==================== design 1
File: src/rtl/rotary_pkg.sv
// Shared types for the rotary encoder controller: quadrature phase, step direction
// and the phase-neighbour decode used by the phase FSM.
package rotary_pkg;

  typedef enum logic [1:0] {
    P00 = 2'b00,
    P10 = 2'b10,
    P11 = 2'b11,
    P01 = 2'b01
  } phase_t;

  // DIR_ILL marks a jump to the opposite corner (both channels changed at once).
  typedef enum logic [1:0] {
    DIR_NONE,
    DIR_CW,
    DIR_CCW,
    DIR_ILL
  } dir_t;

  function automatic dir_t next_dir(input phase_t cur, input logic [1:0] ab);
    phase_t cw_nb;
    phase_t ccw_nb;
    case (cur)
      P00:     begin cw_nb = P10; ccw_nb = P01; end
      P10:     begin cw_nb = P11; ccw_nb = P00; end
      P11:     begin cw_nb = P01; ccw_nb = P10; end
      default: begin cw_nb = P00; ccw_nb = P11; end
    endcase
    if (ab == cur)         return DIR_NONE;
    else if (ab == cw_nb)  return DIR_CW;
    else if (ab == ccw_nb) return DIR_CCW;
    else                   return DIR_ILL;
  endfunction

endpackage

File: src/rtl/rotary_ctrl_quad_filter.sv
// One encoder channel: two-flop synchroniser followed by a stability filter that
// only follows the input after it has differed for FILT_LEN consecutive edges.
module quad_filter #(
  parameter int FILT_LEN = 4
) (
  input  logic clk,
  input  logic rst,
  input  logic d_in,
  output logic d_filt
);

  localparam int CNT_W = (FILT_LEN > 1) ? $clog2(FILT_LEN) : 1;
  localparam logic [CNT_W-1:0] CNT_LAST = CNT_W'(FILT_LEN - 1);

  logic sync1;
  logic sync2;
  logic [CNT_W-1:0] cnt;

  always_ff @(posedge clk or posedge rst) begin
    if (rst) begin
      sync1  <= 1'b0;
      sync2  <= 1'b0;
      d_filt <= 1'b0;
      cnt    <= '0;
    end else begin
      sync1 <= d_in;
      sync2 <= sync1;
      // Any return to the filtered level restarts the count, discarding short pulses.
      if (sync2 == d_filt) begin
        cnt <= '0;
      end else if (cnt == CNT_LAST) begin
        d_filt <= sync2;
        cnt    <= '0;
      end else begin
        cnt <= cnt + 1'b1;
      end
    end
  end

endmodule

File: src/rtl/rotary_ctrl.sv
// Rotary encoder controller: filtered quadrature phase tracking, detent
// accumulation and a bounded position register with saturate/wrap policy.
module rotary_ctrl
  import rotary_pkg::*;
#(
  parameter int POS_W            = 8,
  parameter int FILT_LEN         = 4,
  parameter int EDGES_PER_DETENT = 4
) (
  input  logic             clk,
  input  logic             rst,
  input  logic             a_in,
  input  logic             b_in,
  input  logic [POS_W-1:0] cfg_min,
  input  logic [POS_W-1:0] cfg_max,
  input  logic             cfg_wrap,
  input  logic             clr,
  output logic [POS_W-1:0] pos,
  output logic             step_cw,
  output logic             step_ccw,
  output logic             err
);

  localparam int SUB_W = $clog2(EDGES_PER_DETENT) + 2;
  localparam logic signed [SUB_W-1:0] SUB_ONE = SUB_W'(1);
  localparam logic signed [SUB_W-1:0] SUB_TOP = SUB_W'(EDGES_PER_DETENT - 1);
  localparam logic signed [SUB_W-1:0] SUB_BOT = -SUB_TOP;

  logic                    filt_a;
  logic                    filt_b;
  logic [1:0]              ab;
  phase_t                  phase;
  dir_t                    dir;
  logic signed [SUB_W-1:0] sub;
  logic                    cw_done;
  logic                    ccw_done;

  quad_filter #(.FILT_LEN(FILT_LEN)) u_filt_a (
    .clk    (clk),
    .rst    (rst),
    .d_in   (a_in),
    .d_filt (filt_a)
  );

  quad_filter #(.FILT_LEN(FILT_LEN)) u_filt_b (
    .clk    (clk),
    .rst    (rst),
    .d_in   (b_in),
    .d_filt (filt_b)
  );

  assign ab       = {filt_a, filt_b};
  assign dir      = next_dir(phase, ab);
  assign cw_done  = (dir == DIR_CW)  && (sub == SUB_TOP);
  assign ccw_done = (dir == DIR_CCW) && (sub == SUB_BOT);

  always_ff @(posedge clk or posedge rst) begin
    if (rst) begin
      phase    <= P00;
      sub      <= '0;
      pos      <= '0;
      step_cw  <= 1'b0;
      step_ccw <= 1'b0;
      err      <= 1'b0;
    end else if (clr) begin
      // Resync the phase to the filtered pins so the clear itself never counts.
      phase    <= phase_t'(ab);
      sub      <= '0;
      pos      <= cfg_min;
      step_cw  <= 1'b0;
      step_ccw <= 1'b0;
      err      <= 1'b0;
    end else begin
      step_cw  <= cw_done;
      step_ccw <= ccw_done;
      if (dir != DIR_NONE) phase <= phase_t'(ab);
      if (dir == DIR_ILL)  err   <= 1'b1;

      if (cw_done || ccw_done) sub <= '0;
      else if (dir == DIR_CW)  sub <= sub + SUB_ONE;
      else if (dir == DIR_CCW) sub <= sub - SUB_ONE;

      // Clamping after a bounds change wins over a step landing in the same cycle.
      if (pos > cfg_max)      pos <= cfg_max;
      else if (pos < cfg_min) pos <= cfg_min;
      else if (cw_done)       pos <= (pos == cfg_max) ? (cfg_wrap ? cfg_min : pos) : pos + 1'b1;
      else if (ccw_done)      pos <= (pos == cfg_min) ? (cfg_wrap ? cfg_max : pos) : pos - 1'b1;
    end
  end

endmodule
File: config.mk
export PLATFORM = sky130hd
export DESIGN_NAME = rotary_ctrl
export DESIGN_NICKNAME = d
export VERILOG_FILES = /design/src/rtl/rotary_pkg.sv /design/src/rtl/rotary_ctrl_quad_filter.sv /design/src/rtl/rotary_ctrl.sv
export SDC_FILE = /design/constraint.sdc
export NUM_CORES = 1
export LEC_CHECK = 0
export ABC_AREA = 1
export CAP_MARGIN = 5
export CORE_ASPECT_RATIO = 1.5
export CORE_MARGIN = 2
export CORE_UTILIZATION = 56
export CTS_BUF_LIST = sky130_fd_sc_hd__clkbuf_4 sky130_fd_sc_hd__clkbuf_8 sky130_fd_sc_hd__clkbuf_16
export DETAILED_ROUTE_END_ITERATION = 12
export PLACE_DENSITY_LB_ADDON = 0.25
export SYNTH_ARGS = -nofsm -noshare
export SYNTH_HDL_FRONTEND = slang
export SYNTH_SLANG_ARGS = --single-unit
export TNS_END_PERCENT = 10
File: constraint.sdc
create_clock -name clk -period 2.1 [get_ports clk]
set_clock_uncertainty 0.1 [all_clocks]
set_input_delay 0.21 -clock clk [delete_from_list [all_inputs] [get_ports clk]]
set_output_delay 0.21 -clock clk [all_outputs]
set_load 0.02 [all_outputs]
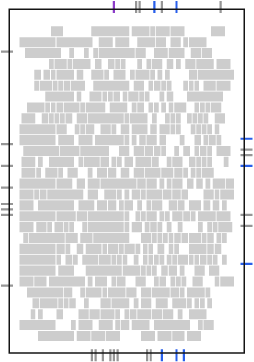
Design 1: pin placement
(4 px per um) Pins as bars across the die edge, other pins in grey.
| port | colour | pins | direction | edge |
|---|---|---|---|---|
| step_ccw | purple | 1 | output | north |
| cfg_max | blue | 8 | input | 3 east, 3 south, 2 north |
Die X: 58.38 um
input/output buffers: 32

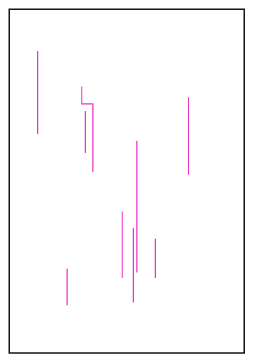
Design 1: met4 routing
(4 px per um)
nets with wire on the layer: 9
main direction: vertical
share of all routed wire: 2.6%
longest straight run: 32.6 um

==> summary.txt <==
impl run done, here's what came out: outcome=finished clean, clock latency (worst-skew pair)=270 ps, biggest regs=pos x8, sub x4, flop-to-flop setup slack=about 90 ps, Vias=2479, first-pass iteration count of the detailed router=4, P_clk=about 0.29 mW, final setup TNS=0 ps, Place WS=-351.9 ps, core area=0.004245 sq mm, clock root buffer=clkbuf_8, max reg flops=8, worst setup path end=pos[0], Log Warnings=28, gpl congestion=slightly above 0.9, drt drc=0, yosys warns=0, most numerous cell in the Yosys netlist=nand2_1, final hold slack=203.4 ps, max_slew headroom=0.7746, Fillers=between 300 and 400, drt wl/cell=roughly 13 um, maximum clock frequency=roughly 500 MHz, max cap viols=0, Crit Path Max Fanout=6, Synth area leader=dfrtp_1, Synth logic family=simple AND/OR/NAND/NOR gates, XORs/XNORs by Area=0.03879, Iteration-0 DRC Markers=87, largest register by flop count=pos, Leak=~1.8 nW, Antenna Cells=0, Async SR Flop Fraction=1.000, combinational gate power=roughly 3.2 mW, vias in the first global route=about 2500, total CTS buffers=3, Placement Cell Area=0.003156 sq mm, HP Class=primary input to asynchronous set/reset pin, fin area=0.003332 sq mm
critical path, cell delays in order:
cell and delay [ps]:
clkdlybuf4s50_1 480, inv_1 60, ha_1 320, a21oi_1 170
nand2_1 110, nand2_1 110, nand2_4 90, nand2_2 100
inv_2 60, buf_4 150, a21boi_2 130, a21oi_2 70
worst min path at each step:
stage / endpoint
after floorplan: u_filt_a.sync1
final: phase[1]
after global routing: phase[1]
after CTS: phase[1]
after detailed placement: u_filt_b.sync2
after global placement: u_filt_a.sync2
area by class of cell:
cell class                      instances  area share
Tap cell                               46     0.01727
Multi-Input combinational cell        265      0.4927
Clock inverter                          1    0.002253
Inverter                               61     0.06872
Timing Repair Buffer                   78      0.2035
Sequential cell                        27      0.2032
Clock buffer                            3     0.01239
metal layers:
layer | up-vias | track usage | wire, um
met5 | - | 0 | 0
met3 | 18 | 0.01659 | 161
met1 | 1131 | 0.2959 | 2408
li1 | 1269 | - | -
met4 | 0 | 0.09514 | 159
met2 | 61 | 0.5087 | 3443
timing repair:
action | in CTS | in global routing
buffers inserted | 0 | 1
setup endpoints to repair | 8 | 9
pin swaps | 0 | 3
resized | 3 | 32

==================== design 2
[src/rtl/pc_fetch_pkg.sv]
// Shared CPU definitions used by the fetch stage: word size, byte width of an
// instruction word, and the fetch-sequencer state encoding.
package cpu_pkg;
  localparam int XLEN       = 32;
  localparam int WORD_BYTES = 4;

  typedef enum logic [1:0] {
    IDLE = 2'd0,
    REQ  = 2'd1,
    EXEC = 2'd2,
    TRAP = 2'd3
  } fetch_state_e;
endpackage

[src/rtl/pc_fetch_if.sv]
// Instruction-memory request/acknowledge channel between the fetch stage
// (master) and instruction memory (slave).
interface pc_fetch_if;
  import cpu_pkg::*;

  logic            imem_req;
  logic [XLEN-1:0] imem_addr;
  logic            imem_ack;
  logic [XLEN-1:0] imem_rdata;

  modport master (output imem_req, output imem_addr, input imem_ack, input imem_rdata);
  modport slave  (input imem_req, input imem_addr, output imem_ack, output imem_rdata);
endinterface

[src/rtl/pc_fetch.sv]
// Program-counter register and instruction-fetch sequencer: fetches the word at
// PC, holds it for the core, and commits the mux-selected PC on accept.
module pc_fetch
  import cpu_pkg::*;
#(
  parameter logic [XLEN-1:0] RESET_VECTOR = 32'h0000_0000
) (
  input  logic            clk,
  input  logic            rst_n,
  input  logic [XLEN-1:0] pc_in,
  input  logic            stall,
  output logic [XLEN-1:0] pc,
  output logic [XLEN-1:0] next,
  output logic [XLEN-1:0] instr,
  output logic            instr_valid,
  output logic            misaligned,
  pc_fetch_if.master      imem
);

  generate
    if (RESET_VECTOR[1:0] != 2'b00) begin : g_bad_vector
      $error("pc_fetch: RESET_VECTOR must be word-aligned");
    end
  endgenerate

  fetch_state_e state, state_nxt;
  logic         pc_in_aligned;
  logic         accept;
  logic         fault;

  assign pc_in_aligned = (pc_in[1:0] == 2'b00);
  assign accept        = (state == EXEC) && !stall && pc_in_aligned;
  assign fault         = (state == EXEC) && !stall && !pc_in_aligned;

  // Sequential successor; wraps silently at the top of the address space.
  assign next = pc + XLEN'(WORD_BYTES);

  always_ff @(posedge clk or negedge rst_n) begin
    if (!rst_n) state <= IDLE;
    else        state <= state_nxt;
  end

  always_comb begin
    state_nxt = state;
    unique case (state)
      IDLE: state_nxt = REQ;
      REQ:  if (imem.imem_ack) state_nxt = EXEC;
      EXEC: if (accept)        state_nxt = REQ;
            else if (fault)    state_nxt = TRAP;
      TRAP: state_nxt = TRAP;
      default: state_nxt = IDLE;
    endcase
  end

  // Address comes straight from the PC register, so it cannot move mid-request.
  always_comb begin
    imem.imem_req  = (state == REQ);
    imem.imem_addr = pc;
  end

  always_ff @(posedge clk or negedge rst_n) begin
    if (!rst_n) begin
      pc          <= RESET_VECTOR;
      instr       <= '0;
      instr_valid <= 1'b0;
      misaligned  <= 1'b0;
    end else begin
      if (state == REQ && imem.imem_ack) begin
        instr       <= imem.imem_rdata;
        instr_valid <= 1'b1;
      end
      if (accept) begin
        pc          <= pc_in;
        instr_valid <= 1'b0;
      end
      if (fault) begin
        misaligned  <= 1'b1;
        instr_valid <= 1'b0;
      end
    end
  end

endmodule

[src/flat_wrapper.sv]
// flat-port wrapper written by rule: the top's interface ports become plain ports
module pc_fetch_flat import cpu_pkg::*;
#(
  parameter logic [XLEN-1:0] RESET_VECTOR = 32'h0000_0000
)
  (clk, rst_n, pc_in, stall, pc, next, instr, instr_valid, misaligned, imem_imem_req, imem_imem_addr, imem_imem_ack, imem_imem_rdata);
  pc_fetch_if imem_i ();
  input  logic clk;
  input  logic rst_n;
  input  logic [XLEN-1:0] pc_in;
  input  logic stall;
  output logic [XLEN-1:0] pc;
  output logic [XLEN-1:0] next;
  output logic [XLEN-1:0] instr;
  output logic instr_valid;
  output logic misaligned;
  output wire logic [$bits(imem_i.imem_req)-1:0] imem_imem_req;
  output wire logic [$bits(imem_i.imem_addr)-1:0] imem_imem_addr;
  input wire logic [$bits(imem_i.imem_ack)-1:0] imem_imem_ack;
  input wire logic [$bits(imem_i.imem_rdata)-1:0] imem_imem_rdata;
  assign imem_imem_req = imem_i.imem_req;
  assign imem_imem_addr = imem_i.imem_addr;
  assign imem_i.imem_ack = imem_imem_ack;
  assign imem_i.imem_rdata = imem_imem_rdata;
  pc_fetch #(.RESET_VECTOR(RESET_VECTOR)) u_core (.clk(clk), .rst_n(rst_n), .pc_in(pc_in), .stall(stall), .pc(pc), .next(next), .instr(instr), .instr_valid(instr_valid), .misaligned(misaligned), .imem(imem_i));
endmodule
[config.mk]
export PLATFORM = sky130hd
export DESIGN_NAME = pc_fetch_flat
export DESIGN_NICKNAME = d
export VERILOG_FILES = /design/src/rtl/pc_fetch_pkg.sv /design/src/rtl/pc_fetch_if.sv /design/src/rtl/pc_fetch.sv /design/src/flat_wrapper.sv
export SDC_FILE = /design/constraint.sdc
export NUM_CORES = 1
export LEC_CHECK = 0
export CAP_MARGIN = 20
export CORE_MARGIN = 8
export CORE_UTILIZATION = 40
export CTS_CLUSTER_DIAMETER = 150
export CTS_CLUSTER_SIZE = 16
export DETAILED_ROUTE_END_ITERATION = 10
export PLACE_DENSITY = 0.89
export SYNTH_ARGS = -nofsm -noshare
export SYNTH_HDL_FRONTEND = slang
export SYNTH_SLANG_ARGS = --single-unit
export TNS_END_PERCENT = 5
[constraint.sdc]
create_clock -name clk -period 5.55 [get_ports clk]
set_input_delay 1.665 -clock clk [delete_from_list [all_inputs] [get_ports clk]]
set_output_delay 1.665 -clock clk [all_outputs]
set_load 0.05 [all_outputs]
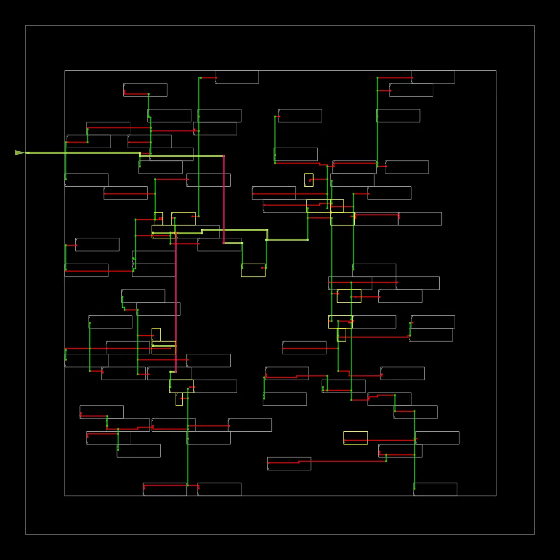
Design 2: the clock network
sequential cell count: 68
P_clk: 0.353 mW
skew final: 14.06 ps
Clock Sink Count: 68
total CTS buffers: 9

==> summary.txt <==
impl run done, here's what came out: I/O pin total=199, clock root buffer=clkbuf_8, cts hold-fix bufs=0, Slew @ Worst Pin=about 1100 ps, largest net degree at the start of global routing=38, Cell Area, Synth=approximately 0.0033 sq mm, floorplan utilization=0.4091, DP HPWL=around 8200 um, aoi share=0.01197, Die X=107.4 um, max_slew headroom=0.2846, most instantiated logic cells after routing=197 x clkdlybuf4s50_1, 108 x nand2_1, 68 x dfrtp_1, clock buf count=11, hold path startpoint=u_core.instr[11], crit path DAT=3170 ps, first-pass iteration count of the detailed router=4, main flop type=dfrtp_1, Synth logic family=simple AND/OR/NAND/NOR gates, pwr/cell area=between 300 and 400 mW/mm^2, ys cells=roughly 340, reg-to-reg startpoint=u_core.state[1], power share of the clock group=0.192, flop-to-flop setup slack=3970 ps, initial antenna violation count=0, switching pwr=0.8083 mW, outcome=finished clean, H-tree depth=3, count of multi-input combinational gates=around 220, Seq share, synth=0.5088, Critical Path RT=3880 ps, Cell Rows=33, top cell class by occupied area=buffers, input/output buffers=198, buffering overhead=0.3738, Iteration-0 DRC Markers=71, Period minus WS final=a little under 5000 ps, Log Warnings=26, Mapped Cells=336, Multiplexer share=0.1010, XORs/XNORs by Area=0.07333, Die ar.=between 0.01 and 0.015 sq mm, Antenna Cells=0, count of library flops with an enable pin=0, CP Capture Type=primary output, worst setup margin=slightly above 700 ps, Repair and plain buffers=around 200, hold path depth=2, final hold slack=474.9 ps, global-route wire length before repair=approximately 16000 um, P_int=between 1 and 1.5 mW, maximum clock frequency=~210 MHz, VDD IR-drop max=0.0002331 V, HP Class=register to register, type of the worst setup path=register to primary output, crit path from=u_core.imem.imem_addr[4]
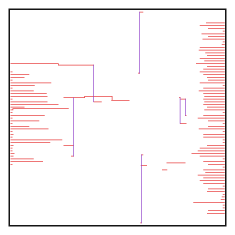
Design 2: routed metal, one colour a layer
(2 px per um) Two of the layers only.
| layer | colour | wire length |
|---|---|---|
| metal 4 | purple | 133 um |
| metal 3 | red | 1010 um |
WL final: 10370 um
GRT Overall Usage: 0.1704

[worst max-delay path: stages, from the launching register on]
cell and delay [ps]:
dfrtp_1 470, nand3_1 160, nor3_1 890, nand4_1 240, xnor2_1 240, clkdlybuf4s50_1 830
[power by group through the flow]
stage          clock network, mW  logic [mW]  registers, mW
2_1_floorplan                  0       0.245          0.941
3_3_place_gp                   0       0.839          0.650
3_5_place_dp                   0       0.848          0.656
4_1_cts                    0.365       0.850          0.648
5_1_grt                    0.388       0.874          0.660
6_report                   0.353       0.840          0.648
[layer usage]
layer  share of wire  global-route usage
met1            0.38              0.1851
met2            0.51              0.3067
met3           0.097             0.05629
met4           0.013             0.05154
met5               0                   0
[registers in the layout, indices dropped and copies added, names as in the netlist]
register and count:
u_core.imem.imem_addr 32, u_core.instr 32, u_core.instr_valid 1, u_core.misaligned 1, u_core.state 2
[synth_stat cells (all sizes together), types with 4 or more instances]
cell	n	area, sq um
mux2	30	337.8
nand3	10	50.05
nor2	8	30.03
xor2	8	70.07
buf	37	269.0
nand2	108	405.4
nor3	4	25.02
dfrtp	68	1702
xnor2	20	175.2
clkbuf	7	26.28
nand4	12	75.07

==================== design 3
Design 3, pin placement:
(2 px per um) Pins as bars across the die edge, other pins in grey.
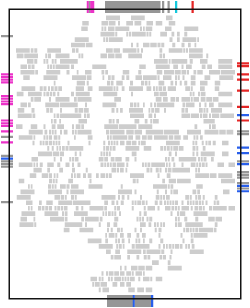
Design 3, logic cells by family:
(2 px per um)
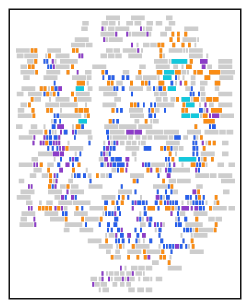
### config.mk
export PLATFORM = sky130hd
export DESIGN_NAME = core_host_if
export DESIGN_NICKNAME = d
export VERILOG_FILES = /design/src/rtl/core_host_pkg.sv /design/src/rtl/core_host_if.sv
export SDC_FILE = /design/constraint.sdc
export NUM_CORES = 1
export LEC_CHECK = 0
export ABC_AREA = 1
export CORE_AREA = 2 2 113 142
export DETAILED_ROUTE_END_ITERATION = 12
export DIE_AREA = 0 0 115 144
export PLACE_DENSITY_LB_ADDON = 0.12
export SETUP_SLACK_MARGIN = 0.02
export SLEW_MARGIN = 0
export SYNTH_ARGS = -nofsm -noshare
export SYNTH_HDL_FRONTEND = slang
export SYNTH_SLANG_ARGS = --single-unit
### constraint.sdc
create_clock -name clk -period 2.3 [get_ports clk]
set_input_delay 0.23 -clock clk [delete_from_list [all_inputs] [get_ports clk]]
set_output_delay 0.23 -clock clk [all_outputs]
set_load 0.05 [all_outputs]
### src/rtl/core_host_pkg.sv
`default_nettype none
// ============================================================================
//  Module      : core_host_pkg
//  Description : Shared definitions for the core host interface: default
//                geometry constants and the job-sequencer state encoding.
//  Revision    : 1.0 - initial release
// ============================================================================
package core_host_pkg;

    localparam int c_AW      = 8;     // data-memory address width
    localparam int c_DW      = 8;     // data width
    localparam int c_MAX_CYC = 4096;  // run-phase timeout in clk cycles

    typedef enum logic [2:0] {
        ST_IDLE  = 3'd0,
        ST_LOAD  = 3'd1,
        ST_START = 3'd2,
        ST_RUN   = 3'd3,
        ST_DUMP  = 3'd4,
        ST_FIN   = 3'd5
    } state_t;

endpackage : core_host_pkg
`default_nettype wire

### src/rtl/core_host_if.sv
`default_nettype none
// ============================================================================
//  Module      : core_host_if
//  Description : Host-side job sequencer for a small core. A job streams
//                load_len bytes from the host into data memory, releases the
//                core from reset and pulses core_req, waits for core_done (or
//                a cycle-count timeout), then streams dump_len bytes from
//                data memory back to the host and pulses finished.
//  Ports       : clk, reset           - clock, synchronous active-high reset
//                start, *_base, *_len - job request and region descriptors
//                in_*                 - host-to-memory byte stream
//                out_*                - memory-to-host byte stream
//                mem_*                - data-memory port (owned when mem_sel=1)
//                core_reset/req/done  - core control and completion
//                busy, finished, timeout, run_cycles - job status
//  Revision    : 1.0 - initial release
// ============================================================================
module core_host_if
    import core_host_pkg::*;
#(
    parameter int AW      = c_AW,
    parameter int DW      = c_DW,
    parameter int MAX_CYC = c_MAX_CYC
) (
    input  logic          clk,
    input  logic          reset,
    input  logic          start,
    input  logic [AW-1:0] load_base,
    input  logic [AW:0]   load_len,
    input  logic [AW-1:0] dump_base,
    input  logic [AW:0]   dump_len,
    input  logic          in_valid,
    output logic          in_ready,
    input  logic [DW-1:0] in_data,
    output logic          out_valid,
    input  logic          out_ready,
    output logic [DW-1:0] out_data,
    output logic          mem_sel,
    output logic [AW-1:0] mem_addr,
    output logic          mem_wr_en,
    output logic [DW-1:0] mem_wdata,
    input  logic [DW-1:0] mem_rdata,
    output logic          core_reset,
    output logic          core_req,
    input  logic          core_done,
    output logic          busy,
    output logic          finished,
    output logic          timeout,
    output logic [15:0]   run_cycles
);

    localparam logic [15:0] c_RUN_LIMIT = 16'(MAX_CYC - 1);
    localparam logic [15:0] c_CNT_MAX   = 16'hFFFF;

    state_t          r_state;
    state_t          w_next;

    logic [AW-1:0]   r_load_base;
    logic [AW-1:0]   r_dump_base;
    logic [AW:0]     r_load_len;
    logic [AW:0]     r_dump_len;
    // One extra bit so a full 2^AW-byte region can be counted; only the low
    // AW bits form the address offset, which gives the modulo-2^AW wrap.
    logic [AW:0]     r_idx;
    logic [AW:0]     w_idx_inc;
    logic [15:0]     r_cnt;
    logic [15:0]     r_run_cycles;
    logic            r_timeout;

    logic            w_in_beat;
    logic            w_out_beat;
    logic            w_load_last;
    logic            w_dump_last;
    logic            w_run_exit;
    logic            w_run_timeout;

    assign w_idx_inc     = r_idx + {{AW{1'b0}}, 1'b1};
    assign w_in_beat     = (r_state == ST_LOAD) && in_valid;
    assign w_out_beat    = (r_state == ST_DUMP) && out_ready;
    assign w_load_last   = w_in_beat && (w_idx_inc == r_load_len);
    assign w_dump_last   = w_out_beat && (w_idx_inc == r_dump_len);
    // core_done wins over the timeout when both land on the same cycle.
    assign w_run_timeout = (r_cnt == c_RUN_LIMIT) && !core_done;
    assign w_run_exit    = (r_state == ST_RUN) && (core_done || (r_cnt == c_RUN_LIMIT));

    // ------------------------------------------------------------------
    // State register
    // ------------------------------------------------------------------
    always_ff @(posedge clk) begin
        if (reset) begin
            r_state <= ST_IDLE;
        end else begin
            r_state <= w_next;
        end
    end

    // ------------------------------------------------------------------
    // Next-state logic
    // ------------------------------------------------------------------
    always_comb begin
        w_next = r_state;
        case (r_state)
            ST_IDLE: begin
                if (start) begin
                    w_next = (load_len == '0) ? ST_START : ST_LOAD;
                end
            end
            ST_LOAD: begin
                if (w_load_last) begin
                    w_next = ST_START;
                end
            end
            ST_START: begin
                w_next = ST_RUN;
            end
            ST_RUN: begin
                if (w_run_exit) begin
                    w_next = (r_dump_len == '0) ? ST_FIN : ST_DUMP;
                end
            end
            ST_DUMP: begin
                if (w_dump_last) begin
                    w_next = ST_FIN;
                end
            end
            ST_FIN: begin
                w_next = ST_IDLE;
            end
            default: begin
                w_next = ST_IDLE;
            end
        endcase
    end

    // ------------------------------------------------------------------
    // Job descriptor, shared index, run counter and status registers
    // ------------------------------------------------------------------
    always_ff @(posedge clk) begin
        if (reset) begin
            r_load_base  <= '0;
            r_dump_base  <= '0;
            r_load_len   <= '0;
            r_dump_len   <= '0;
            r_idx        <= '0;
            r_cnt        <= '0;
            r_run_cycles <= '0;
            r_timeout    <= 1'b0;
        end else begin
            case (r_state)
                ST_IDLE: begin
                    if (start) begin
                        r_load_base <= load_base;
                        r_dump_base <= dump_base;
                        r_load_len  <= load_len;
                        r_dump_len  <= dump_len;
                        r_idx       <= '0;
                        r_timeout   <= 1'b0;
                    end
                end
                ST_LOAD: begin
                    // Index returns to zero on the last beat so DUMP starts clean.
                    if (w_in_beat) begin
                        r_idx <= w_load_last ? '0 : w_idx_inc;
                    end
                end
                ST_START: begin
                    r_cnt <= '0;
                end
                ST_RUN: begin
                    if (r_cnt != c_CNT_MAX) begin
                        r_cnt <= r_cnt + 16'd1;
                    end
                    if (w_run_exit) begin
                        r_run_cycles <= r_cnt;
                        if (w_run_timeout) begin
                            r_timeout <= 1'b1;
                        end
                    end
                end
                ST_DUMP: begin
                    if (w_out_beat) begin
                        r_idx <= w_dump_last ? '0 : w_idx_inc;
                    end
                end
                default: begin
                end
            endcase
        end
    end

    // ------------------------------------------------------------------
    // Output decode
    // ------------------------------------------------------------------
    always_comb begin
        in_ready   = 1'b0;
        out_valid  = 1'b0;
        out_data   = '0;
        mem_sel    = 1'b0;
        mem_addr   = '0;
        mem_wr_en  = 1'b0;
        mem_wdata  = '0;
        core_reset = 1'b1;
        core_req   = 1'b0;
        finished   = 1'b0;
        busy       = 1'b1;
        case (r_state)
            ST_IDLE: begin
                busy = 1'b0;
            end
            ST_LOAD: begin
                in_ready  = 1'b1;
                mem_sel   = 1'b1;
                mem_addr  = r_load_base + r_idx[AW-1:0];
                mem_wr_en = in_valid;
                mem_wdata = in_data;
            end
            ST_RUN: begin
                core_reset = 1'b0;
                // The counter only reads zero on the first RUN cycle.
                core_req   = (r_cnt == '0);
            end
            ST_DUMP: begin
                // Address moves only on an accepted beat, so the asynchronous
                // read data stays put while the host stalls.
                mem_sel   = 1'b1;
                mem_addr  = r_dump_base + r_idx[AW-1:0];
                out_valid = 1'b1;
                out_data  = mem_rdata;
            end
            ST_FIN: begin
                finished = 1'b1;
            end
            default: begin
            end
        endcase
    end

    assign timeout    = r_timeout;
    assign run_cycles = r_run_cycles;

endmodule : core_host_if
`default_nettype wire

==> summary.txt <==
impl run done, here's what came out: XORs/XNORs by Area=0.01014, setup repair after global routing missed its margin=true, worst setup margin=-491.7 ps, placed cells=between 900 and 1000, maximum clock frequency=~360 MHz, Max clock buf depth=2, cts hold-fix bufs=0, layout cells sized above 1=0.1831, final setup TNS=-2223 ps, pwr/cell area=949.5 mW/mm^2, initial antenna violation count=0, Final Setup Violations=7, HP Class=register to register, outcome=finished, violations left, worst reg-to-reg path cell count=13, failing checks=negative setup slack, switching pwr=2.580 mW, Vias=roughly 4700, GRT Overall Usage=0.1773, Levels on crit path=17, yosys warns=0, Top cell area share=0.3661, worst path cell trace=nor2_4 > inv_2 > nor2_4 > buf_6 > o21ai_2 > ha_2 > inv_2 > fa_2 > nor2_1 > o21ai_1 > nand2_1 > nand2_1 > nand2_2 > a21oi_4 > o21ai_2 > a21oi_4 > buf_12, max cap viols=0
Notes on 'pin placement' of design 3 above:
| port | colour | pins | direction | edge |
|---|---|---|---|---|
| mem_addr | red | 8 | output | 7 east, 1 north |
| out_valid | cyan | 1 | output | north |
| dump_len | blue | 9 | input | 6 east, 2 south, 1 west |
| run_cycles | magenta | 16 | output | 13 west, 3 north |
die height: 144 um
Die X: 115 um

Notes on 'logic cells by family' of design 3 above:
| family | colour | cells | most used |
|---|---|---|---|
| inverting AOI/OAI gates | orange | 148 | a21oi_1 |
| adder and majority cells | cyan | 11 | ha_1 |
| NOR gates | purple | 103 | nor2_1 |
| NAND gates | blue | 196 | nand2_1 |
final cell count without fillers: 988
most instantiated logic cell after routing: nand2_1
multi-input gate share of total cell area: 0.3744

==> cell type report <==
cell class	count	area, sq um
Fill cell	1590	8879
Multi-Input combinational cell	465	2410
Sequential cell	79	1585
Timing Repair Buffer	144	1525
Inverter	99	372.9
Tap cell	185	231.5
Clock buffer	9	225.2
Clock inverter	7	86.33
==> worst paths after layout <==
check / start / end / slack [ps]
max: r_state[0] / mem_addr[6] / -490
min: r_dump_base[7] / r_dump_base[7] / 450
max reg2reg: r_state[1] / r_idx[4] / 180
min reg2reg: r_dump_base[7] / r_dump_base[7] / 450
==> routing by layer <==
| metal | global-route usage | up-vias | routed length, um |
|---|---|---|---|
| li1 | - | 2401 | - |
| met1 | 0.2071 | 2125 | 6029 |
| met2 | 0.3223 | 113 | 7391 |
| met3 | 0.03018 | 25 | 594 |
| met4 | 0.06531 | 0 | 344 |
| met5 | 0 | - | 0 |
==> power groups by stage <==
stage / Clock, mW / Sequential, mW / Combinational (mW)
final: 1.51 / 1.73 / 2.87
after global placement: 0 / 1.76 / 2.76
after global routing: 1.60 / 1.75 / 3.14
after floorplan: 0 / 1.84 / 1.63
after detailed placement: 0 / 1.76 / 2.78
after CTS: 1.54 / 1.73 / 2.85

==================== design 4
==> config.mk <==
export PLATFORM = sky130hd
export DESIGN_NAME = ramctrl
export DESIGN_NICKNAME = d
export VERILOG_FILES = /design/src/rtl/ramctrl_pkg.sv /design/src/rtl/ramctrl_sext.sv /design/src/rtl/ramctrl.sv
export SDC_FILE = /design/constraint.sdc
export NUM_CORES = 1
export LEC_CHECK = 0
export ABC_CLOCK_PERIOD_IN_PS = 3700
export CAP_MARGIN = 20
export CORE_MARGIN = 2
export CORE_UTILIZATION = 52
export DETAILED_ROUTE_END_ITERATION = 10
export PLACE_DENSITY = 0.9
export SYNTH_ARGS = -nofsm -noshare
export SYNTH_HDL_FRONTEND = slang
export SYNTH_SLANG_ARGS = --single-unit
==> constraint.sdc <==
create_clock -name clk_in -period 3.7 [get_ports clk_in]
set_input_delay 0.925 -clock clk_in [delete_from_list [all_inputs] [get_ports clk_in]]
set_output_delay 0.925 -clock clk_in [all_outputs]
set_load 0.03 [all_outputs]
==> src/rtl/ramctrl_pkg.sv <==
// Shared constants, width codes and FSM state type
// for the byte-serialising RAM/IO controller.
package ramctrl_pkg;

  localparam int AddressWidth = 32;
  localparam int IDWidth      = 32;
  localparam logic [31:0] IOBase = 32'h0003_0000;

  localparam logic [2:0] WIDTH_B = 3'd1;
  localparam logic [2:0] WIDTH_H = 3'd2;
  localparam logic [2:0] WIDTH_W = 3'd4;

  typedef enum logic [1:0] {
    S_IDLE,
    S_READ,
    S_WRITE,
    S_IOSTALL
  } state_e;

  // Any width code other than byte/half is a word.
  function automatic logic [2:0] width_n(input logic [2:0] w);
    case (w)
      WIDTH_B: return WIDTH_B;
      WIDTH_H: return WIDTH_H;
      default: return WIDTH_W;
    endcase
  endfunction

  function automatic logic is_io(input logic [1:0] a_hi);
    return a_hi == IOBase[17:16];
  endfunction

endpackage

==> src/rtl/ramctrl_sext.sv <==
// Sign/zero extension of an assembled read word
// according to its byte count.
module ramctrl_sext
  import ramctrl_pkg::*;
(
  input  logic [IDWidth-1:0] word_i,
  input  logic [2:0]         n_i,
  input  logic               sgn_i,
  output logic [IDWidth-1:0] word_o
);

  // Extend from bit 7 or bit 15; words pass through.
  always_comb begin
    word_o = word_i;
    if (n_i == WIDTH_B) begin
      word_o[IDWidth-1:8] = {(IDWidth-8){sgn_i & word_i[7]}};
    end else if (n_i == WIDTH_H) begin
      word_o[IDWidth-1:16] = {(IDWidth-16){sgn_i & word_i[15]}};
    end
  end

endmodule

==> src/rtl/ramctrl.sv <==
// Data/fetch responder serialising requests into
// byte accesses on the 8-bit RAM/IO bus.
module ramctrl
  import ramctrl_pkg::*;
(
  input  logic                    clk_in,
  input  logic                    rst_in,
  input  logic                    rdy_in,
  input  logic                    datactrl_ramctrl_data_en_in,
  input  logic                    datactrl_ramctrl_data_rw_in,
  input  logic                    datactrl_ramctrl_data_sgn_in,
  input  logic [2:0]              datactrl_ramctrl_data_width_in,
  input  logic [AddressWidth-1:0] datactrl_ramctrl_data_addr_in,
  input  logic [IDWidth-1:0]      datactrl_ramctrl_data_data_in,
  output logic                    ramctrl_datactrl_data_rdy_out,
  output logic [IDWidth-1:0]      ramctrl_datactrl_data_data_out,
  input  logic                    inst_ramctrl_en_in,
  input  logic [AddressWidth-1:0] inst_ramctrl_addr_in,
  output logic                    ramctrl_inst_rdy_out,
  output logic [IDWidth-1:0]      ramctrl_inst_data_out,
  input  logic [7:0]              mem_din_in,
  output logic [7:0]              mem_dout_out,
  output logic [AddressWidth-1:0] mem_a_out,
  output logic                    mem_wr_out,
  input  logic                    io_buffer_full_in
);

  state_e                  state_q, state_d;
  logic [AddressWidth-1:0] addr_q, addr_d;
  logic [2:0]              n_q, n_d;
  logic                    rw_q, rw_d;
  logic                    sgn_q, sgn_d;
  logic [IDWidth-1:0]      wdata_q, wdata_d;
  logic                    src_q, src_d;
  logic [2:0]              k_q, k_d;
  logic                    tagv_q, tagv_d;
  logic [1:0]              tag_q, tag_d;
  logic [IDWidth-1:0]      buf_q, buf_d;
  logic                    last_q, last_d;
  logic [AddressWidth-1:0] mema_q, mema_d;
  logic [7:0]              dout_q, dout_d;
  logic                    wr_q, wr_d;
  logic                    drdy_q, drdy_d;
  logic [IDWidth-1:0]      ddata_q, ddata_d;
  logic                    irdy_q, irdy_d;
  logic [IDWidth-1:0]      idata_q, idata_d;
  logic [IDWidth-1:0]      cap_word;
  logic [IDWidth-1:0]      ext_word;
  logic                    take_d, take_i;

  // The tag names the byte whose address was on the
  // bus last cycle, so din lands in the right lane
  // even when the address was held by a pause.
  always_comb begin
    cap_word = buf_q;
    if (state_q == S_READ && tagv_q) begin
      cap_word[{tag_q, 3'b000} +: 8] = mem_din_in;
    end
  end

  ramctrl_sext u_sext (
    .word_i (cap_word),
    .n_i    (n_q),
    .sgn_i  (sgn_q),
    .word_o (ext_word)
  );

  // Arbitration, byte issue and completion.
  always_comb begin
    state_d = state_q;
    addr_d  = addr_q;
    n_d     = n_q;
    rw_d    = rw_q;
    sgn_d   = sgn_q;
    wdata_d = wdata_q;
    src_d   = src_q;
    k_d     = k_q;
    tagv_d  = tagv_q;
    tag_d   = tag_q;
    buf_d   = buf_q;
    last_d  = last_q;
    mema_d  = mema_q;
    dout_d  = dout_q;
    wr_d    = 1'b0;
    drdy_d  = 1'b0;
    ddata_d = ddata_q;
    irdy_d  = 1'b0;
    idata_d = idata_q;
    take_d  = 1'b0;
    take_i  = 1'b0;
    if (state_q == S_READ) begin
      buf_d  = cap_word;
      tagv_d = 1'b1;
      tag_d  = k_q[1:0];
    end
    if (rdy_in) begin
      unique case (state_q)
        S_IDLE: begin
          take_d = datactrl_ramctrl_data_en_in &&
                   (!inst_ramctrl_en_in || last_q);
          take_i = inst_ramctrl_en_in && !take_d;
          if (take_d || take_i) begin
            addr_d  = take_i ? inst_ramctrl_addr_in
                             : datactrl_ramctrl_data_addr_in;
            n_d     = take_i ? WIDTH_W
                             : width_n(datactrl_ramctrl_data_width_in);
            rw_d    = take_d && datactrl_ramctrl_data_rw_in;
            sgn_d   = take_d && datactrl_ramctrl_data_sgn_in;
            wdata_d = datactrl_ramctrl_data_data_in;
            src_d   = take_i;
            last_d  = take_i;
            k_d     = 3'd0;
            tagv_d  = 1'b0;
            tag_d   = 2'd0;
            buf_d   = '0;
            if (!rw_d) begin
              state_d = S_READ;
              mema_d  = addr_d;
            end else if (is_io(addr_d[17:16]) && io_buffer_full_in) begin
              state_d = S_IOSTALL;
            end else begin
              state_d = S_WRITE;
              wr_d    = 1'b1;
              mema_d  = addr_d;
              dout_d  = wdata_d[7:0];
              k_d     = 3'd1;
            end
          end
        end
        S_READ: begin
          if (tagv_q && {1'b0, tag_q} == n_q - 3'd1) begin
            state_d = S_IDLE;
            tagv_d  = 1'b0;
            if (src_q) begin
              irdy_d  = 1'b1;
              idata_d = cap_word;
            end else begin
              drdy_d  = 1'b1;
              ddata_d = ext_word;
            end
          end else if (k_q < n_q - 3'd1) begin
            k_d    = k_q + 3'd1;
            mema_d = addr_q + {{(AddressWidth-3){1'b0}}, k_d};
          end
        end
        S_WRITE, S_IOSTALL: begin
          if (k_q == n_q) begin
            state_d = S_IDLE;
            drdy_d  = 1'b1;
          end else if (is_io(addr_q[17:16]) && io_buffer_full_in) begin
            state_d = S_IOSTALL;
          end else begin
            state_d = S_WRITE;
            wr_d    = 1'b1;
            mema_d  = addr_q + {{(AddressWidth-3){1'b0}}, k_q};
            dout_d  = wdata_q[{k_q[1:0], 3'b000} +: 8];
            k_d     = k_q + 3'd1;
          end
        end
        default: state_d = S_IDLE;
      endcase
    end
  end

  // State and registered outputs; last_q starts on
  // the fetch port so data wins the first tie.
  always_ff @(posedge clk_in or negedge rst_in) begin
    if (!rst_in) begin
      state_q <= S_IDLE;
      addr_q  <= '0;
      n_q     <= 3'd0;
      rw_q    <= 1'b0;
      sgn_q   <= 1'b0;
      wdata_q <= '0;
      src_q   <= 1'b0;
      k_q     <= 3'd0;
      tagv_q  <= 1'b0;
      tag_q   <= 2'd0;
      buf_q   <= '0;
      last_q  <= 1'b1;
      mema_q  <= '0;
      dout_q  <= 8'd0;
      wr_q    <= 1'b0;
      drdy_q  <= 1'b0;
      ddata_q <= '0;
      irdy_q  <= 1'b0;
      idata_q <= '0;
    end else begin
      state_q <= state_d;
      addr_q  <= addr_d;
      n_q     <= n_d;
      rw_q    <= rw_d;
      sgn_q   <= sgn_d;
      wdata_q <= wdata_d;
      src_q   <= src_d;
      k_q     <= k_d;
      tagv_q  <= tagv_d;
      tag_q   <= tag_d;
      buf_q   <= buf_d;
      last_q  <= last_d;
      mema_q  <= mema_d;
      dout_q  <= dout_d;
      wr_q    <= wr_d;
      drdy_q  <= drdy_d;
      ddata_q <= ddata_d;
      irdy_q  <= irdy_d;
      idata_q <= idata_d;
    end
  end

  assign ramctrl_datactrl_data_rdy_out  = drdy_q;
  assign ramctrl_datactrl_data_data_out = ddata_q;
  assign ramctrl_inst_rdy_out           = irdy_q;
  assign ramctrl_inst_data_out          = idata_q;
  assign mem_dout_out                   = dout_q;
  assign mem_a_out                      = mema_q;
  assign mem_wr_out                     = wr_q;

endmodule

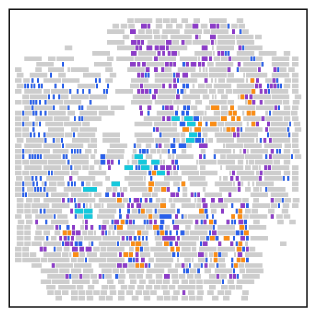
Design 4: logic cells by family
(2 px per um)
| family | colour | cells | most used |
|---|---|---|---|
| NAND gates | blue | 275 | nand2_1 |
| adder and majority cells | cyan | 16 | ha_1 |
| AND and OR gates | orange | 63 | and3_1 |
| inverting AOI/OAI gates | purple | 208 | o21ai_0 |

==> summary.txt <==
impl run done, here's what came out: top cell class by occupied area=sequential cells, Layout Nets=about 1400, buffering overhead=0.1737, cts hold-fix bufs=0, Synth area leader=dfrtp_1, die height=around 150 um, worst path cell trace=mux2_2 > ha_1 > nand3_1 > a2111o_1 > or3_1 > and3_1 > o2bb2ai_1, crit path from=state_q[1], Critical Path Max Stage Delay=~770 ps, Crit Path Max Fanout=21, count of multi-input combinational gates=roughly 800, Critical Path RT=approximately 4100 ps, vias in the first global route=9529, Die X=148.1 um, yosys warns=0, sequential cell area share=0.3848, startpoint types=register, most instantiated logic cells after routing=220 x clkdlybuf4s50_1, 216 x nand2_1, 216 x dfrtp_1, core area=between 0.02 and 0.025 sq mm, Top delay family on crit path=AND-OR/OR-AND gates, fin area=roughly 0.014 sq mm, Log Warnings=32, placed cells=between 1500 and 2000, Slew @ Worst Pin=between 800 and 900 ps, Async SR Flop Fraction=1.000, final setup TNS=0 ps, postcts setup bufs=0, Inverters, non-clock=22, post-cts repair resize count=0, Top cell area share=0.5003, clock latency (worst-skew pair)=between 500 and 600 ps, count of library flops with an enable pin=0, clock buf count=28, setup repair after global routing missed its margin=false, GRT Overall Usage=0.2697, Placement Cell Area=0.01329 sq mm, outcome=finished clean, max_slew headroom=0.4576
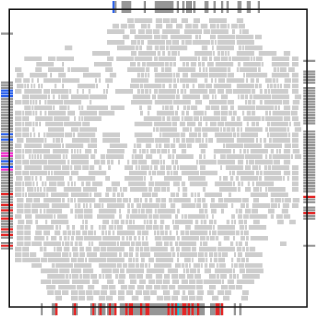
Design 4: pin placement
(2 px per um) Pins as bars across the die edge, other pins in grey.
| port | colour | pins | direction | edge |
|---|---|---|---|---|
| mem_dout_out | blue | 8 | output | 7 west, 1 north |
| rdy_in | cyan | 1 | input | south |
| inst_ramctrl_addr_in | red | 32 | input | 23 south, 7 west, 2 east |
| datactrl_ramctrl_data_width_in | magenta | 3 | input | west |

-- kinds of logic (layout without fill, tap and decap cells) --
family                     after synthesis  count (layout)  synth area share
adders and majority gates               16              16           0.01922
DFF                                    217             217            0.5027
xor gates and xnor gates                16              16           0.01297
other                                    0               1                 0
and+or+nand+nor                        413             413            0.1849
AOI/OAI and AO/OA                      241             241            0.1386
muxes                                   92              92            0.1034
buffers and inverters                   97             311           0.03810
-- report_power, final --
part,total [mW],internal (mW),switching [mW]
clock,2.49,1.56,0.934
sequential,3.87,3.14,0.730
combinational,4.46,1.98,2.48
total,10.8,6.68,4.14
-- synth_stat cells, drive strengths merged (10+ instances only) --
cell type,count
a31oi,20
buf,30
a21oi,39
mux2,32
nor2,49
and3,31
mux2i,52
o21ai,107
a22o,10
xnor2,13
a2bb2oi,17
inv,21
nand3,42
ha,15
nand2,216
clkbuf,45
dfrtp,216
-- per-layer routing --
| metal | track usage | up-vias | wire length [um] |
|---|---|---|---|
| li1 | - | 4256 | - |
| met1 | 0.3537 | 4618 | 11990 |
| met2 | 0.4613 | 396 | 14760 |
| met3 | 0.03926 | 77 | 1911 |
| met4 | 0.09429 | 0 | 900 |
| met5 | 0 | - | 0 |

==================== design 5
<file path="src/rtl/dma_reg_pkg.sv">
// dma_reg_pkg
// Shared constants for the DMA configuration/status register bank:
//   - default base address and the size of the mapped window
//   - register byte offsets and register indices
//   - reset values, writable-bit masks and write-1-to-clear masks
// Ports: none (package).

package dma_reg_pkg;

    localparam logic [31:0] DEFAULT_BASE_ADDR = 32'h0000_0400;
    localparam int          NUM_REGS          = 10;
    // Ten word registers occupy byte offsets 0x00..0x27.
    localparam logic [31:0] REG_SPAN          = 32'h0000_0028;

    localparam logic [31:0] INTR_OFS            = 32'h00;
    localparam logic [31:0] CTRL_OFS            = 32'h04;
    localparam logic [31:0] IO_ADDR_OFS         = 32'h08;
    localparam logic [31:0] MEM_ADDR_OFS        = 32'h0C;
    localparam logic [31:0] EXTRA_INFO_OFS      = 32'h10;
    localparam logic [31:0] STATUS_OFS          = 32'h14;
    localparam logic [31:0] TRANSFER_COUNT_OFS  = 32'h18;
    localparam logic [31:0] DESCRIPTOR_ADDR_OFS = 32'h1C;
    localparam logic [31:0] ERROR_STATUS_OFS    = 32'h20;
    localparam logic [31:0] CONFIG_OFS          = 32'h24;

    // Register index = byte offset / 4.
    typedef enum logic [3:0] {
        IDX_INTR            = 4'd0,
        IDX_CTRL            = 4'd1,
        IDX_IO_ADDR         = 4'd2,
        IDX_MEM_ADDR        = 4'd3,
        IDX_EXTRA_INFO      = 4'd4,
        IDX_STATUS          = 4'd5,
        IDX_TRANSFER_COUNT  = 4'd6,
        IDX_DESCRIPTOR_ADDR = 4'd7,
        IDX_ERROR_STATUS    = 4'd8,
        IDX_CONFIG          = 4'd9
    } reg_idx_e;

    localparam logic [31:0] CONFIG_RESET = 32'h0000_0001;

    // Bits a bus write stores directly. CTRL[0] (start) is a strobe and is
    // never stored, so it is excluded here.
    localparam logic [31:0] CTRL_RW_MASK   = 32'h0000_0006;
    localparam logic [31:0] TCOUNT_RW_MASK = 32'h0000_FFFF;
    localparam logic [31:0] CONFIG_RW_MASK = 32'h0000_01FF;

    // Bits cleared by writing 1.
    localparam logic [31:0] STATUS_W1C_MASK = 32'h0000_0001;
    localparam logic [31:0] ERROR_W1C_MASK  = 32'h0000_0003;

    function automatic logic [31:0] reset_value(input logic [3:0] idx);
        logic [31:0] v;
        v = '0;
        if (idx == IDX_CONFIG) v = CONFIG_RESET;
        return v;
    endfunction

    function automatic logic [31:0] rw_mask(input logic [3:0] idx);
        logic [31:0] m;
        case (idx)
            IDX_INTR,
            IDX_IO_ADDR,
            IDX_MEM_ADDR,
            IDX_EXTRA_INFO,
            IDX_DESCRIPTOR_ADDR: m = 32'hFFFF_FFFF;
            IDX_CTRL:            m = CTRL_RW_MASK;
            IDX_TRANSFER_COUNT:  m = TCOUNT_RW_MASK;
            IDX_CONFIG:          m = CONFIG_RW_MASK;
            default:             m = '0;
        endcase
        return m;
    endfunction

    function automatic logic [31:0] w1c_mask(input logic [3:0] idx);
        logic [31:0] m;
        case (idx)
            IDX_STATUS:       m = STATUS_W1C_MASK;
            IDX_ERROR_STATUS: m = ERROR_W1C_MASK;
            default:          m = '0;
        endcase
        return m;
    endfunction

endpackage

</file>
<file path="src/rtl/dma_modport_if.sv">
// dma_modport_if
// Single-beat register access bus.
//   addr  : byte address of the access
//   wr_en : 1 = write, 0 = read (qualified by valid)
//   valid : one access per cycle in which it is high
//   wdata : write data
//   rdata : read data, loaded one cycle after a read request
// Handshake: there is no ready; every cycle with valid=1 is accepted at
// the next rising clk edge. rdata holds its value until the next read.
// Modports: master drives the request, slave returns rdata.

interface dma_modport_if;
    logic [31:0] addr;
    logic        wr_en;
    logic        valid;
    logic [31:0] wdata;
    logic [31:0] rdata;

    modport master (
        output addr,
        output wr_en,
        output valid,
        output wdata,
        input  rdata
    );

    modport slave (
        input  addr,
        input  wr_en,
        input  valid,
        input  wdata,
        output rdata
    );
endinterface

</file>
<file path="src/rtl/dma_reg_decode.sv">
// dma_reg_decode
// Combinational address decode for the DMA register bank.
// Ports:
//   addr     (in,  32) : byte address of the access
//   sel      (out, 10) : one-hot register select, all zero when unmapped
//   unmapped (out, 1)  : address outside the window or not word aligned

module dma_reg_decode
    import dma_reg_pkg::*;
#(
    parameter logic [31:0] BASE_ADDR = DEFAULT_BASE_ADDR
) (
    input  logic [31:0]         addr,
    output logic [NUM_REGS-1:0] sel,
    output logic                unmapped
);

    logic [31:0] offset;

    // Addresses below BASE_ADDR wrap to a huge offset and fall out of range.
    assign offset = addr - BASE_ADDR;

    always_comb begin
        sel      = '0;
        unmapped = 1'b1;
        if (addr[1:0] == 2'b00 && offset < REG_SPAN) begin
            unmapped         = 1'b0;
            sel[offset[5:2]] = 1'b1;
        end
    end

endmodule

</file>
<file path="src/rtl/dma_modport.sv">
// dma_modport
// Configuration/status register bank for a DMA engine: ten 32-bit
// registers with RW, RO and W1C fields behind a single-beat bus.
// Ports:
//   clk   (in)          : single clock, rising edge
//   reset (in)          : asynchronous active-low reset
//   bus   (slave mport) : addr / wr_en / valid / wdata in, rdata out
// Reads return data one cycle after the request; unmapped reads return 0.
// Unmapped writes and reads are recorded in ERROR_STATUS[0] / [1].

module dma_modport
    import dma_reg_pkg::*;
#(
    parameter logic [31:0] BASE_ADDR = DEFAULT_BASE_ADDR
) (
    input  logic         clk,
    input  logic         reset,
    dma_modport_if.slave bus
);

    logic [NUM_REGS-1:0] sel;
    logic                unmapped;
    logic                wr_acc;
    logic                rd_acc;
    logic [31:0]         regs_q [NUM_REGS];
    logic [31:0]         regs_d [NUM_REGS];
    logic [31:0]         rd_mux;
    logic [31:0]         rdata_q;

    dma_reg_decode #(
        .BASE_ADDR (BASE_ADDR)
    ) u_decode (
        .addr     (bus.addr),
        .sel      (sel),
        .unmapped (unmapped)
    );

    assign wr_acc = bus.valid &  bus.wr_en;
    assign rd_acc = bus.valid & ~bus.wr_en;

    // Next-state for every register: bus write first, then hardware sets,
    // so a hardware set overrides a W1C clear of the same bit.
    always_comb begin
        for (int i = 0; i < NUM_REGS; i++) begin
            regs_d[i] = regs_q[i];
            if (wr_acc && sel[i]) begin
                regs_d[i] = (regs_q[i] & ~rw_mask(4'(i))) |
                            (bus.wdata & rw_mask(4'(i)));
                regs_d[i] = regs_d[i] & ~(bus.wdata & w1c_mask(4'(i)));
            end
        end

        // CTRL.start is a one-cycle strobe derived from the write itself;
        // it is never stored (reads 0) and is recorded as STATUS.start_seen.
        if (wr_acc && sel[IDX_CTRL] && bus.wdata[0])
            regs_d[IDX_STATUS][0] = 1'b1;

        if (wr_acc && unmapped)
            regs_d[IDX_ERROR_STATUS][0] = 1'b1;
        if (rd_acc && unmapped)
            regs_d[IDX_ERROR_STATUS][1] = 1'b1;
    end

    always_ff @(posedge clk or negedge reset) begin
        if (!reset) begin
            for (int i = 0; i < NUM_REGS; i++)
                regs_q[i] <= reset_value(4'(i));
        end else begin
            for (int i = 0; i < NUM_REGS; i++)
                regs_q[i] <= regs_d[i];
        end
    end

    // One-hot select makes the read mux a plain OR; sel is all zero for
    // unmapped addresses, which yields the required 0.
    always_comb begin
        rd_mux = '0;
        for (int i = 0; i < NUM_REGS; i++)
            if (sel[i]) rd_mux = rd_mux | regs_q[i];
    end

    always_ff @(posedge clk or negedge reset) begin
        if (!reset) begin
            rdata_q <= '0;
        end else if (rd_acc) begin
            rdata_q <= unmapped ? 32'h0 : rd_mux;
        end
    end

    assign bus.rdata = rdata_q;

endmodule

</file>
<file path="src/flat_wrapper.sv">
// flat-port wrapper written by rule: the top's interface ports become plain ports
module dma_modport_flat import dma_reg_pkg::*;
#(
    parameter logic [31:0] BASE_ADDR = DEFAULT_BASE_ADDR
)
  (clk, reset, bus_addr, bus_wr_en, bus_valid, bus_wdata, bus_rdata);
  dma_modport_if bus_i ();
  input  logic clk;
  input  logic reset;
  input wire logic [$bits(bus_i.addr)-1:0] bus_addr;
  input wire logic [$bits(bus_i.wr_en)-1:0] bus_wr_en;
  input wire logic [$bits(bus_i.valid)-1:0] bus_valid;
  input wire logic [$bits(bus_i.wdata)-1:0] bus_wdata;
  output wire logic [$bits(bus_i.rdata)-1:0] bus_rdata;
  assign bus_i.addr = bus_addr;
  assign bus_i.wr_en = bus_wr_en;
  assign bus_i.valid = bus_valid;
  assign bus_i.wdata = bus_wdata;
  assign bus_rdata = bus_i.rdata;
  dma_modport #(.BASE_ADDR(BASE_ADDR)) u_core (.clk(clk), .reset(reset), .bus(bus_i));
endmodule
</file>
<file path="config.mk">
export PLATFORM = sky130hd
export DESIGN_NAME = dma_modport_flat
export DESIGN_NICKNAME = d
export VERILOG_FILES = /design/src/rtl/dma_reg_pkg.sv /design/src/rtl/dma_modport_if.sv /design/src/rtl/dma_reg_decode.sv /design/src/rtl/dma_modport.sv /design/src/flat_wrapper.sv
export SDC_FILE = /design/constraint.sdc
export NUM_CORES = 1
export LEC_CHECK = 0
export ABC_AREA = 1
export CORE_ASPECT_RATIO = 1.75
export CORE_MARGIN = 1.5
export CORE_UTILIZATION = 56
export CTS_CLUSTER_SIZE = 12
export DETAILED_ROUTE_END_ITERATION = 16
export GPL_TIMING_DRIVEN = 0
export HOLD_SLACK_MARGIN = 0.05
export PLACE_DENSITY = 0.78
export SYNTH_ARGS = -nofsm -noshare
export SYNTH_HDL_FRONTEND = slang
export SYNTH_SLANG_ARGS = --single-unit
export TNS_END_PERCENT = 5
</file>
<file path="constraint.sdc">
create_clock -name clk -period 2.2 [get_ports clk]
set_input_delay 0.22 -clock clk [delete_from_list [all_inputs] [get_ports clk]]
set_output_delay 0.22 -clock clk [all_outputs]
set_load 0.005 [all_outputs]
</file>
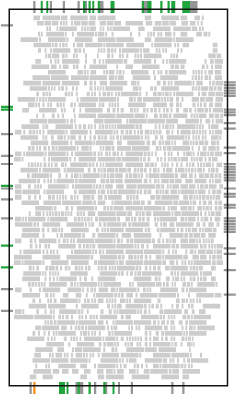
Design 5: pin placement
(2 px per um) Pins as bars across the die edge, other pins in grey.
| port | colour | pins | direction | edge |
|---|---|---|---|---|
| reset | orange | 1 | input | south |
| bus_rdata | green | 32 | output | 19 north, 8 south, 5 west |
all pins by edge: 35 east, 32 north, 19 south, 14 west

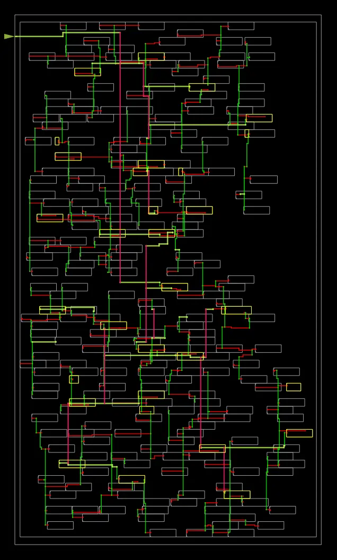
Design 5: the clock network
Clock Sink Count: 222
skew final: 15.26 ps
sequential cell count: 222
clock latency (worst-skew pair): 520 ps

==> cell type report <==
type	count	area, sq um
Tap cell	241	301.5
Timing Repair Buffer	160	1599
Clock inverter	2	17.52
Sequential cell	222	5557
Multi-Input combinational cell	993	4856
Fill cell	1407	5064
Inverter	165	621.8
Clock buffer	30	631.9
Buffer	59	465.4
==> what timing repair did <==
| item | in CTS | in global routing |
|---|---|---|
| cloned | 3 | 3 |
| hold buffers | 1 | 0 |
| buffers inserted | 39 | 16 |
| hold endpoints to repair | 111 | 0 |
| pin swaps | 46 | 51 |
| resized | 179 | 141 |
| endpoints found under the setup margin | 221 | 218 |
==> layer usage <==
layer,part of all wire,GRT usage
met1,0.32,0.3698
met5,0,0
met2,0.50,0.5905
met4,0.099,0.3052
met3,0.081,0.08585
==> registers in the layout (all words and copies together) (netlist names), named ones only <==
register          flops
u_core.regs_q       189
u_core.bus.rdata     32
==> worst max-delay path: stages <==
cell and delay [ps]:
buf_8 100, nor2_4 140, nand2_2 100, nor2_4 320
buf_4 180, nand3_2 80, nand2_2 110, nand2_1 60
nor2_1 140, nand3_2 140, nor2_4 210, buf_8 180
buf_8 160, nand4_1 90, o21ai_1 120, nor2_1 70
nand2_2 200, nand2_2 70, nand2_1 100
==> summary.txt <==
impl run done, here's what came out: TritonCTS clock tree=built, WL final=~36000 um, Synth area leader=dfrtp_1, failing checks=negative setup slack, Synth logic family=simple AND/OR/NAND/NOR gates, DR vias/cell=just under 6, most instantiated logic cells after routing=436 x nand2_1, 221 x dfrtp_1, 160 x inv_1, Final Hold Viols=0, Log Warnings=31, worst reg-to-reg path cell count=6, gpl congestion=~0.95, power share of the clock group=0.436, I/O pin total=roughly 100, XORs/XNORs by Area=0.0008040, final core occ=0.7351, Simple Share, Synth=0.2941, hold path startpoint=bus_wdata[6], largest net degree at the start of global routing=around 110, drt wl/cell=19.37 um, vias in the first global route=10880, most instantiated logic cell after routing=nand2_1, Seq share, synth=0.5100, Adder-Cell Fraction of Synth Area=0, Antenna Cells=0, GRT Overall Usage=0.3568, worst setup margin=-136.1 ps, startpoint types=primary input, Period minus WS final=roughly 2300 ps, DP HPWL=between 20000 and 25000 um, Commonest cells post-synth=472 x nand2_1, 221 x dfrtp_1, 170 x nor2_1, 163 x inv_1, 148 x o21ai_0, final setup TNS=-5513 ps, layout cells sized above 1=0.1821, Top cell area share=0.5076, Iteration-0 DRC Markers=about 1100, core area=0.01911 sq mm, Mapped Cells=roughly 1400, input/output buffers=about 100, Net Sw Frac=0.2316, Slew Limit Fails=0, HP Class=primary input to register, Critical Path RT=~2700 ps, pwr/cell area=577.2 mW/mm^2, P_int=a little over 6 mW, outcome=finished, violations left, clock root buffer=clkbuf_16, global-route wire length before repair=55120 um, gr ovfl total=0, maximum clock frequency=roughly 430 MHz, ys cells=between 1000 and 1500, Tcrit/Tclk final=1.062, crit path DAT=~2800 ps, crit path from=bus_addr[15], yosys warns=0, Combinational Power Share=0.060, Async SR Flop Fraction=1.000, main flop type=dfrtp_1, most numerous cell in the Yosys netlist=nand2_1, Placement Cell Area=0.01222 sq mm, Tot Pwr=8.110 mW, first-pass iteration count of the detailed router=6, RR Endpoint=u_core.bus.rdata[10], Final Setup Violations=between 150 and 200, synth-to-layout area growth=28.96%

==================== design 6
==> config.mk <==
export PLATFORM = sky130hd
export DESIGN_NAME = irq_request_latch_flat
export DESIGN_NICKNAME = d
export VERILOG_FILES = /design/src/rtl/irq_pkg.sv /design/src/rtl/irq_request_latch_if.sv /design/src/rtl/irq_prio_select.sv /design/src/rtl/irq_request_latch.sv /design/src/flat_wrapper.sv
export SDC_FILE = /design/constraint.sdc
export NUM_CORES = 1
export LEC_CHECK = 0
export CAP_MARGIN = 10
export CORE_ASPECT_RATIO = 1.2
export CORE_MARGIN = 4
export CORE_UTILIZATION = 40
export CTS_BUF_LIST = sky130_fd_sc_hd__clkbuf_8
export DETAILED_ROUTE_END_ITERATION = 10
export GPL_ROUTABILITY_DRIVEN = 0
export GPL_TIMING_DRIVEN = 0
export PLACE_DENSITY = 0.74
export SLEW_MARGIN = 30
export SYNTH_ARGS = -nofsm -noshare
export SYNTH_HDL_FRONTEND = slang
export SYNTH_HIERARCHICAL = 1
export SYNTH_SLANG_ARGS = --single-unit
==> constraint.sdc <==
create_clock -name clk -period 2.2 [get_ports clk]
set_input_delay 0.66 -clock clk [delete_from_list [all_inputs] [get_ports clk]]
set_output_delay 0.66 -clock clk [all_outputs]
set_load 0.005 [all_outputs]
==> src/rtl/irq_pkg.sv <==
// Shared constants and FSM encoding for the request latch / priority-select slice.
package irq_pkg;

  localparam int unsigned N_REQ = 8;
  localparam int unsigned IDX_W = $clog2(N_REQ);

  typedef enum logic {
    StIdle  = 1'b0,
    StOffer = 1'b1
  } state_e;

endpackage

==> src/rtl/irq_request_latch_if.sv <==
// Downstream index handshake: producer offers vec_idx with vec_valid, consumer answers vec_ready.
interface irq_request_latch_if
  import irq_pkg::*;
();

  logic             vec_valid;
  logic             vec_ready;
  logic [IDX_W-1:0] vec_idx;

  modport master (
    output vec_valid,
    output vec_idx,
    input  vec_ready
  );

  modport slave (
    input  vec_valid,
    input  vec_idx,
    output vec_ready
  );

endinterface

==> src/rtl/irq_prio_select.sv <==
// Combinational highest-index selector: bit N_REQ-1 wins, bit 0 loses.
module irq_prio_select
  import irq_pkg::*;
(
  input  logic [N_REQ-1:0] eligible_i,
  output logic             any_o,
  output logic [IDX_W-1:0] idx_o
);

  // Ascending scan so the last (highest) set bit overwrites lower ones.
  always_comb begin
    any_o = |eligible_i;
    idx_o = '0;
    for (int i = 0; i < N_REQ; i++) begin
      if (eligible_i[i]) idx_o = IDX_W'(i);
    end
  end

endmodule

==> src/rtl/irq_request_latch.sv <==
// Request latch: captures level/edge requests into a pending register and offers the
// highest eligible index over a valid/ready handshake, one index at a time.
// Optional feature: define IRQ_MASK_EN to add the mask_in port (masked lines latch but
// are never selected).
module irq_request_latch
  import irq_pkg::*;
#(
  parameter bit EDGE = 1'b1
) (
  input  logic                 clk,
  input  logic                 rst,
  input  logic [N_REQ-1:0]     req_in,
`ifdef IRQ_MASK_EN
  input  logic [N_REQ-1:0]     mask_in,
`endif
  irq_request_latch_if.master  vec,
  output logic [N_REQ-1:0]     pending,
  output logic                 overflow
);

  logic [N_REQ-1:0] req_q;
  logic [N_REQ-1:0] pending_q, pending_d;
  logic             overflow_q, overflow_d;
  logic [N_REQ-1:0] set, clr, eligible;
  logic [IDX_W-1:0] idx_q, idx_d, sel;
  logic             any;
  state_e           state_q, state_d;

`ifdef IRQ_MASK_EN
  assign eligible = pending_q & ~mask_in;
`else
  assign eligible = pending_q;
`endif

  irq_prio_select u_prio (
    .eligible_i (eligible),
    .any_o      (any),
    .idx_o      (sel)
  );

  // Set/clear of the pending register; set wins so a re-arriving event is never lost.
  always_comb begin
    set = EDGE ? (req_in & ~req_q) : req_in;
    clr = '0;
    if (vec.vec_valid && vec.vec_ready) clr[idx_q] = 1'b1;
    pending_d  = (pending_q & ~clr) | set;
    overflow_d = |(set & pending_q & ~clr);
  end

  // Offer FSM: the offered index is frozen until accepted, no re-arbitration in StOffer.
  always_comb begin
    state_d = state_q;
    idx_d   = idx_q;
    unique case (state_q)
      StIdle: begin
        if (any) begin
          idx_d   = sel;
          state_d = StOffer;
        end
      end
      StOffer: begin
        if (vec.vec_ready) state_d = StIdle;
      end
      default: state_d = StIdle;
    endcase
  end

  // State and output registers, synchronous reset has priority over everything.
  always_ff @(posedge clk) begin
    if (rst) begin
      req_q      <= '0;
      pending_q  <= '0;
      overflow_q <= 1'b0;
      idx_q      <= '0;
      state_q    <= StIdle;
    end else begin
      req_q      <= req_in;
      pending_q  <= pending_d;
      overflow_q <= overflow_d;
      idx_q      <= idx_d;
      state_q    <= state_d;
    end
  end

  assign vec.vec_valid = (state_q == StOffer);
  assign vec.vec_idx   = idx_q;
  assign pending       = pending_q;
  assign overflow      = overflow_q;

endmodule
==> src/flat_wrapper.sv <==
// flat-port wrapper written by rule: the top's interface ports become plain ports
module irq_request_latch_flat import irq_pkg::*;
#(
  parameter bit EDGE = 1'b1
)
  (clk, rst, req_in, pending, overflow, vec_vec_valid, vec_vec_idx, vec_vec_ready);
  irq_request_latch_if vec_i ();
  input  logic clk;
  input  logic rst;
  input  logic [N_REQ-1:0] req_in;
  output logic [N_REQ-1:0] pending;
  output logic overflow;
  output wire logic [$bits(vec_i.vec_valid)-1:0] vec_vec_valid;
  output wire logic [$bits(vec_i.vec_idx)-1:0] vec_vec_idx;
  input wire logic [$bits(vec_i.vec_ready)-1:0] vec_vec_ready;
  assign vec_vec_valid = vec_i.vec_valid;
  assign vec_vec_idx = vec_i.vec_idx;
  assign vec_i.vec_ready = vec_vec_ready;
  irq_request_latch #(.EDGE(EDGE)) u_core (.clk(clk), .rst(rst), .req_in(req_in), .vec(vec_i), .pending(pending), .overflow(overflow));
endmodule
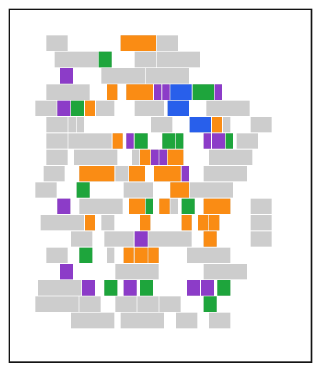
Design 6: logic cells by family
(6 px per um)
| family | colour | cells | most used |
|---|---|---|---|
| multiplexers | blue | 3 | mux2i_1 |
| NOR gates | purple | 18 | nor2b_1 |
| inverting AOI/OAI gates | orange | 24 | a21oi_1 |
| NAND gates | green | 15 | nand2b_1 |

==> registers in the layout, indices dropped and copies added (netlist names) <==
name	flops
u_core/overflow	1
u_core/pending	8
u_core/vec.vec_idx	3
u_core/vec.vec_valid	1
u_core/req_q	8
==> power by group through the flow <==
stage	clock, mW	combinational, mW	sequential [mW]
after floorplan	0	0.0822	0.451
after global placement	0	0.161	0.456
after detailed placement	0	0.164	0.457
after CTS	0.246	0.165	0.449
after global routing	0.262	0.180	0.453
final	0.235	0.163	0.449
==> cells in the mapped netlist (all sizes together) <==
cell	count
o22ai	2
nand2	3
a41oi	1
nor2	9
inv	3
o22a	1
o21ai	3
nand2b	10
nand3	1
dfxtp	21
clkbuf	2
or2	2
nor2b	9
nand4	1
o31ai	6
a21oi	11
mux2i	3
o41ai	1
==> routing by layer <==
metal  vias to the layer above  global-route usage  wire length (um)  share of wire
met2                        22              0.2519               929           0.51
met1                       328              0.1524               765           0.42
li1                        362                   -                 -              -
met3                         2             0.02532                97          0.054
met4                         0             0.07115                13         0.0072
met5                         -                   0                 0              0
==> logic make-up after synthesis <==
logic type / share of synthesized area
simple gates: 0.2291
compound gates: 0.2203
flops: 0.4934
buf+inv: 0.02203
mux: 0.03524
==> summary.txt <==
impl run done, here's what came out: RR Endpoint=u_core/overflow, Flops after synth=21, Place WS=between 60 and 70 ps, worst reg-to-reg path cell count=5, outcome=finished clean, Tot Pwr=0.8465 mW, maximum clock frequency=roughly 500 MHz, layout cells sized above 1=0.1121, clock latency (worst-skew pair)=approximately 250 ps, sequential cell count=21, global-route wire length before repair=3084 um, H-tree depth=1, skew final=approximately 2.5 ps, Log Warnings=26, final hold slack=approximately 510 ps, largest net degree at the start of global routing=12, Seq share, synth=0.4934, total CTS buffers=3, Net Sw Frac=0.2533, Critical Path RT=1540 ps, Synth area leader=dfxtp_1, VDD IR-drop max=around 0.00044 V, Inverters, non-clock=3, sequential cell area share=0.3609, Vias=714, Leak=0.4333 nW, power share of the clock group=0.277, placed cells=142, Layout Nets=128, Cell Area, Synth=852.1 sq um, synth unique cells=23, worst path cell trace=clkdlybuf4s50_1, Iteration-0 DRC Markers=10, cts hold-fix bufs=0, Seq pwr share=0.530, pwr/cell area=726.7 mW/mm^2

==================== design 7
**src/rtl/maxpool_s2_pkg.sv**
```systemverilog
// Shared constants and types for the 2x2 stride-2 floating-point max-pool block.
package maxpool_s2_pkg;

  localparam int unsigned SIGN_W = 1;
  localparam int unsigned EXP_W  = 8;
  localparam int unsigned MANT_W = 23;

  localparam int unsigned DATA_WIDTH = SIGN_W + EXP_W + MANT_W;

  typedef enum logic [1:0] {
    StIdle = 2'd0,
    StRun  = 2'd1,
    StDone = 2'd2
  } state_e;

endpackage

```
**src/rtl/fp_max2.sv**
```systemverilog
// Combinational maximum of two IEEE-754 words, compared on raw sign/magnitude bit patterns.
// On equal values (including +0 vs -0) the earlier operand a_i is returned.
module fp_max2
  import maxpool_s2_pkg::*;
#(
  parameter int unsigned Width = DATA_WIDTH
) (
  input  logic [Width-1:0] a_i,
  input  logic [Width-1:0] b_i,
  output logic [Width-1:0] max_o
);

  localparam int unsigned MagW = Width - SIGN_W;

  logic            a_sign;
  logic            b_sign;
  logic [MagW-1:0] a_mag;
  logic [MagW-1:0] b_mag;
  logic            b_wins;

  assign a_sign = a_i[Width-1];
  assign b_sign = b_i[Width-1];
  assign a_mag  = a_i[MagW-1:0];
  assign b_mag  = b_i[MagW-1:0];

  always_comb begin
    b_wins = 1'b0;
    if (a_sign != b_sign) begin
      // Opposite signs only tie when both operands are zeros.
      b_wins = !b_sign && ((a_mag | b_mag) != '0);
    end else if (!a_sign) begin
      b_wins = b_mag > a_mag;
    end else begin
      b_wins = b_mag < a_mag;
    end
    max_o = b_wins ? b_i : a_i;
  end

endmodule

```
**src/rtl/maxpool_s2.sv**
```systemverilog
// 2x2 stride-2 max-pool over raster-ordered FP32 feature maps, one output per 2x2 window.
// Define POOL_ADDR_OUT_EN to add the next-layer write address and map select outputs.
module maxpool_s2 #(
  parameter int unsigned DATA_WIDTH       = maxpool_s2_pkg::DATA_WIDTH,
  parameter int unsigned IFM_SIZE         = 28,
  parameter int unsigned NUMBER_OF_MAPS   = 6,
  parameter int unsigned ADDRESS_SIZE_OUT = $clog2((IFM_SIZE / 2) * (IFM_SIZE / 2))
) (
  input  logic                                clk,
  input  logic                                reset,
  input  logic                                start,
  input  logic                                in_valid,
  input  logic [DATA_WIDTH-1:0]               in_data,
  output logic                                out_valid,
  output logic [DATA_WIDTH-1:0]               out_data,
  output logic                                busy,
  output logic                                frame_done
`ifdef POOL_ADDR_OUT_EN
  ,
  output logic [ADDRESS_SIZE_OUT-1:0]         out_address,
  output logic [$clog2(NUMBER_OF_MAPS)-1:0]   out_map_sel
`endif
);

  import maxpool_s2_pkg::*;

  localparam int unsigned Half = IFM_SIZE / 2;
  localparam int unsigned ColW = $clog2(IFM_SIZE);
  localparam int unsigned IdxW = ColW - 1;
  localparam int unsigned MapW = (NUMBER_OF_MAPS > 1) ? $clog2(NUMBER_OF_MAPS) : 1;

  localparam logic [ColW-1:0] EdgeLast = ColW'(IFM_SIZE - 1);
  localparam logic [MapW-1:0] MapLast  = MapW'(NUMBER_OF_MAPS - 1);

  state_e state_q, state_d;

  logic [ColW-1:0]       col_q, col_d;
  logic [ColW-1:0]       row_q, row_d;
  logic [MapW-1:0]       map_q, map_d;
  logic [DATA_WIDTH-1:0] hold_q, hold_d;
  logic                  out_valid_q, out_valid_d;
  logic [DATA_WIDTH-1:0] out_data_q, out_data_d;
  logic [DATA_WIDTH-1:0] lbuf_q [Half];

  logic                  accept;
  logic                  col_odd;
  logic                  row_odd;
  logic                  col_last;
  logic                  row_last;
  logic                  map_last;
  logic                  last_in;
  logic [IdxW-1:0]       lb_idx;
  logic [DATA_WIDTH-1:0] hmax;
  logic [DATA_WIDTH-1:0] vmax;

  assign accept   = (state_q == StRun) && in_valid;
  assign col_odd  = col_q[0];
  assign row_odd  = row_q[0];
  assign col_last = (col_q == EdgeLast);
  assign row_last = (row_q == EdgeLast);
  assign map_last = (map_q == MapLast);
  assign last_in  = accept && col_last && row_last && map_last;
  assign lb_idx   = col_q[ColW-1:1];

  // Horizontal pair: earlier pixel is the held even-column value.
  fp_max2 #(
    .Width (DATA_WIDTH)
  ) u_hmax (
    .a_i   (hold_q),
    .b_i   (in_data),
    .max_o (hmax)
  );

  // Vertical pair: earlier row is the buffered even-row result.
  fp_max2 #(
    .Width (DATA_WIDTH)
  ) u_vmax (
    .a_i   (lbuf_q[lb_idx]),
    .b_i   (hmax),
    .max_o (vmax)
  );

  always_comb begin
    state_d = state_q;
    unique case (state_q)
      StIdle:  if (start) state_d = StRun;
      StRun:   if (last_in) state_d = StDone;
      StDone:  state_d = StIdle;
      default: state_d = StIdle;
    endcase
  end

  always_comb begin
    col_d = col_q;
    row_d = row_q;
    map_d = map_q;
    if (accept) begin
      if (col_last) begin
        col_d = '0;
        if (row_last) begin
          row_d = '0;
          map_d = map_last ? '0 : map_q + 1'b1;
        end else begin
          row_d = row_q + 1'b1;
        end
      end else begin
        col_d = col_q + 1'b1;
      end
    end
  end

  always_comb begin
    hold_d      = hold_q;
    out_valid_d = accept && col_odd && row_odd;
    out_data_d  = out_data_q;
    if (accept && !col_odd) begin
      hold_d = in_data;
    end
    if (out_valid_d) begin
      out_data_d = vmax;
    end
  end

  always_ff @(posedge clk or negedge reset) begin
    if (!reset) begin
      state_q     <= StIdle;
      col_q       <= '0;
      row_q       <= '0;
      map_q       <= '0;
      hold_q      <= '0;
      out_valid_q <= 1'b0;
      out_data_q  <= '0;
    end else begin
      state_q     <= state_d;
      col_q       <= col_d;
      row_q       <= row_d;
      map_q       <= map_d;
      hold_q      <= hold_d;
      out_valid_q <= out_valid_d;
      out_data_q  <= out_data_d;
    end
  end

  // Every entry is written on an even row before the odd row reads it.
  always_ff @(posedge clk) begin
    if (accept && col_odd && !row_odd) begin
      lbuf_q[lb_idx] <= hmax;
    end
  end

  assign out_valid  = out_valid_q;
  assign out_data   = out_data_q;
  assign busy       = (state_q == StRun);
  assign frame_done = (state_q == StDone);

`ifdef POOL_ADDR_OUT_EN
  localparam logic [ADDRESS_SIZE_OUT-1:0] AddrLast = ADDRESS_SIZE_OUT'(Half * Half - 1);

  logic [ADDRESS_SIZE_OUT-1:0] addr_cnt_q, addr_cnt_d;
  logic [ADDRESS_SIZE_OUT-1:0] out_address_q, out_address_d;
  logic [MapW-1:0]             out_map_sel_q, out_map_sel_d;

  // The window counter wraps exactly at each map boundary.
  always_comb begin
    addr_cnt_d    = addr_cnt_q;
    out_address_d = out_address_q;
    out_map_sel_d = out_map_sel_q;
    if (out_valid_d) begin
      out_address_d = addr_cnt_q;
      out_map_sel_d = map_q;
      addr_cnt_d    = (addr_cnt_q == AddrLast) ? '0 : addr_cnt_q + 1'b1;
    end
  end

  always_ff @(posedge clk or negedge reset) begin
    if (!reset) begin
      addr_cnt_q    <= '0;
      out_address_q <= '0;
      out_map_sel_q <= '0;
    end else begin
      addr_cnt_q    <= addr_cnt_d;
      out_address_q <= out_address_d;
      out_map_sel_q <= out_map_sel_d;
    end
  end

  assign out_address = out_address_q;
  assign out_map_sel = out_map_sel_q;
`endif

endmodule

```
**config.mk**
```make
export PLATFORM = sky130hd
export DESIGN_NAME = maxpool_s2
export DESIGN_NICKNAME = d
export VERILOG_FILES = /design/src/rtl/maxpool_s2_pkg.sv /design/src/rtl/fp_max2.sv /design/src/rtl/maxpool_s2.sv
export SDC_FILE = /design/constraint.sdc
export NUM_CORES = 1
export LEC_CHECK = 0
export CORE_MARGIN = 2
export CORE_UTILIZATION = 60
export CTS_CLUSTER_DIAMETER = 60
export CTS_CLUSTER_SIZE = 10
export DETAILED_ROUTE_END_ITERATION = 12
export GPL_TIMING_DRIVEN = 0
export PLACE_DENSITY = 0.84
export SYNTH_ARGS = -nofsm -noshare
export SYNTH_HDL_FRONTEND = slang
export SYNTH_HIERARCHICAL = 1
export SYNTH_SLANG_ARGS = --single-unit
```
**constraint.sdc**
```tcl
create_clock -name clk -period 7.61 [get_ports clk]
set_clock_uncertainty 0.05 [all_clocks]
set_input_delay 2.283 -clock clk [delete_from_list [all_inputs] [get_ports clk]]
set_output_delay 2.283 -clock clk [all_outputs]
set_load 0.005 [all_outputs]
```
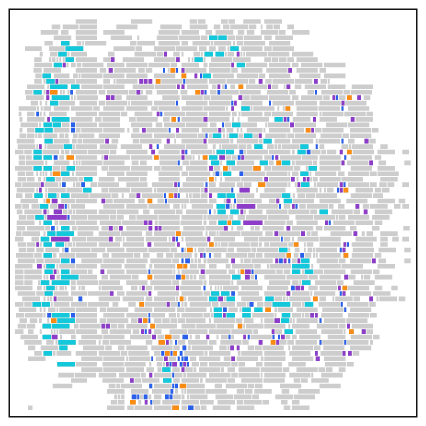
Design 7: logic cells by family
(2 px per um)
| family | colour | cells | most used |
|---|---|---|---|
| AND and OR gates | orange | 54 | or4_1 |
| adder and majority cells | cyan | 126 | ha_1 |
| NAND gates | blue | 120 | nand2_1 |
| inverting AOI/OAI gates | purple | 175 | o22ai_1 |

==> summary.txt <==
impl run done, here's what came out: outcome=finished, violations left, failing checks=negative setup slack, aoi share=0.04821, combinational gate power=just under 5 mW, comb. cell area=about 0.0083 sq mm, Multiplexer share=0.1388, multi-input gate share of total cell area=0.2886, first-pass iteration count of the detailed router=5, Synth area leader=edfxtp_1, die height=a little over 200 um, Commonest cells post-synth=448 x edfxtp_1, 254 x mux2i_1, 143 x inv_1, 126 x ha_1, 80 x dfrtp_1, Leak=roughly 11 nW, maximum clock frequency=~130 MHz, most instantiated logic cell after routing=edfxtp_1, drt drc=0, Flops after synth=between 500 and 600, sequential cell area share=0.5351, max_slew headroom=0.06446, P_int=approximately 7 mW, hold path startpoint=map_q[0], type of the worst setup path=primary input to register, Cell Rows=between 70 and 80, final hold slack=between 400 and 500 ps, routed wl met2=33060 um, count of multi-input combinational gates=a little under 900, M1 wire length=23590 um, Simple Share, Synth=0.05532, crit path from=in_data[14], Period minus WS final=about 7700 ps, Final Setup Violations=31, worst reg-to-reg path cell count=23, Final Hold Viols=0, Max clock buf depth=3, Tcrit/Tclk final=1.017, worst setup margin=-127.1 ps, CTS clk-pin slew, worst paths=~60 ps, Top area cell types=edfxtp_1 57%, mux2i_1 11%, dfrtp_1 8.4%, ha_1 6.6%, mux2_2 3.2%, max reg flops=between 400 and 500, Clock Sink Count=between 500 and 600, floorplan utilization=0.6116, Antenna Cells=0, power share of the clock group=0.233, largest power group=combinational cells, Syn Nets=1774, ANT nets after route=0, placed cells=between 2000 and 2500, largest register by flop count=lbuf_q, Vias=~16000, Combinational Power Share=0.440, Top cell area share=0.5665, post-cts repair resize count=145, P_clk=about 2.6 mW, WL final=around 68000 um, flop-to-flop setup slack=about 1200 ps, gpl congestion=between 0.8 and 0.9, Slew Limit Fails=0, total CTS buffers=59, synth-to-layout area growth=21.63%, Repair and plain buffers=roughly 230, Net Sw Frac=0.3680, Top Usage Layer GRT=met2, Layout Nets=1993, Cell Area, Synth=roughly 0.024 sq mm, final cell count without fillers=2399, tap cells=around 520, met1 Resource Use GR=0.3974, ys cells=between 1500 and 2000, most instantiated logic cells after routing=448 x edfxtp_1, 202 x mux2i_1, 115 x inv_1, postcts setup bufs=41
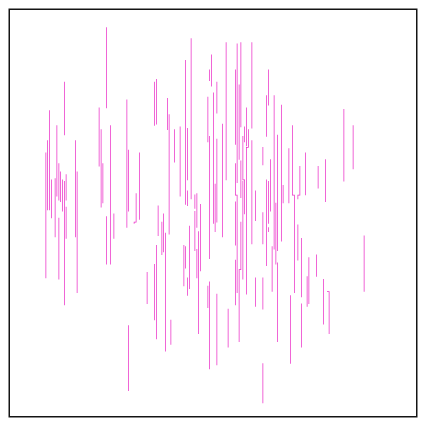
Design 7: met4 routing
(2 px per um)
wire length on this layer: 3870 um
share of all routed wire: 5.7%

-- metrics by stage --
stage	total power, mW	instance area, sq um	utilization	setup WS, ps	setup TNS (ps)
2_1_floorplan	6.061	23750	-	239.4	0
3_3_place_gp	7.177	25100	0.6463	-2226	-224620
3_5_place_dp	7.365	25640	0.6605	-2424	-71640
4_1_cts	10.67	28460	0.7330	5.581	0
5_1_grt	11.38	28880	0.7439	-148.8	-3088
6_report	11.09	28880	0.7439	-127.1	-1566
-- cell families (layout without fill, tap and decap cells) --
logic type,Yosys count,after routing
AOI/OAI and AO/OA,183,183
adders and majority gates,126,126
buffers and inverters,212,481
DFF,528,528
xor gates and xnor gates,3,3
muxes,321,321
and+or+nand+nor,239,239
-- worst max-delay path: stages --
cell and delay (ps):
clkdlybuf4s15_1 230, inv_2 70, ha_1 300, or4_4 460
nor4b_4 400, o31a_1 240, o41a_1 310, o41ai_4 140
o311ai_4 140, buf_12 180, buf_12 150, mux2i_4 350
inv_1 150, ha_1 340, or4_4 590, nor4b_4 300
o31a_1 200, o41a_1 130, buf_4 160, o41ai_4 80
o311ai_4 110, buf_12 200, mux2i_1 440, mux2_2 240

==================== design 8
Design 8, routed metal, one colour a layer:
(1.5 px per um) Two of the layers only.
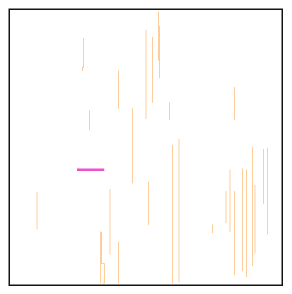
Design 8, met4 routing:
(2 px per um)
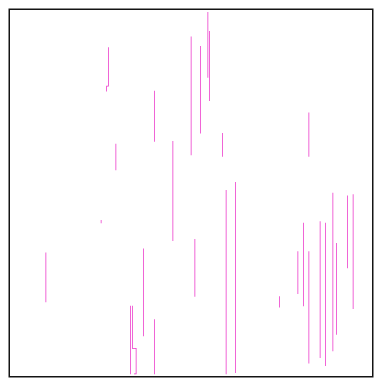
===== src/rtl/y86_pkg.sv =====
// Shared Y86-64 definitions: instruction codes and the memory-stage sequencer states.
package y86_pkg;

   localparam logic [3:0] I_HALT   = 4'h0;
   localparam logic [3:0] I_NOP    = 4'h1;
   localparam logic [3:0] I_RRMOVQ = 4'h2;
   localparam logic [3:0] I_IRMOVQ = 4'h3;
   localparam logic [3:0] I_RMMOVQ = 4'h4;
   localparam logic [3:0] I_MRMOVQ = 4'h5;
   localparam logic [3:0] I_OPQ    = 4'h6;
   localparam logic [3:0] I_JXX    = 4'h7;
   localparam logic [3:0] I_CALL   = 4'h8;
   localparam logic [3:0] I_RET    = 4'h9;
   localparam logic [3:0] I_PUSHQ  = 4'hA;
   localparam logic [3:0] I_POPQ   = 4'hB;

   typedef enum logic [1:0] {
      ST_IDLE = 2'd0,
      ST_REQ  = 2'd1,
      ST_DONE = 2'd2
   } seq_state_e;

endpackage


===== src/rtl/dmem_decode.sv =====
// Combinational memory-stage decode: access type, address, write data and 8-byte range check.
module dmem_decode
   import y86_pkg::*;
#(
   parameter int unsigned MEM_BYTES = 1024
) (
   input  logic [3:0]  icode,
   input  logic [63:0] valA,
   input  logic [63:0] valE,
   input  logic [63:0] valP,
   output logic        is_rd,
   output logic        is_wr,
   output logic [63:0] addr,
   output logic [63:0] wdata,
   output logic        range_err
);

   // Highest legal start address of an 8-byte access; unsigned compare, no wrap.
   localparam logic [63:0] MAX_ADDR = 64'(MEM_BYTES) - 64'd8;

   always_comb begin
      is_rd = 1'b0;
      is_wr = 1'b0;
      addr  = 64'd0;
      wdata = 64'd0;
      case (icode)
         I_RMMOVQ, I_PUSHQ: begin
            is_wr = 1'b1;
            addr  = valE;
            wdata = valA;
         end
         I_CALL: begin
            is_wr = 1'b1;
            addr  = valE;
            wdata = valP;
         end
         I_MRMOVQ: begin
            is_rd = 1'b1;
            addr  = valE;
         end
         I_RET, I_POPQ: begin
            is_rd = 1'b1;
            addr  = valA;
         end
         default: begin
            is_rd = 1'b0;
            is_wr = 1'b0;
         end
      endcase
   end

   assign range_err = (is_rd | is_wr) & (addr > MAX_ADDR);

endmodule


===== src/rtl/dmem_seq_ctrl.sv =====
// Memory-stage sequencer: launches one data-memory access per start over a req/ack
// handshake with timeout, and reports valM / dmem_error with a one-cycle done pulse.
//
// state | meaning
// IDLE  | waiting for start; busy=0
// REQ   | mem_req high, address/data held, waiting for mem_ack or timeout
// DONE  | done pulse for one cycle, results valid
module dmem_seq_ctrl
   import y86_pkg::*;
#(
   parameter int unsigned MEM_BYTES = 1024,
   parameter int unsigned TIMEOUT   = 16
) (
   input  logic        clk,
   input  logic        rst_n,
   input  logic        start,
   input  logic [3:0]  icode,
   input  logic [63:0] valA,
   input  logic [63:0] valE,
   input  logic [63:0] valP,
   output logic        busy,
   output logic        done,
   output logic [63:0] valM,
   output logic        dmem_error,
   output logic        mem_req,
   output logic        mem_we,
   output logic [63:0] mem_addr,
   output logic [63:0] mem_wdata,
   input  logic [63:0] mem_rdata,
   input  logic        mem_ack
);

   localparam int          CW      = $clog2(TIMEOUT + 1);
   localparam logic [CW-1:0] TO_LAST = CW'(TIMEOUT - 1);
   localparam logic [CW-1:0] TO_SAT  = CW'(TIMEOUT);

   seq_state_e    state_q, state_d;
   logic [CW-1:0] cnt_q, cnt_d;
   logic [63:0]   valm_q, valm_d;
   logic          err_q, err_d;
   logic          we_q, we_d;
   logic [63:0]   addr_q, addr_d;
   logic [63:0]   wdata_q, wdata_d;

   logic          dec_rd, dec_wr, dec_range_err;
   logic [63:0]   dec_addr, dec_wdata;

   dmem_decode #(
      .MEM_BYTES (MEM_BYTES)
   ) u_decode (
      .icode     (icode),
      .valA      (valA),
      .valE      (valE),
      .valP      (valP),
      .is_rd     (dec_rd),
      .is_wr     (dec_wr),
      .addr      (dec_addr),
      .wdata     (dec_wdata),
      .range_err (dec_range_err)
   );

   always_ff @(posedge clk) begin
      if (!rst_n) begin
         state_q <= ST_IDLE;
         cnt_q   <= '0;
         valm_q  <= 64'd0;
         err_q   <= 1'b0;
         we_q    <= 1'b0;
         addr_q  <= 64'd0;
         wdata_q <= 64'd0;
      end else begin
         state_q <= state_d;
         cnt_q   <= cnt_d;
         valm_q  <= valm_d;
         err_q   <= err_d;
         we_q    <= we_d;
         addr_q  <= addr_d;
         wdata_q <= wdata_d;
      end
   end

   always_comb begin
      state_d = state_q;
      cnt_d   = cnt_q;
      valm_d  = valm_q;
      err_d   = err_q;
      we_d    = we_q;
      addr_d  = addr_q;
      wdata_d = wdata_q;
      case (state_q)
         ST_IDLE: begin
            if (start) begin
               valm_d = 64'd0;
               err_d  = 1'b0;
               if (!dec_rd && !dec_wr) begin
                  state_d = ST_DONE;
               end else if (dec_range_err) begin
                  state_d = ST_DONE;
                  err_d   = 1'b1;
               end else begin
                  state_d = ST_REQ;
                  addr_d  = dec_addr;
                  we_d    = dec_wr;
                  wdata_d = dec_wdata;
                  cnt_d   = '0;
               end
            end
         end
         ST_REQ: begin
            // An ack in the final allowed cycle takes priority over the timeout.
            if (mem_ack) begin
               state_d = ST_DONE;
               valm_d  = we_q ? 64'd0 : mem_rdata;
            end else if (cnt_q >= TO_LAST) begin
               state_d = ST_DONE;
               err_d   = 1'b1;
               valm_d  = 64'd0;
            end else if (cnt_q != TO_SAT) begin
               cnt_d = cnt_q + CW'(1);
            end
         end
         ST_DONE: begin
            state_d = ST_IDLE;
         end
         default: begin
            state_d = ST_IDLE;
         end
      endcase
   end

   assign busy       = (state_q != ST_IDLE);
   assign done       = (state_q == ST_DONE);
   assign mem_req    = (state_q == ST_REQ);
   assign mem_we     = we_q;
   assign mem_addr   = addr_q;
   assign mem_wdata  = wdata_q;
   assign valM       = valm_q;
   assign dmem_error = err_q;

endmodule


===== config.mk =====
export PLATFORM = sky130hd
export DESIGN_NAME = dmem_seq_ctrl
export DESIGN_NICKNAME = d
export VERILOG_FILES = /design/src/rtl/y86_pkg.sv /design/src/rtl/dmem_decode.sv /design/src/rtl/dmem_seq_ctrl.sv
export SDC_FILE = /design/constraint.sdc
export NUM_CORES = 1
export LEC_CHECK = 0
export ABC_CLOCK_PERIOD_IN_PS = 4600
export CAP_MARGIN = 20
export CORE_AREA = 2 2 179 181
export CTS_CLUSTER_DIAMETER = 60
export DETAILED_ROUTE_END_ITERATION = 7
export DIE_AREA = 0 0 181 183
export PLACE_DENSITY = 0.62
export SLEW_MARGIN = 20
export SYNTH_ARGS = -nofsm -noshare
export SYNTH_HDL_FRONTEND = slang
export SYNTH_SLANG_ARGS = --single-unit

===== constraint.sdc =====
create_clock -name clk -period 4.6 [get_ports clk]
set_input_delay 0.69 -clock clk [delete_from_list [all_inputs] [get_ports clk]]
set_output_delay 0.69 -clock clk [all_outputs]
set_load 0.01 [all_outputs]

==> summary.txt <==
impl run done, here's what came out: WL final=approximately 36000 um, Synth area leader=dfxtp_1, flop-to-flop setup slack=~1300 ps, M1 wire length=14360 um, synth unique cells=roughly 55, Die X=~180 um, crit path from=icode[2], Slew Limit Fails=0, highest metal used=met5, startpoint types=primary input, Power Sequential=1.83 mW, met2 Use GR=0.3482, gr ovfl total=0, Slew @ Worst Pin=~1000 ps, Crit Path Max Fanout=30, Seq share, synth=0.4590, combinational gate power=0.704 mW, final setup TNS=0 ps, Synth logic family=AND-OR/OR-AND gates, pwr/cell area=between 300 and 400 mW/mm^2, gpl congestion=roughly 0.91, power share of the clock group=0.443, H-tree depth=1, aoi share=0.2936, main flop type=dfxtp_1, Async SR Flop Fraction=0, max cap viols=0, Vias=about 8500, Top cell area share=0.4590, synth-to-layout area growth=59.47%, Flops after synth=201, clock root buffer=clkbuf_16, Syn Nets=between 1000 and 1500, Tcrit/Tclk final=0.7579, CTS clk-pin slew, worst paths=~60 ps, die height=183 um, Mapped Cells=approximately 800, Seq pwr share=0.402, TritonCTS clock tree=built, floorplan utilization=0.2807, most numerous cell in the Yosys netlist=dfxtp_1, outcome=finished clean, core area=0.03123 sq mm, layout cells sized above 1=0.1228, setup repair after global routing missed its margin=false, yosys warns=0, Antenna Cells=0, DR vias/cell=between 5 and 6, total CTS buffers=26, GR Util met3=0.05739, Leak=roughly 5 nW, ys cells=804, drt drc=0, switching pwr=about 1.2 mW, type of the worst setup path=primary input to register, VDD IR-drop max=0.0002253 V, Cell Area, Synth=slightly below 0.009 sq mm, Period minus WS final=3486 ps
Notes on 'routed metal, one colour a layer' of design 8 above:
| layer | colour | wire length |
|---|---|---|
| metal 4 | orange | 1180 um |
| metal 5 | magenta | 16.6 um |

Notes on 'met4 routing' of design 8 above:
wire length on this layer: 1180 um
nets with wire on the layer: 20

==> worst max-delay path: stages <==
cell	delay (ps)
clkdlybuf4s50_1	620
nor3b_2	500
a211oi_1	230
a211oi_1	470
nand3_4	460
and3_4	470
buf_12	210
a211oi_1	250
==> layout make-up <==
cell class | instances | area [sq um] | share of cell area
repair buffers | 478 | 4772 | 0.3413
flip-flops and latches | 201 | 4024 | 0.2878
multi-input cells | 507 | 3800 | 0.2718
clock buffers | 34 | 742.0 | 0.05307
well taps | 402 | 503.0 | 0.03598
clock inverters | 12 | 112.6 | 0.008054
inverters | 6 | 27.53 | 0.001969
==> metrics by stage <==
step / setup slack (ps) / power (mW) / hold WS, ps / cell area [sq um]
6_report: 1114 / 4.545 / 471.6 / 13980
5_1_grt: 779.8 / 4.705 / 488.9 / 13980
4_1_cts: 1148 / 4.596 / 471.8 / 13980
3_5_place_dp: 595.8 / 2.568 / 452.0 / 13130
3_3_place_gp: 624.7 / 2.565 / 449.7 / 13130
2_1_floorplan: 1906 / 2.196 / 468.8 / 8767

==================== design 9
Design 9, logic cells by family:
(1.5 px per um)
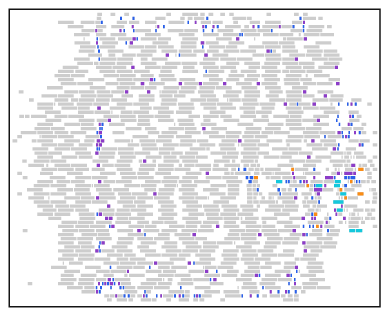
Design 9, routed metal, one colour a layer:
(1 px per um) Two of the layers only.
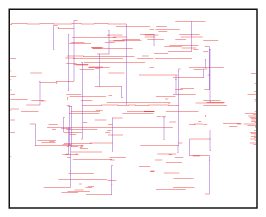
--- src/rtl/ip_pkg.sv ---
// Shared types for the ip_in_fifo input buffer: frame FSM states, word modes and error-bit indices.
package ip_pkg;

    typedef enum logic [1:0] {
        ST_IDLE   = 2'd0,
        ST_ACTIVE = 2'd1,
        ST_FLUSH  = 2'd2
    } frame_state_t;

    typedef enum logic [1:0] {
        MODE_NONE = 2'd0,
        MODE_A    = 2'd1,
        MODE_B    = 2'd2,
        MODE_C    = 2'd3
    } mode_t;

    localparam int ERR_OVERFLOW = 0;
    localparam int ERR_MISMATCH = 1;

    function automatic logic mode_is_valid(input logic [1:0] mode);
        return mode != MODE_NONE;
    endfunction

endpackage

--- src/rtl/ip_fifo_mem.sv ---
// Storage array for ip_in_fifo: DEPTH entries of {data, mode, last}, synchronous write, combinational read.
module ip_fifo_mem #(
    parameter int DW    = 32,
    parameter int DEPTH = 16
) (
    input  logic                     clk,
    input  logic                     wr_en,
    input  logic [$clog2(DEPTH)-1:0] wr_addr,
    input  logic [DW+2:0]            wr_data,
    input  logic [$clog2(DEPTH)-1:0] rd_addr,
    output logic [DW+2:0]            rd_data
);

    logic [DW+2:0] mem [DEPTH];

    always_ff @(posedge clk) begin
        if (wr_en) begin
            mem[wr_addr] <= wr_data;
        end
    end

    assign rd_data = mem[rd_addr];

endmodule

--- src/rtl/ip_in_fifo.sv ---
// Frame-aware input FIFO between the upstream arbiter and the processing engine.
// Define IP_IN_FIFO_FWFT_EN for first-word-fall-through; otherwise the output stage is registered.
module ip_in_fifo
    import ip_pkg::*;
#(
    parameter int DW    = 32,
    parameter int DEPTH = 16,
    parameter int SKID  = 3
) (
    input  logic                   clk,
    input  logic                   rst_n,
    input  logic [DW-1:0]          slvx_data,
    input  logic                   slvx_data_valid,
    input  logic [1:0]             slvx_mode,
    input  logic                   slvx_proc_val,
    output logic                   fifo_threshold,
    output logic                   fifo_empty,
    output logic                   fifo_full,
    output logic [DW-1:0]          out_data,
    output logic [1:0]             out_mode,
    output logic                   out_last,
    output logic                   out_valid,
    input  logic                   out_ready,
    output logic [$clog2(DEPTH):0] level,
    output logic [1:0]             err_sticky,
    output frame_state_t           frame_state
);

    // Handshake: a write is taken on an edge where slvx_data_valid=1 with a non-zero mode and
    // the frame FSM admits it; a read completes on an edge where out_valid=1 and out_ready=1.

    localparam int AW = $clog2(DEPTH);
    localparam int LW = AW + 1;
    localparam int EW = DW + 3;
    localparam logic [LW-1:0] FULL_LEVEL = LW'(DEPTH);
    localparam logic [LW-1:0] THR_LEVEL  = LW'(DEPTH - SKID);
    localparam logic [AW:0]   PTR_ONE    = (AW+1)'(1);

    logic [AW:0]   wr_ptr;
    logic [AW:0]   rd_ptr;
    logic [LW-1:0] level_q;
    logic [LW-1:0] level_next;
    frame_state_t  state_q;
    logic [1:0]    frame_mode_q;
    logic [1:0]    err_q;
    logic          thr_q;
    logic          out_valid_q;
    logic          out_valid_next;
    logic          wr_en;
    logic          mem_pop;
    logic          rd_fire;
    logic          mem_empty;
    logic          has_space;
    logic          set_ovf;
    logic          set_mis;
    logic [EW-1:0] mem_rdata;

    assign rd_fire    = out_valid_q && out_ready;
    assign mem_empty  = (wr_ptr == rd_ptr);
    assign has_space  = (level_q != FULL_LEVEL) || rd_fire;
    assign level_next = level_q + LW'(wr_en) - LW'(rd_fire);

    // Mode mismatch takes precedence over overflow; FLUSH silently drops everything.
    always_comb begin
        wr_en   = 1'b0;
        set_ovf = 1'b0;
        set_mis = 1'b0;
        if (slvx_data_valid && mode_is_valid(slvx_mode)) begin
            case (state_q)
                ST_IDLE: begin
                    if (has_space) wr_en = 1'b1;
                    else           set_ovf = 1'b1;
                end
                ST_ACTIVE: begin
                    if (slvx_mode != frame_mode_q) set_mis = 1'b1;
                    else if (has_space)            wr_en = 1'b1;
                    else                           set_ovf = 1'b1;
                end
                default: ;
            endcase
        end
    end

    always_ff @(posedge clk) begin
        if (!rst_n) begin
            wr_ptr       <= '0;
            rd_ptr       <= '0;
            level_q      <= '0;
            state_q      <= ST_IDLE;
            frame_mode_q <= '0;
            err_q        <= '0;
            thr_q        <= 1'b0;
            out_valid_q  <= 1'b0;
        end else begin
            if (wr_en)   wr_ptr <= wr_ptr + PTR_ONE;
            if (mem_pop) rd_ptr <= rd_ptr + PTR_ONE;
            level_q     <= level_next;
            thr_q       <= (level_next >= THR_LEVEL);
            out_valid_q <= out_valid_next;
            if (set_ovf) err_q[ERR_OVERFLOW] <= 1'b1;
            if (set_mis) err_q[ERR_MISMATCH] <= 1'b1;
            case (state_q)
                ST_IDLE: begin
                    if (wr_en) begin
                        frame_mode_q <= slvx_mode;
                        state_q      <= slvx_proc_val ? ST_FLUSH : ST_ACTIVE;
                    end
                end
                ST_ACTIVE: if (wr_en && slvx_proc_val) state_q <= ST_FLUSH;
                ST_FLUSH:  if (rd_fire && out_last)    state_q <= ST_IDLE;
                default:   state_q <= ST_IDLE;
            endcase
        end
    end

    ip_fifo_mem #(
        .DW    (DW),
        .DEPTH (DEPTH)
    ) u_mem (
        .clk     (clk),
        .wr_en   (wr_en),
        .wr_addr (wr_ptr[AW-1:0]),
        .wr_data ({slvx_data, slvx_mode, slvx_proc_val}),
        .rd_addr (rd_ptr[AW-1:0]),
        .rd_data (mem_rdata)
    );

`ifdef IP_IN_FIFO_FWFT_EN
    // Head of storage is presented directly; level is the storage count.
    assign mem_pop        = rd_fire;
    assign out_valid_next = (level_next != '0);
    assign out_data       = out_valid_q ? mem_rdata[EW-1:3] : '0;
    assign out_mode       = out_valid_q ? mem_rdata[2:1] : 2'b00;
    assign out_last       = out_valid_q & mem_rdata[0];
`else
    // Output register refills from storage whenever it is empty or being read.
    logic [EW-1:0] out_q;

    assign mem_pop        = (!out_valid_q || rd_fire) && !mem_empty;
    assign out_valid_next = mem_pop || (out_valid_q && !rd_fire);

    always_ff @(posedge clk) begin
        if (!rst_n) begin
            out_q <= '0;
        end else if (mem_pop) begin
            out_q <= mem_rdata;
        end
    end

    assign out_data = out_q[EW-1:3];
    assign out_mode = out_q[2:1];
    assign out_last = out_q[0];
`endif

    assign out_valid      = out_valid_q;
    assign fifo_empty     = !out_valid_q;
    assign fifo_full      = (level_q == FULL_LEVEL);
    assign fifo_threshold = thr_q;
    assign level          = level_q;
    assign err_sticky     = err_q;
    assign frame_state    = state_q;

endmodule

--- config.mk ---
export PLATFORM = sky130hd
export DESIGN_NAME = ip_in_fifo
export DESIGN_NICKNAME = d
export VERILOG_FILES = /design/src/rtl/ip_pkg.sv /design/src/rtl/ip_fifo_mem.sv /design/src/rtl/ip_in_fifo.sv
export SDC_FILE = /design/constraint.sdc
export NUM_CORES = 1
export LEC_CHECK = 0
export CAP_MARGIN = 10
export CORE_ASPECT_RATIO = 0.8
export CORE_UTILIZATION = 50
export CTS_CLUSTER_SIZE = 25
export DETAILED_ROUTE_END_ITERATION = 10
export PLACE_DENSITY = 0.67
export SKIP_CTS_REPAIR_TIMING = 1
export SYNTH_ARGS = -nofsm -noshare
export SYNTH_HDL_FRONTEND = slang
export SYNTH_HIERARCHICAL = 1
export SYNTH_SLANG_ARGS = --single-unit
export TNS_END_PERCENT = 100
--- constraint.sdc ---
create_clock -name clk -period 6 [get_ports clk]
set_clock_uncertainty 0.05 [all_clocks]
set_input_delay 1.2 -clock clk [delete_from_list [all_inputs] [get_ports clk]]
set_output_delay 1.2 -clock clk [all_outputs]
set_load 0.01 [all_outputs]
==> summary.txt <==
impl run done, here's what came out: Repair and plain buffers=roughly 110, yosys warns=6, input/output buffers=roughly 86, Inverters, non-clock=10, clock buf count=roughly 85, placed cells=1836, flop-to-flop setup slack=between 2000 and 3000 ps, multi-input gate share of total cell area=0.2010, crit path from=slvx_mode[0], tap cells=around 620, CTS clk-pin slew, worst paths=approximately 60 ps, drt drc=0, Max clock buf depth=3, Vias=11550, main flop type=edfxtp_1, DR vias/cell=about 5.9, Simple Share, Synth=0.03525, Multiplexer share=0.1432, die height=just under 200 um, type of the worst setup path=primary input to register, reg-to-reg startpoint=level[2], startpoint types=primary input, Synth logic family=multiplexers, Tot Pwr=~11 mW, Iteration-0 DRC Markers=approximately 1000, Antenna Cells=0, ANT nets after route=0, Fillers=between 3000 and 4000, slowest library cell on the worst path=clkdlybuf4s50_1, Final Hold Viols=0, worst path cell trace=clkdlybuf4s50_1 > nor2_2 > nor3b_4 > nand3_2 > inv_1 > or3b_2 > nor2_4 > buf_4, GRT Overall Usage=0.2054, layout cells sized above 1=0.1716, buffering overhead=0.03989, fin area=0.02735 sq mm, global-route wire length before repair=roughly 73000 um, WL final=about 49000 um, yosys stat area=0.02385 sq mm, TritonCTS clock tree=built, Log Warnings=27, Cell Area, Synth=about 0.024 sq mm, largest net degree at the start of global routing=80, synth unique cells=between 40 and 50, worst setup path end=u_mem/mem[2][32], worst reg-to-reg path cell count=9, max cap viols=0, max_slew headroom=0.2036, first-pass iteration count of the detailed router=5, sequential cell area share=0.6575, HP Class=register to register, met2 Use GR=0.3055, DP HPWL=approximately 27000 um, Reg area=between 0.015 and 0.02 sq mm, top cell class by occupied area=sequential cells, RR Endpoint=u_mem/mem[2][32], aoi share=0.03588, final hold slack=403.6 ps, clock root buffer=clkbuf_16, WHS Endpoint=out_q[30], outcome=finished clean, floorplan utilization=0.5066, Critical Path Max Stage Delay=930 ps, Levels on crit path=8, Async SR Flop Fraction=0, I/O pin total=approximately 87, CP Capture Type=register, Place WS=about 1100 ps
Notes on 'logic cells by family' of design 9 above:
| family | colour | cells |
|---|---|---|
| AND and OR gates | orange | 10 |
| inverting AOI/OAI gates | purple | 124 |
| NAND gates | blue | 129 |
| adder and majority cells | cyan | 9 |

Notes on 'routed metal, one colour a layer' of design 9 above:
| layer | colour | wire length |
|---|---|---|
| metal 4 | purple | 990 um |
| metal 3 | red | 3140 um |

## synthesized netlist by cell type, types with 5 or more instances
master / instances / area, sq um
edfxtp_1: 560 / 16820
mux4_2: 83 / 1869
nand2_1: 78 / 292.8
a22oi_1: 71 / 533.0
dfxtp_1: 58 / 1161
mux4_1: 57 / 1498
nand3_1: 43 / 215.2
o21ai_0: 33 / 165.2
nor2_1: 31 / 116.4
clkbuf_1: 30 / 112.6
buf_2: 15 / 75.07
buf_12: 11 / 220.2
inv_1: 9 / 33.78
xnor2_1: 9 / 78.83
ha_1: 8 / 100.1
o21ai_1: 7 / 35.03
a21oi_1: 6 / 30.03
nor3_1: 6 / 30.03
buf_6: 5 / 56.30
mux2i_1: 5 / 50.05
xor2_1: 5 / 43.79
## power breakdown
group	switching, mW	internal, mW	total, mW
sequential	0.151	4.88	5.03
combinational	1.07	0.992	2.06
clock	1.52	2.24	3.77
## tightest hold or removal path, stage by stage (launching register included)
cell     delay (ps)
dfxtp_1         310
nand3_1          60
o21ai_1          50

==================== design 10
===== src/rtl/ifetch_unit.sv =====
// rtl/ifetch_unit.sv - instruction fetch sequencer: PC register, memory request/ack, decode handoff
module ifetch_unit #(
    parameter logic [15:0] RESET_PC = 16'h0000,
    parameter int          TIMEOUT  = 15
) (
    input  logic        clk,
    input  logic        rst,
    output logic        mem_req,
    output logic [15:0] mem_addr,
    input  logic        mem_ack,
    input  logic [15:0] mem_rdata,
    output logic [15:0] instr_out,
    output logic        instr_valid,
    input  logic        dec_ready,
    output logic [15:0] pc_output,
    output logic [15:0] pc_inc,
    input  logic [15:0] pc_next,
    input  logic        hlt,
    output logic        halted,
    output logic        err_timeout,
    output logic        err_misalign
);

    typedef enum logic [1:0] {
        IDLE  = 2'd0,
        FETCH = 2'd1,
        HOLD  = 2'd2,
        HALT  = 2'd3
    } state_t;

    localparam logic [7:0] WAIT_LAST = 8'(TIMEOUT - 1);

    state_t      state, state_nxt;
    logic [15:0] pc, pc_d;
    logic [15:0] instr_d;
    logic [7:0]  wait_cnt, wait_cnt_d;
    logic        err_timeout_d, err_misalign_d;

    always_ff @(posedge clk or posedge rst) begin
        if (rst) begin
            state <= IDLE;
        end else begin
            state <= state_nxt;
        end
    end

    always_comb begin
        state_nxt      = state;
        pc_d           = pc;
        instr_d        = instr_out;
        wait_cnt_d     = wait_cnt;
        err_timeout_d  = err_timeout;
        err_misalign_d = err_misalign;
        case (state)
            IDLE: begin
                state_nxt  = FETCH;
                wait_cnt_d = 8'd0;
            end
            FETCH: begin
                // An ack in the last allowed cycle takes priority over the timeout.
                if (mem_ack) begin
                    instr_d    = mem_rdata;
                    wait_cnt_d = 8'd0;
                    state_nxt  = HOLD;
                end else if (wait_cnt == WAIT_LAST) begin
                    err_timeout_d = 1'b1;
                    state_nxt     = HALT;
                end else begin
                    wait_cnt_d = wait_cnt + 8'd1;
                end
            end
            HOLD: begin
                if (dec_ready) begin
                    if (hlt) begin
                        state_nxt = HALT;
                    end else begin
                        pc_d           = {pc_next[15:1], 1'b0};
                        err_misalign_d = err_misalign | pc_next[0];
                        wait_cnt_d     = 8'd0;
                        state_nxt      = FETCH;
                    end
                end
            end
            default: begin
                state_nxt = HALT;
            end
        endcase
    end

    always_ff @(posedge clk or posedge rst) begin
        if (rst) begin
            pc           <= RESET_PC;
            instr_out    <= 16'h0000;
            wait_cnt     <= 8'd0;
            err_timeout  <= 1'b0;
            err_misalign <= 1'b0;
        end else begin
            pc           <= pc_d;
            instr_out    <= instr_d;
            wait_cnt     <= wait_cnt_d;
            err_timeout  <= err_timeout_d;
            err_misalign <= err_misalign_d;
        end
    end

    assign mem_req     = (state == FETCH);
    assign instr_valid = (state == HOLD);
    assign halted      = (state == HALT);
    assign mem_addr    = pc;
    assign pc_output   = pc;
    assign pc_inc      = pc + 16'd2;

endmodule


===== config.mk =====
export PLATFORM = sky130hd
export DESIGN_NAME = ifetch_unit
export DESIGN_NICKNAME = d
export VERILOG_FILES = /design/src/rtl/ifetch_unit.sv
export SDC_FILE = /design/constraint.sdc
export NUM_CORES = 1
export LEC_CHECK = 0
export ABC_AREA = 1
export CORE_ASPECT_RATIO = 2
export CORE_MARGIN = 2
export CORE_UTILIZATION = 42
export DETAILED_ROUTE_END_ITERATION = 10
export GPL_TIMING_DRIVEN = 0
export PLACE_DENSITY = 0.81
export SLEW_MARGIN = 10
export SYNTH_ARGS = -nofsm -noshare
export SYNTH_HDL_FRONTEND = slang
export SYNTH_SLANG_ARGS = --single-unit

===== constraint.sdc =====
create_clock -name clk -period 1.5 [get_ports clk]
set_input_delay 0.225 -clock clk [delete_from_list [all_inputs] [get_ports clk]]
set_output_delay 0.225 -clock clk [all_outputs]
set_load 0.05 [all_outputs]

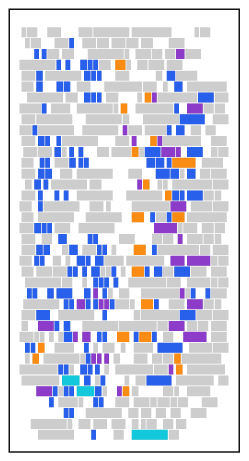
Design 10: logic cells by family
(4 px per um)
| family | colour | cells | most used |
|---|---|---|---|
| inverting AOI/OAI gates | orange | 20 | a21oi_1 |
| NAND gates | blue | 135 | nand2_1 |
| NOR gates | purple | 31 | nor2_1 |
| adder and majority cells | cyan | 3 | ha_1 |

==> summary.txt <==
impl run done, here's what came out: worst setup margin=-379.9 ps, placed cells=471, drt drc=0, core area=roughly 0.0054 sq mm, Mapped Cells=307, Layout Nets=about 480, XORs/XNORs by Area=0.03692, slowest library cell on the worst path=dfrtp_2, failing checks=negative setup slack, Max clock buf depth=2, global-route wire length before repair=approximately 11000 um, Top area cell types=dfrtp_1 45%, nand2_1 15%, buf_4 6.0%, nand3_1 5.7%, inv_1 5.5%, die height=about 110 um, gpl congestion=0.8084, Top delay family on crit path=flip-flops, TritonCTS clock tree=built, ys cells=307, final cell count without fillers=502, outcome=finished, violations left, CP Capture Type=primary output, Die X=around 57 um, Placement Cell Area=roughly 0.0037 sq mm, cts hold-fix bufs=0, fin area=just over 0.004 sq mm, flop-to-flop setup slack=roughly 110 ps, Synth area leader=dfrtp_1, Multiplexer share=0, WHS Endpoint=instr_out[0], Synth logic family=simple AND/OR/NAND/NOR gates, ANT nets after route=0, highest metal used=met4, Leak=between 2 and 2.5 nW, Final Hold Viols=0, RR Endpoint=wait_cnt[7], HP Class=primary input to register, skew final=~4.5 ps, Cell Rows=38, clock buf count=7, worst reg-to-reg path cell count=10, Final Setup Violations=15, Antenna Cells=0, Top cell area share=0.4536
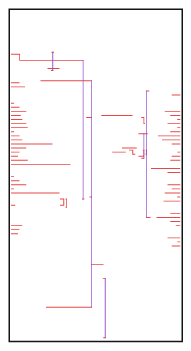
Design 10: routed metal, one colour a layer
(3 px per um) Two of the layers only.
| layer | colour | wire length |
|---|---|---|
| metal 4 | purple | 198 um |
| metal 3 | red | 325 um |
WL final: 7014 um
drt wl/cell: 13.97 um
GRT Overall Usage: 0.2274
Vias: 2465

-- per-stage QoR --
step | total power, mW | util | hold slack [ps] | worst slack [ps] | TNS, ps
2_1_floorplan | 6.656 | - | 359.8 | -248.8 | -2053
3_3_place_gp | 8.576 | 0.6824 | 446.0 | -845.4 | -37360
3_5_place_dp | 8.700 | 0.6874 | 454.4 | -829.0 | -9788
4_1_cts | 9.430 | 0.7295 | 240.0 | -408.1 | -3777
5_1_grt | 10.20 | 0.7516 | 264.4 | -440.6 | -4342
6_report | 9.750 | 0.7516 | 244.5 | -379.9 | -3449
-- power by group --
| group | internal, mW | switching, mW |
|---|---|---|
| Combinational | 2.28 | 4.56 |
| Sequential | 1.63 | 0.512 |
| Clock | 0.371 | 0.390 |
-- synth_stat cells --
master	number
nor2_4	2
inv_1	35
nand2_2	3
dfrtp_1	43
buf_2	5
nand3_1	27
o21bai_1	1
nor2_2	1
o21ai_0	3
buf_4	19
xnor2_1	2
nand2_4	1
ha_1	3
clkbuf_1	1
nor3_1	5
nand3_2	1
nor2_1	23
nand4_1	6
inv_2	3
buf_6	1
conb_1	1
nand2_1	97
xor2_1	8
o21ai_2	6
a21oi_1	10

==================== design 11
--- src/rtl/commit_out_tx_pkg.sv ---
// Shared types and constants for the commit-ordered UART output path.
package commit_out_tx_pkg;

  // 100 MHz clock, 115200 baud.
  localparam int DEFAULT_CLK_PER_BIT = 868;

  // Bit-period counter width; covers CLK_PER_BIT up to 65535.
  localparam int BIT_CNT_W = 16;

  typedef enum logic [1:0] {
    IDLE,
    START,
    DATA,
    STOP
  } tx_state_t;

endpackage

--- src/rtl/commit_out_tx_if.sv ---
// Exec/commit/flush handshake bundle between the pipeline and the output buffer.
interface commit_out_tx_if;

  logic       flush;
  logic       exec_valid;
  logic [7:0] exec_data;
  logic       exec_ready;
  logic       commit_valid;
  logic       commit_ready;

  // Pipeline side: produces bytes, commits and flushes.
  modport master (
    output flush, exec_valid, exec_data, commit_valid,
    input  exec_ready, commit_ready
  );

  // Buffer side.
  modport slave (
    input  flush, exec_valid, exec_data, commit_valid,
    output exec_ready, commit_ready
  );

endinterface

--- src/rtl/commit_out_tx_uart_tx.sv ---
// 8N1 UART transmitter: accepts one byte in IDLE and shifts it out LSB first.
module uart_tx
  import commit_out_tx_pkg::*;
#(
  parameter int CLK_PER_BIT = DEFAULT_CLK_PER_BIT
) (
  input  logic       clk,
  input  logic       reset,
  input  logic       valid,
  input  logic [7:0] data,
  output logic       ready,
  output logic       txd
);

  localparam logic [BIT_CNT_W-1:0] CNT_LAST = BIT_CNT_W'(CLK_PER_BIT - 1);

  tx_state_t            state_q, state_d;
  logic [BIT_CNT_W-1:0] cnt_q, cnt_d;
  logic [2:0]           bit_q, bit_d;
  logic [7:0]           shift_q, shift_d;
  logic                 txd_q, txd_d;
  logic                 cnt_done;

  assign cnt_done = (cnt_q == CNT_LAST);
  assign ready    = (state_q == IDLE);
  assign txd      = txd_q;

  // Next-state, bit timing and the registered line level for the next cycle.
  always_comb begin
    // NOTE: every signal gets a default first, so no path can leave one unassigned and infer a latch.
    state_d = state_q;
    cnt_d   = cnt_q;
    bit_d   = bit_q;
    shift_d = shift_q;
    case (state_q)
      IDLE: begin
        if (valid) begin
          shift_d = data;
          cnt_d   = '0;
          bit_d   = '0;
          state_d = START;
        end
      end
      START: begin
        if (cnt_done) begin
          cnt_d   = '0;
          bit_d   = '0;
          state_d = DATA;
        end else begin
          cnt_d = cnt_q + BIT_CNT_W'(1);
        end
      end
      DATA: begin
        if (cnt_done) begin
          cnt_d   = '0;
          shift_d = {1'b0, shift_q[7:1]};
          if (bit_q == 3'd7) begin
            state_d = STOP;
          end else begin
            bit_d = bit_q + 3'd1;
          end
        end else begin
          cnt_d = cnt_q + BIT_CNT_W'(1);
        end
      end
      STOP: begin
        if (cnt_done) begin
          cnt_d   = '0;
          state_d = IDLE;
        end else begin
          cnt_d = cnt_q + BIT_CNT_W'(1);
        end
      end
      default: state_d = IDLE;
    endcase
    // Line level follows the state being entered, so txd comes straight off a flop.
    case (state_d)
      START:   txd_d = 1'b0;
      DATA:    txd_d = shift_d[0];
      default: txd_d = 1'b1;
    endcase
  end

  // State, counters, shift register and line flop.
  always_ff @(posedge clk) begin
    // NOTE: non-blocking assignments so every register samples pre-edge values and updates together.
    if (reset) begin
      state_q <= IDLE;
      cnt_q   <= '0;
      bit_q   <= '0;
      shift_q <= '0;
      txd_q   <= 1'b1;
    end else begin
      state_q <= state_d;
      cnt_q   <= cnt_d;
      bit_q   <= bit_d;
      shift_q <= shift_d;
      txd_q   <= txd_d;
    end
  end

endmodule

--- src/rtl/commit_out_tx.sv ---
// Speculative output buffer: bytes are written in program order, released on
// commit, discarded on flush, and committed bytes are serialised over UART.
module commit_out_tx
  import commit_out_tx_pkg::*;
#(
  parameter int CLK_PER_BIT   = DEFAULT_CLK_PER_BIT,
  parameter int OUT_BUF_WIDTH = 4
) (
  input  logic                 clk,
  input  logic                 reset,
  commit_out_tx_if.slave       bus,
  output logic                 txd,
  output logic                 busy
);

  localparam int DEPTH = 2 ** OUT_BUF_WIDTH;

  typedef logic [OUT_BUF_WIDTH-1:0] ptr_t;

  // tx_ptr..commit_ptr-1 is committed, commit_ptr..write_ptr-1 is speculative.
  ptr_t       tx_ptr_q, tx_ptr_d;
  ptr_t       commit_ptr_q, commit_ptr_d;
  ptr_t       write_ptr_q, write_ptr_d;
  logic [7:0] mem_q [DEPTH];

  logic exec_hs;
  logic commit_hs;
  logic mem_we;
  logic tx_valid;
  logic tx_ready;
  logic tx_pop;

  // One slot is kept empty so full and empty are distinguishable.
  assign bus.exec_ready   = (write_ptr_q + ptr_t'(1)) != tx_ptr_q;
  assign bus.commit_ready = commit_ptr_q != write_ptr_q;

  assign exec_hs   = bus.exec_valid && bus.exec_ready;
  assign commit_hs = bus.commit_valid && bus.commit_ready;
  assign mem_we    = exec_hs && !bus.flush && !reset;

  assign tx_valid = tx_ptr_q != commit_ptr_q;
  assign tx_pop   = tx_valid && tx_ready;
  assign busy     = tx_valid || !tx_ready;

  // Pointer advance; flush rewinds write_ptr to the post-commit boundary.
  always_comb begin
    tx_ptr_d     = tx_ptr_q;
    commit_ptr_d = commit_ptr_q;
    write_ptr_d  = write_ptr_q;
    if (tx_pop) begin
      tx_ptr_d = tx_ptr_q + ptr_t'(1);
    end
    if (commit_hs) begin
      commit_ptr_d = commit_ptr_q + ptr_t'(1);
    end
    if (bus.flush) begin
      write_ptr_d = commit_ptr_d;
    end else if (exec_hs) begin
      write_ptr_d = write_ptr_q + ptr_t'(1);
    end
  end

  // Pointer registers.
  always_ff @(posedge clk) begin
    if (reset) begin
      tx_ptr_q     <= '0;
      commit_ptr_q <= '0;
      write_ptr_q  <= '0;
    end else begin
      tx_ptr_q     <= tx_ptr_d;
      commit_ptr_q <= commit_ptr_d;
      write_ptr_q  <= write_ptr_d;
    end
  end

  // Byte storage write port.
  always_ff @(posedge clk) begin
    // NOTE: storage is deliberately not reset; the pointers alone define which entries hold valid bytes.
    if (mem_we) begin
      mem_q[write_ptr_q] <= bus.exec_data;
    end
  end

  uart_tx #(
    .CLK_PER_BIT(CLK_PER_BIT)
  ) u_uart_tx (
    .clk   (clk),
    .reset (reset),
    .valid (tx_valid),
    .data  (mem_q[tx_ptr_q]),
    .ready (tx_ready),
    .txd   (txd)
  );

endmodule

--- src/flat_wrapper.sv ---
// flat-port wrapper written by rule: the top's interface ports become plain ports
module commit_out_tx_flat import commit_out_tx_pkg::*;
#(
  parameter int CLK_PER_BIT   = DEFAULT_CLK_PER_BIT,
  parameter int OUT_BUF_WIDTH = 4
)
  (clk, reset, txd, busy, bus_flush, bus_exec_valid, bus_exec_data, bus_commit_valid, bus_exec_ready, bus_commit_ready);
  commit_out_tx_if bus_i ();
  input  logic clk;
  input  logic reset;
  output logic txd;
  output logic busy;
  input wire logic [$bits(bus_i.flush)-1:0] bus_flush;
  input wire logic [$bits(bus_i.exec_valid)-1:0] bus_exec_valid;
  input wire logic [$bits(bus_i.exec_data)-1:0] bus_exec_data;
  input wire logic [$bits(bus_i.commit_valid)-1:0] bus_commit_valid;
  output wire logic [$bits(bus_i.exec_ready)-1:0] bus_exec_ready;
  output wire logic [$bits(bus_i.commit_ready)-1:0] bus_commit_ready;
  assign bus_i.flush = bus_flush;
  assign bus_i.exec_valid = bus_exec_valid;
  assign bus_i.exec_data = bus_exec_data;
  assign bus_i.commit_valid = bus_commit_valid;
  assign bus_exec_ready = bus_i.exec_ready;
  assign bus_commit_ready = bus_i.commit_ready;
  commit_out_tx #(.CLK_PER_BIT(CLK_PER_BIT), .OUT_BUF_WIDTH(OUT_BUF_WIDTH)) u_core (.clk(clk), .reset(reset), .bus(bus_i), .txd(txd), .busy(busy));
endmodule
--- config.mk ---
export PLATFORM = sky130hd
export DESIGN_NAME = commit_out_tx_flat
export DESIGN_NICKNAME = d
export VERILOG_FILES = /design/src/rtl/commit_out_tx_pkg.sv /design/src/rtl/commit_out_tx_if.sv /design/src/rtl/commit_out_tx_uart_tx.sv /design/src/rtl/commit_out_tx.sv /design/src/flat_wrapper.sv
export SDC_FILE = /design/constraint.sdc
export NUM_CORES = 1
export LEC_CHECK = 0
export CORE_MARGIN = 1
export CORE_UTILIZATION = 50
export CTS_CLUSTER_DIAMETER = 120
export DETAILED_ROUTE_END_ITERATION = 6
export MAX_ROUTING_LAYER = met4
export PLACE_DENSITY = 0.65
export SLEW_MARGIN = 20
export SYNTH_ARGS = -nofsm -noshare
export SYNTH_HDL_FRONTEND = slang
export SYNTH_SLANG_ARGS = --single-unit
--- constraint.sdc ---
create_clock -name clk -period 2.9 [get_ports clk]
set_input_delay 0.435 -clock clk [delete_from_list [all_inputs] [get_ports clk]]
set_output_delay 0.435 -clock clk [all_outputs]
set_load 0.01 [all_outputs]
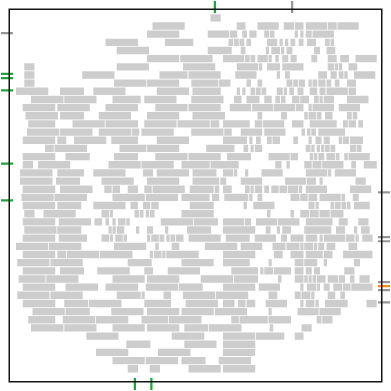
Design 11: pin placement
(3 px per um) Pins as bars across the die edge, other pins in grey.
| port | colour | pins | direction | edge |
|---|---|---|---|---|
| bus_exec_data | green | 8 | input | 5 west, 2 south, 1 north |
| bus_exec_ready | orange | 1 | output | east |
all pins by edge: 7 east, 6 west, 2 north, 2 south
die height: 123.7 um
Die X: 123.7 um
input/output buffers: 16

==> summary.txt <==
impl run done, here's what came out: final hold slack=~480 ps, outcome=finished clean, sequential cell area share=0.5655, postcts setup bufs=0, comb. cell area=~0.0024 sq mm, clock root buffer=clkbuf_16, Power Sequential=2.92 mW, Multiplexer share=0.1300, Mapped Cells=between 400 and 500, yosys stat area=between 0.007 and 0.008 sq mm, crit path DAT=roughly 2300 ps, Cell Rows=~44, worst setup path end=bus_exec_ready, sequential cell count=about 170, Cell Area, Synth=about 0.0074 sq mm, worst path cell trace=inv_1 > ha_1 > xor2_1 > nor2_2 > nand3_1 > clkdlybuf4s50_1, WL final=15160 um, top cell class by occupied area=sequential cells
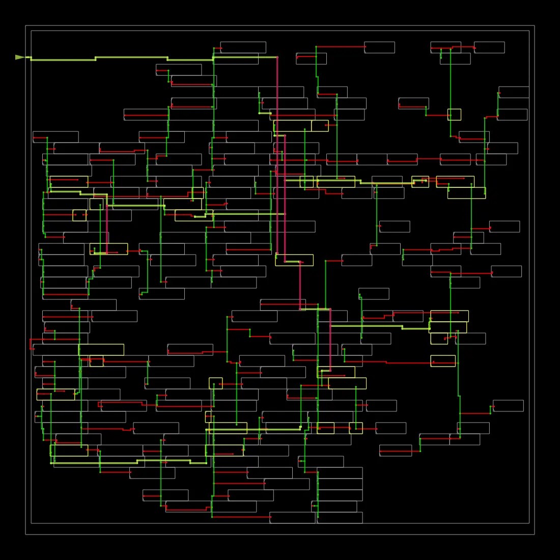
Design 11: the clock network
clock latency (worst-skew pair): 430 ps
Clock Sink Count: 174
total CTS buffers: 17
P_clk: 2.26 mW

-- synthesized netlist by cell type (2+ instances only) --
cell	instances
nand3_1	6
edfxtp_1	128
buf_6	4
or3_1	6
o21a_1	2
o21ai_0	14
nand3b_1	5
and3_1	5
a31oi_1	4
inv_1	10
nor4_1	3
dfxtp_1	46
nand4_1	7
a22oi_1	8
mux4_2	27
a41oi_1	3
and4_1	3
a31o_2	2
buf_2	10
a2111oi_0	2
mux2i_1	5
nor2_1	37
mux4_1	11
nor3_1	14
xor2_1	4
a21oi_1	23
nand2_1	40
dlygate4sd1_1	2
o22ai_1	2
a311oi_1	6
buf_4	2
nor2b_1	3
clkbuf_1	7
ha_1	9
xnor2_1	15
-- metrics by stage --
stage | instances | utilization | total power [mW]
after global routing | 728 | 0.5822 | 6.881
after CTS | 728 | 0.5821 | 6.630
final | 728 | 0.5822 | 6.584
after global placement | 696 | 0.5412 | 4.324
after detailed placement | 696 | 0.5412 | 4.362
after floorplan | 495 | - | 3.921
-- layer usage --
layer | global-route usage | vias up
met5 | - | -
met4 | 0.06175 | 0
met3 | 0.06136 | 15
met2 | 0.3483 | 95
met1 | 0.2889 | 2136
li1 | - | 2020


## Gallery

Logic cells by family.
shot_01.png
(2 px per um)
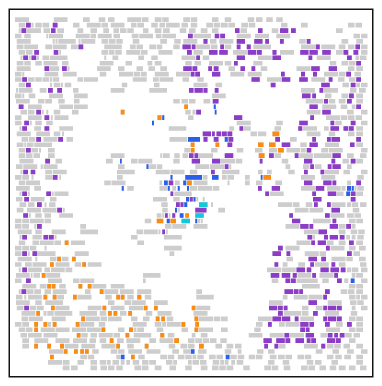
shot_02.png
(3 px per um)
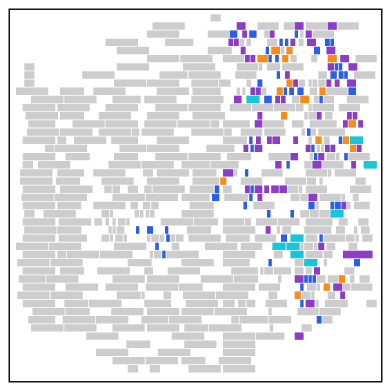
shot_03.png
(4 px per um)
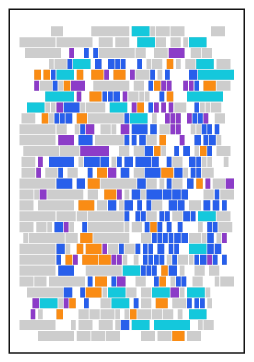
shot_04.png
(3 px per um)
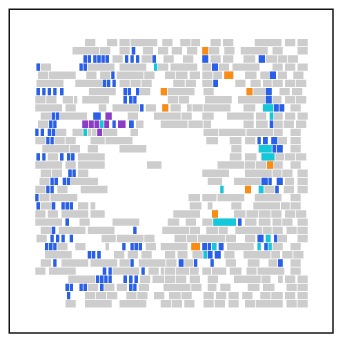
shot_05.png
(2 px per um)
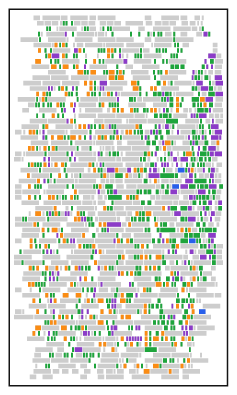
Of these, fewest cells: shot_03.png
Of these, smallest die: shot_03.png
shot_02.png: design 11
shot_01.png: design 8
shot_03.png: design 1
shot_04.png: design 2
shot_05.png: design 5

Key to shot_04.png:
| family | colour | cells |
|---|---|---|
| inverting AOI/OAI gates | purple | 7 |
| NAND gates | blue | 131 |
| AND and OR gates | orange | 9 |
| NOR gates | cyan | 15 |


==> notes/layouts.md <==
Pictures saved along the way, in no particular order.

Routed metal, one colour a layer.
Plate I
(2 px per um) Two of the layers only.
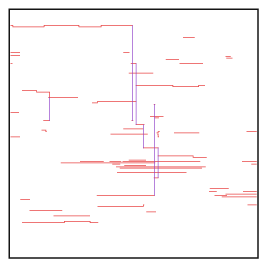
Plate II
(4 px per um) Two of the layers only.
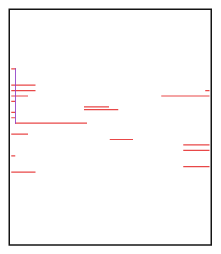
Plate III
(1.5 px per um) Two of the layers only.
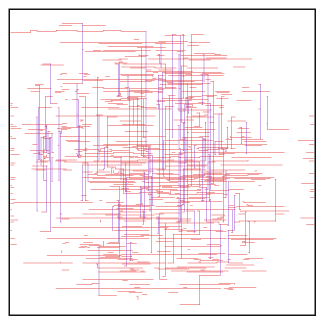
Plate IV
(3 px per um) Two of the layers only.
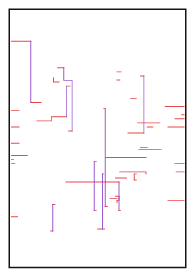
Plate V
(2 px per um) Two of the layers only.
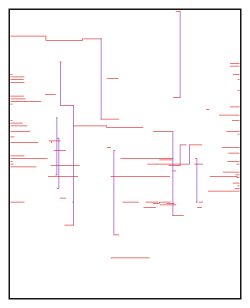
Plate VI
(2 px per um) Two of the layers only.
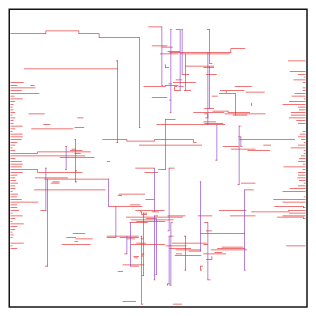
Plate II comes from design 6.
Plate IV comes from design 1.
Plate VI comes from design 4.
Plate I comes from design 11.
Plate V comes from design 3.
Plate III comes from design 7.

Power is estimated from default activity; no workload was simulated.
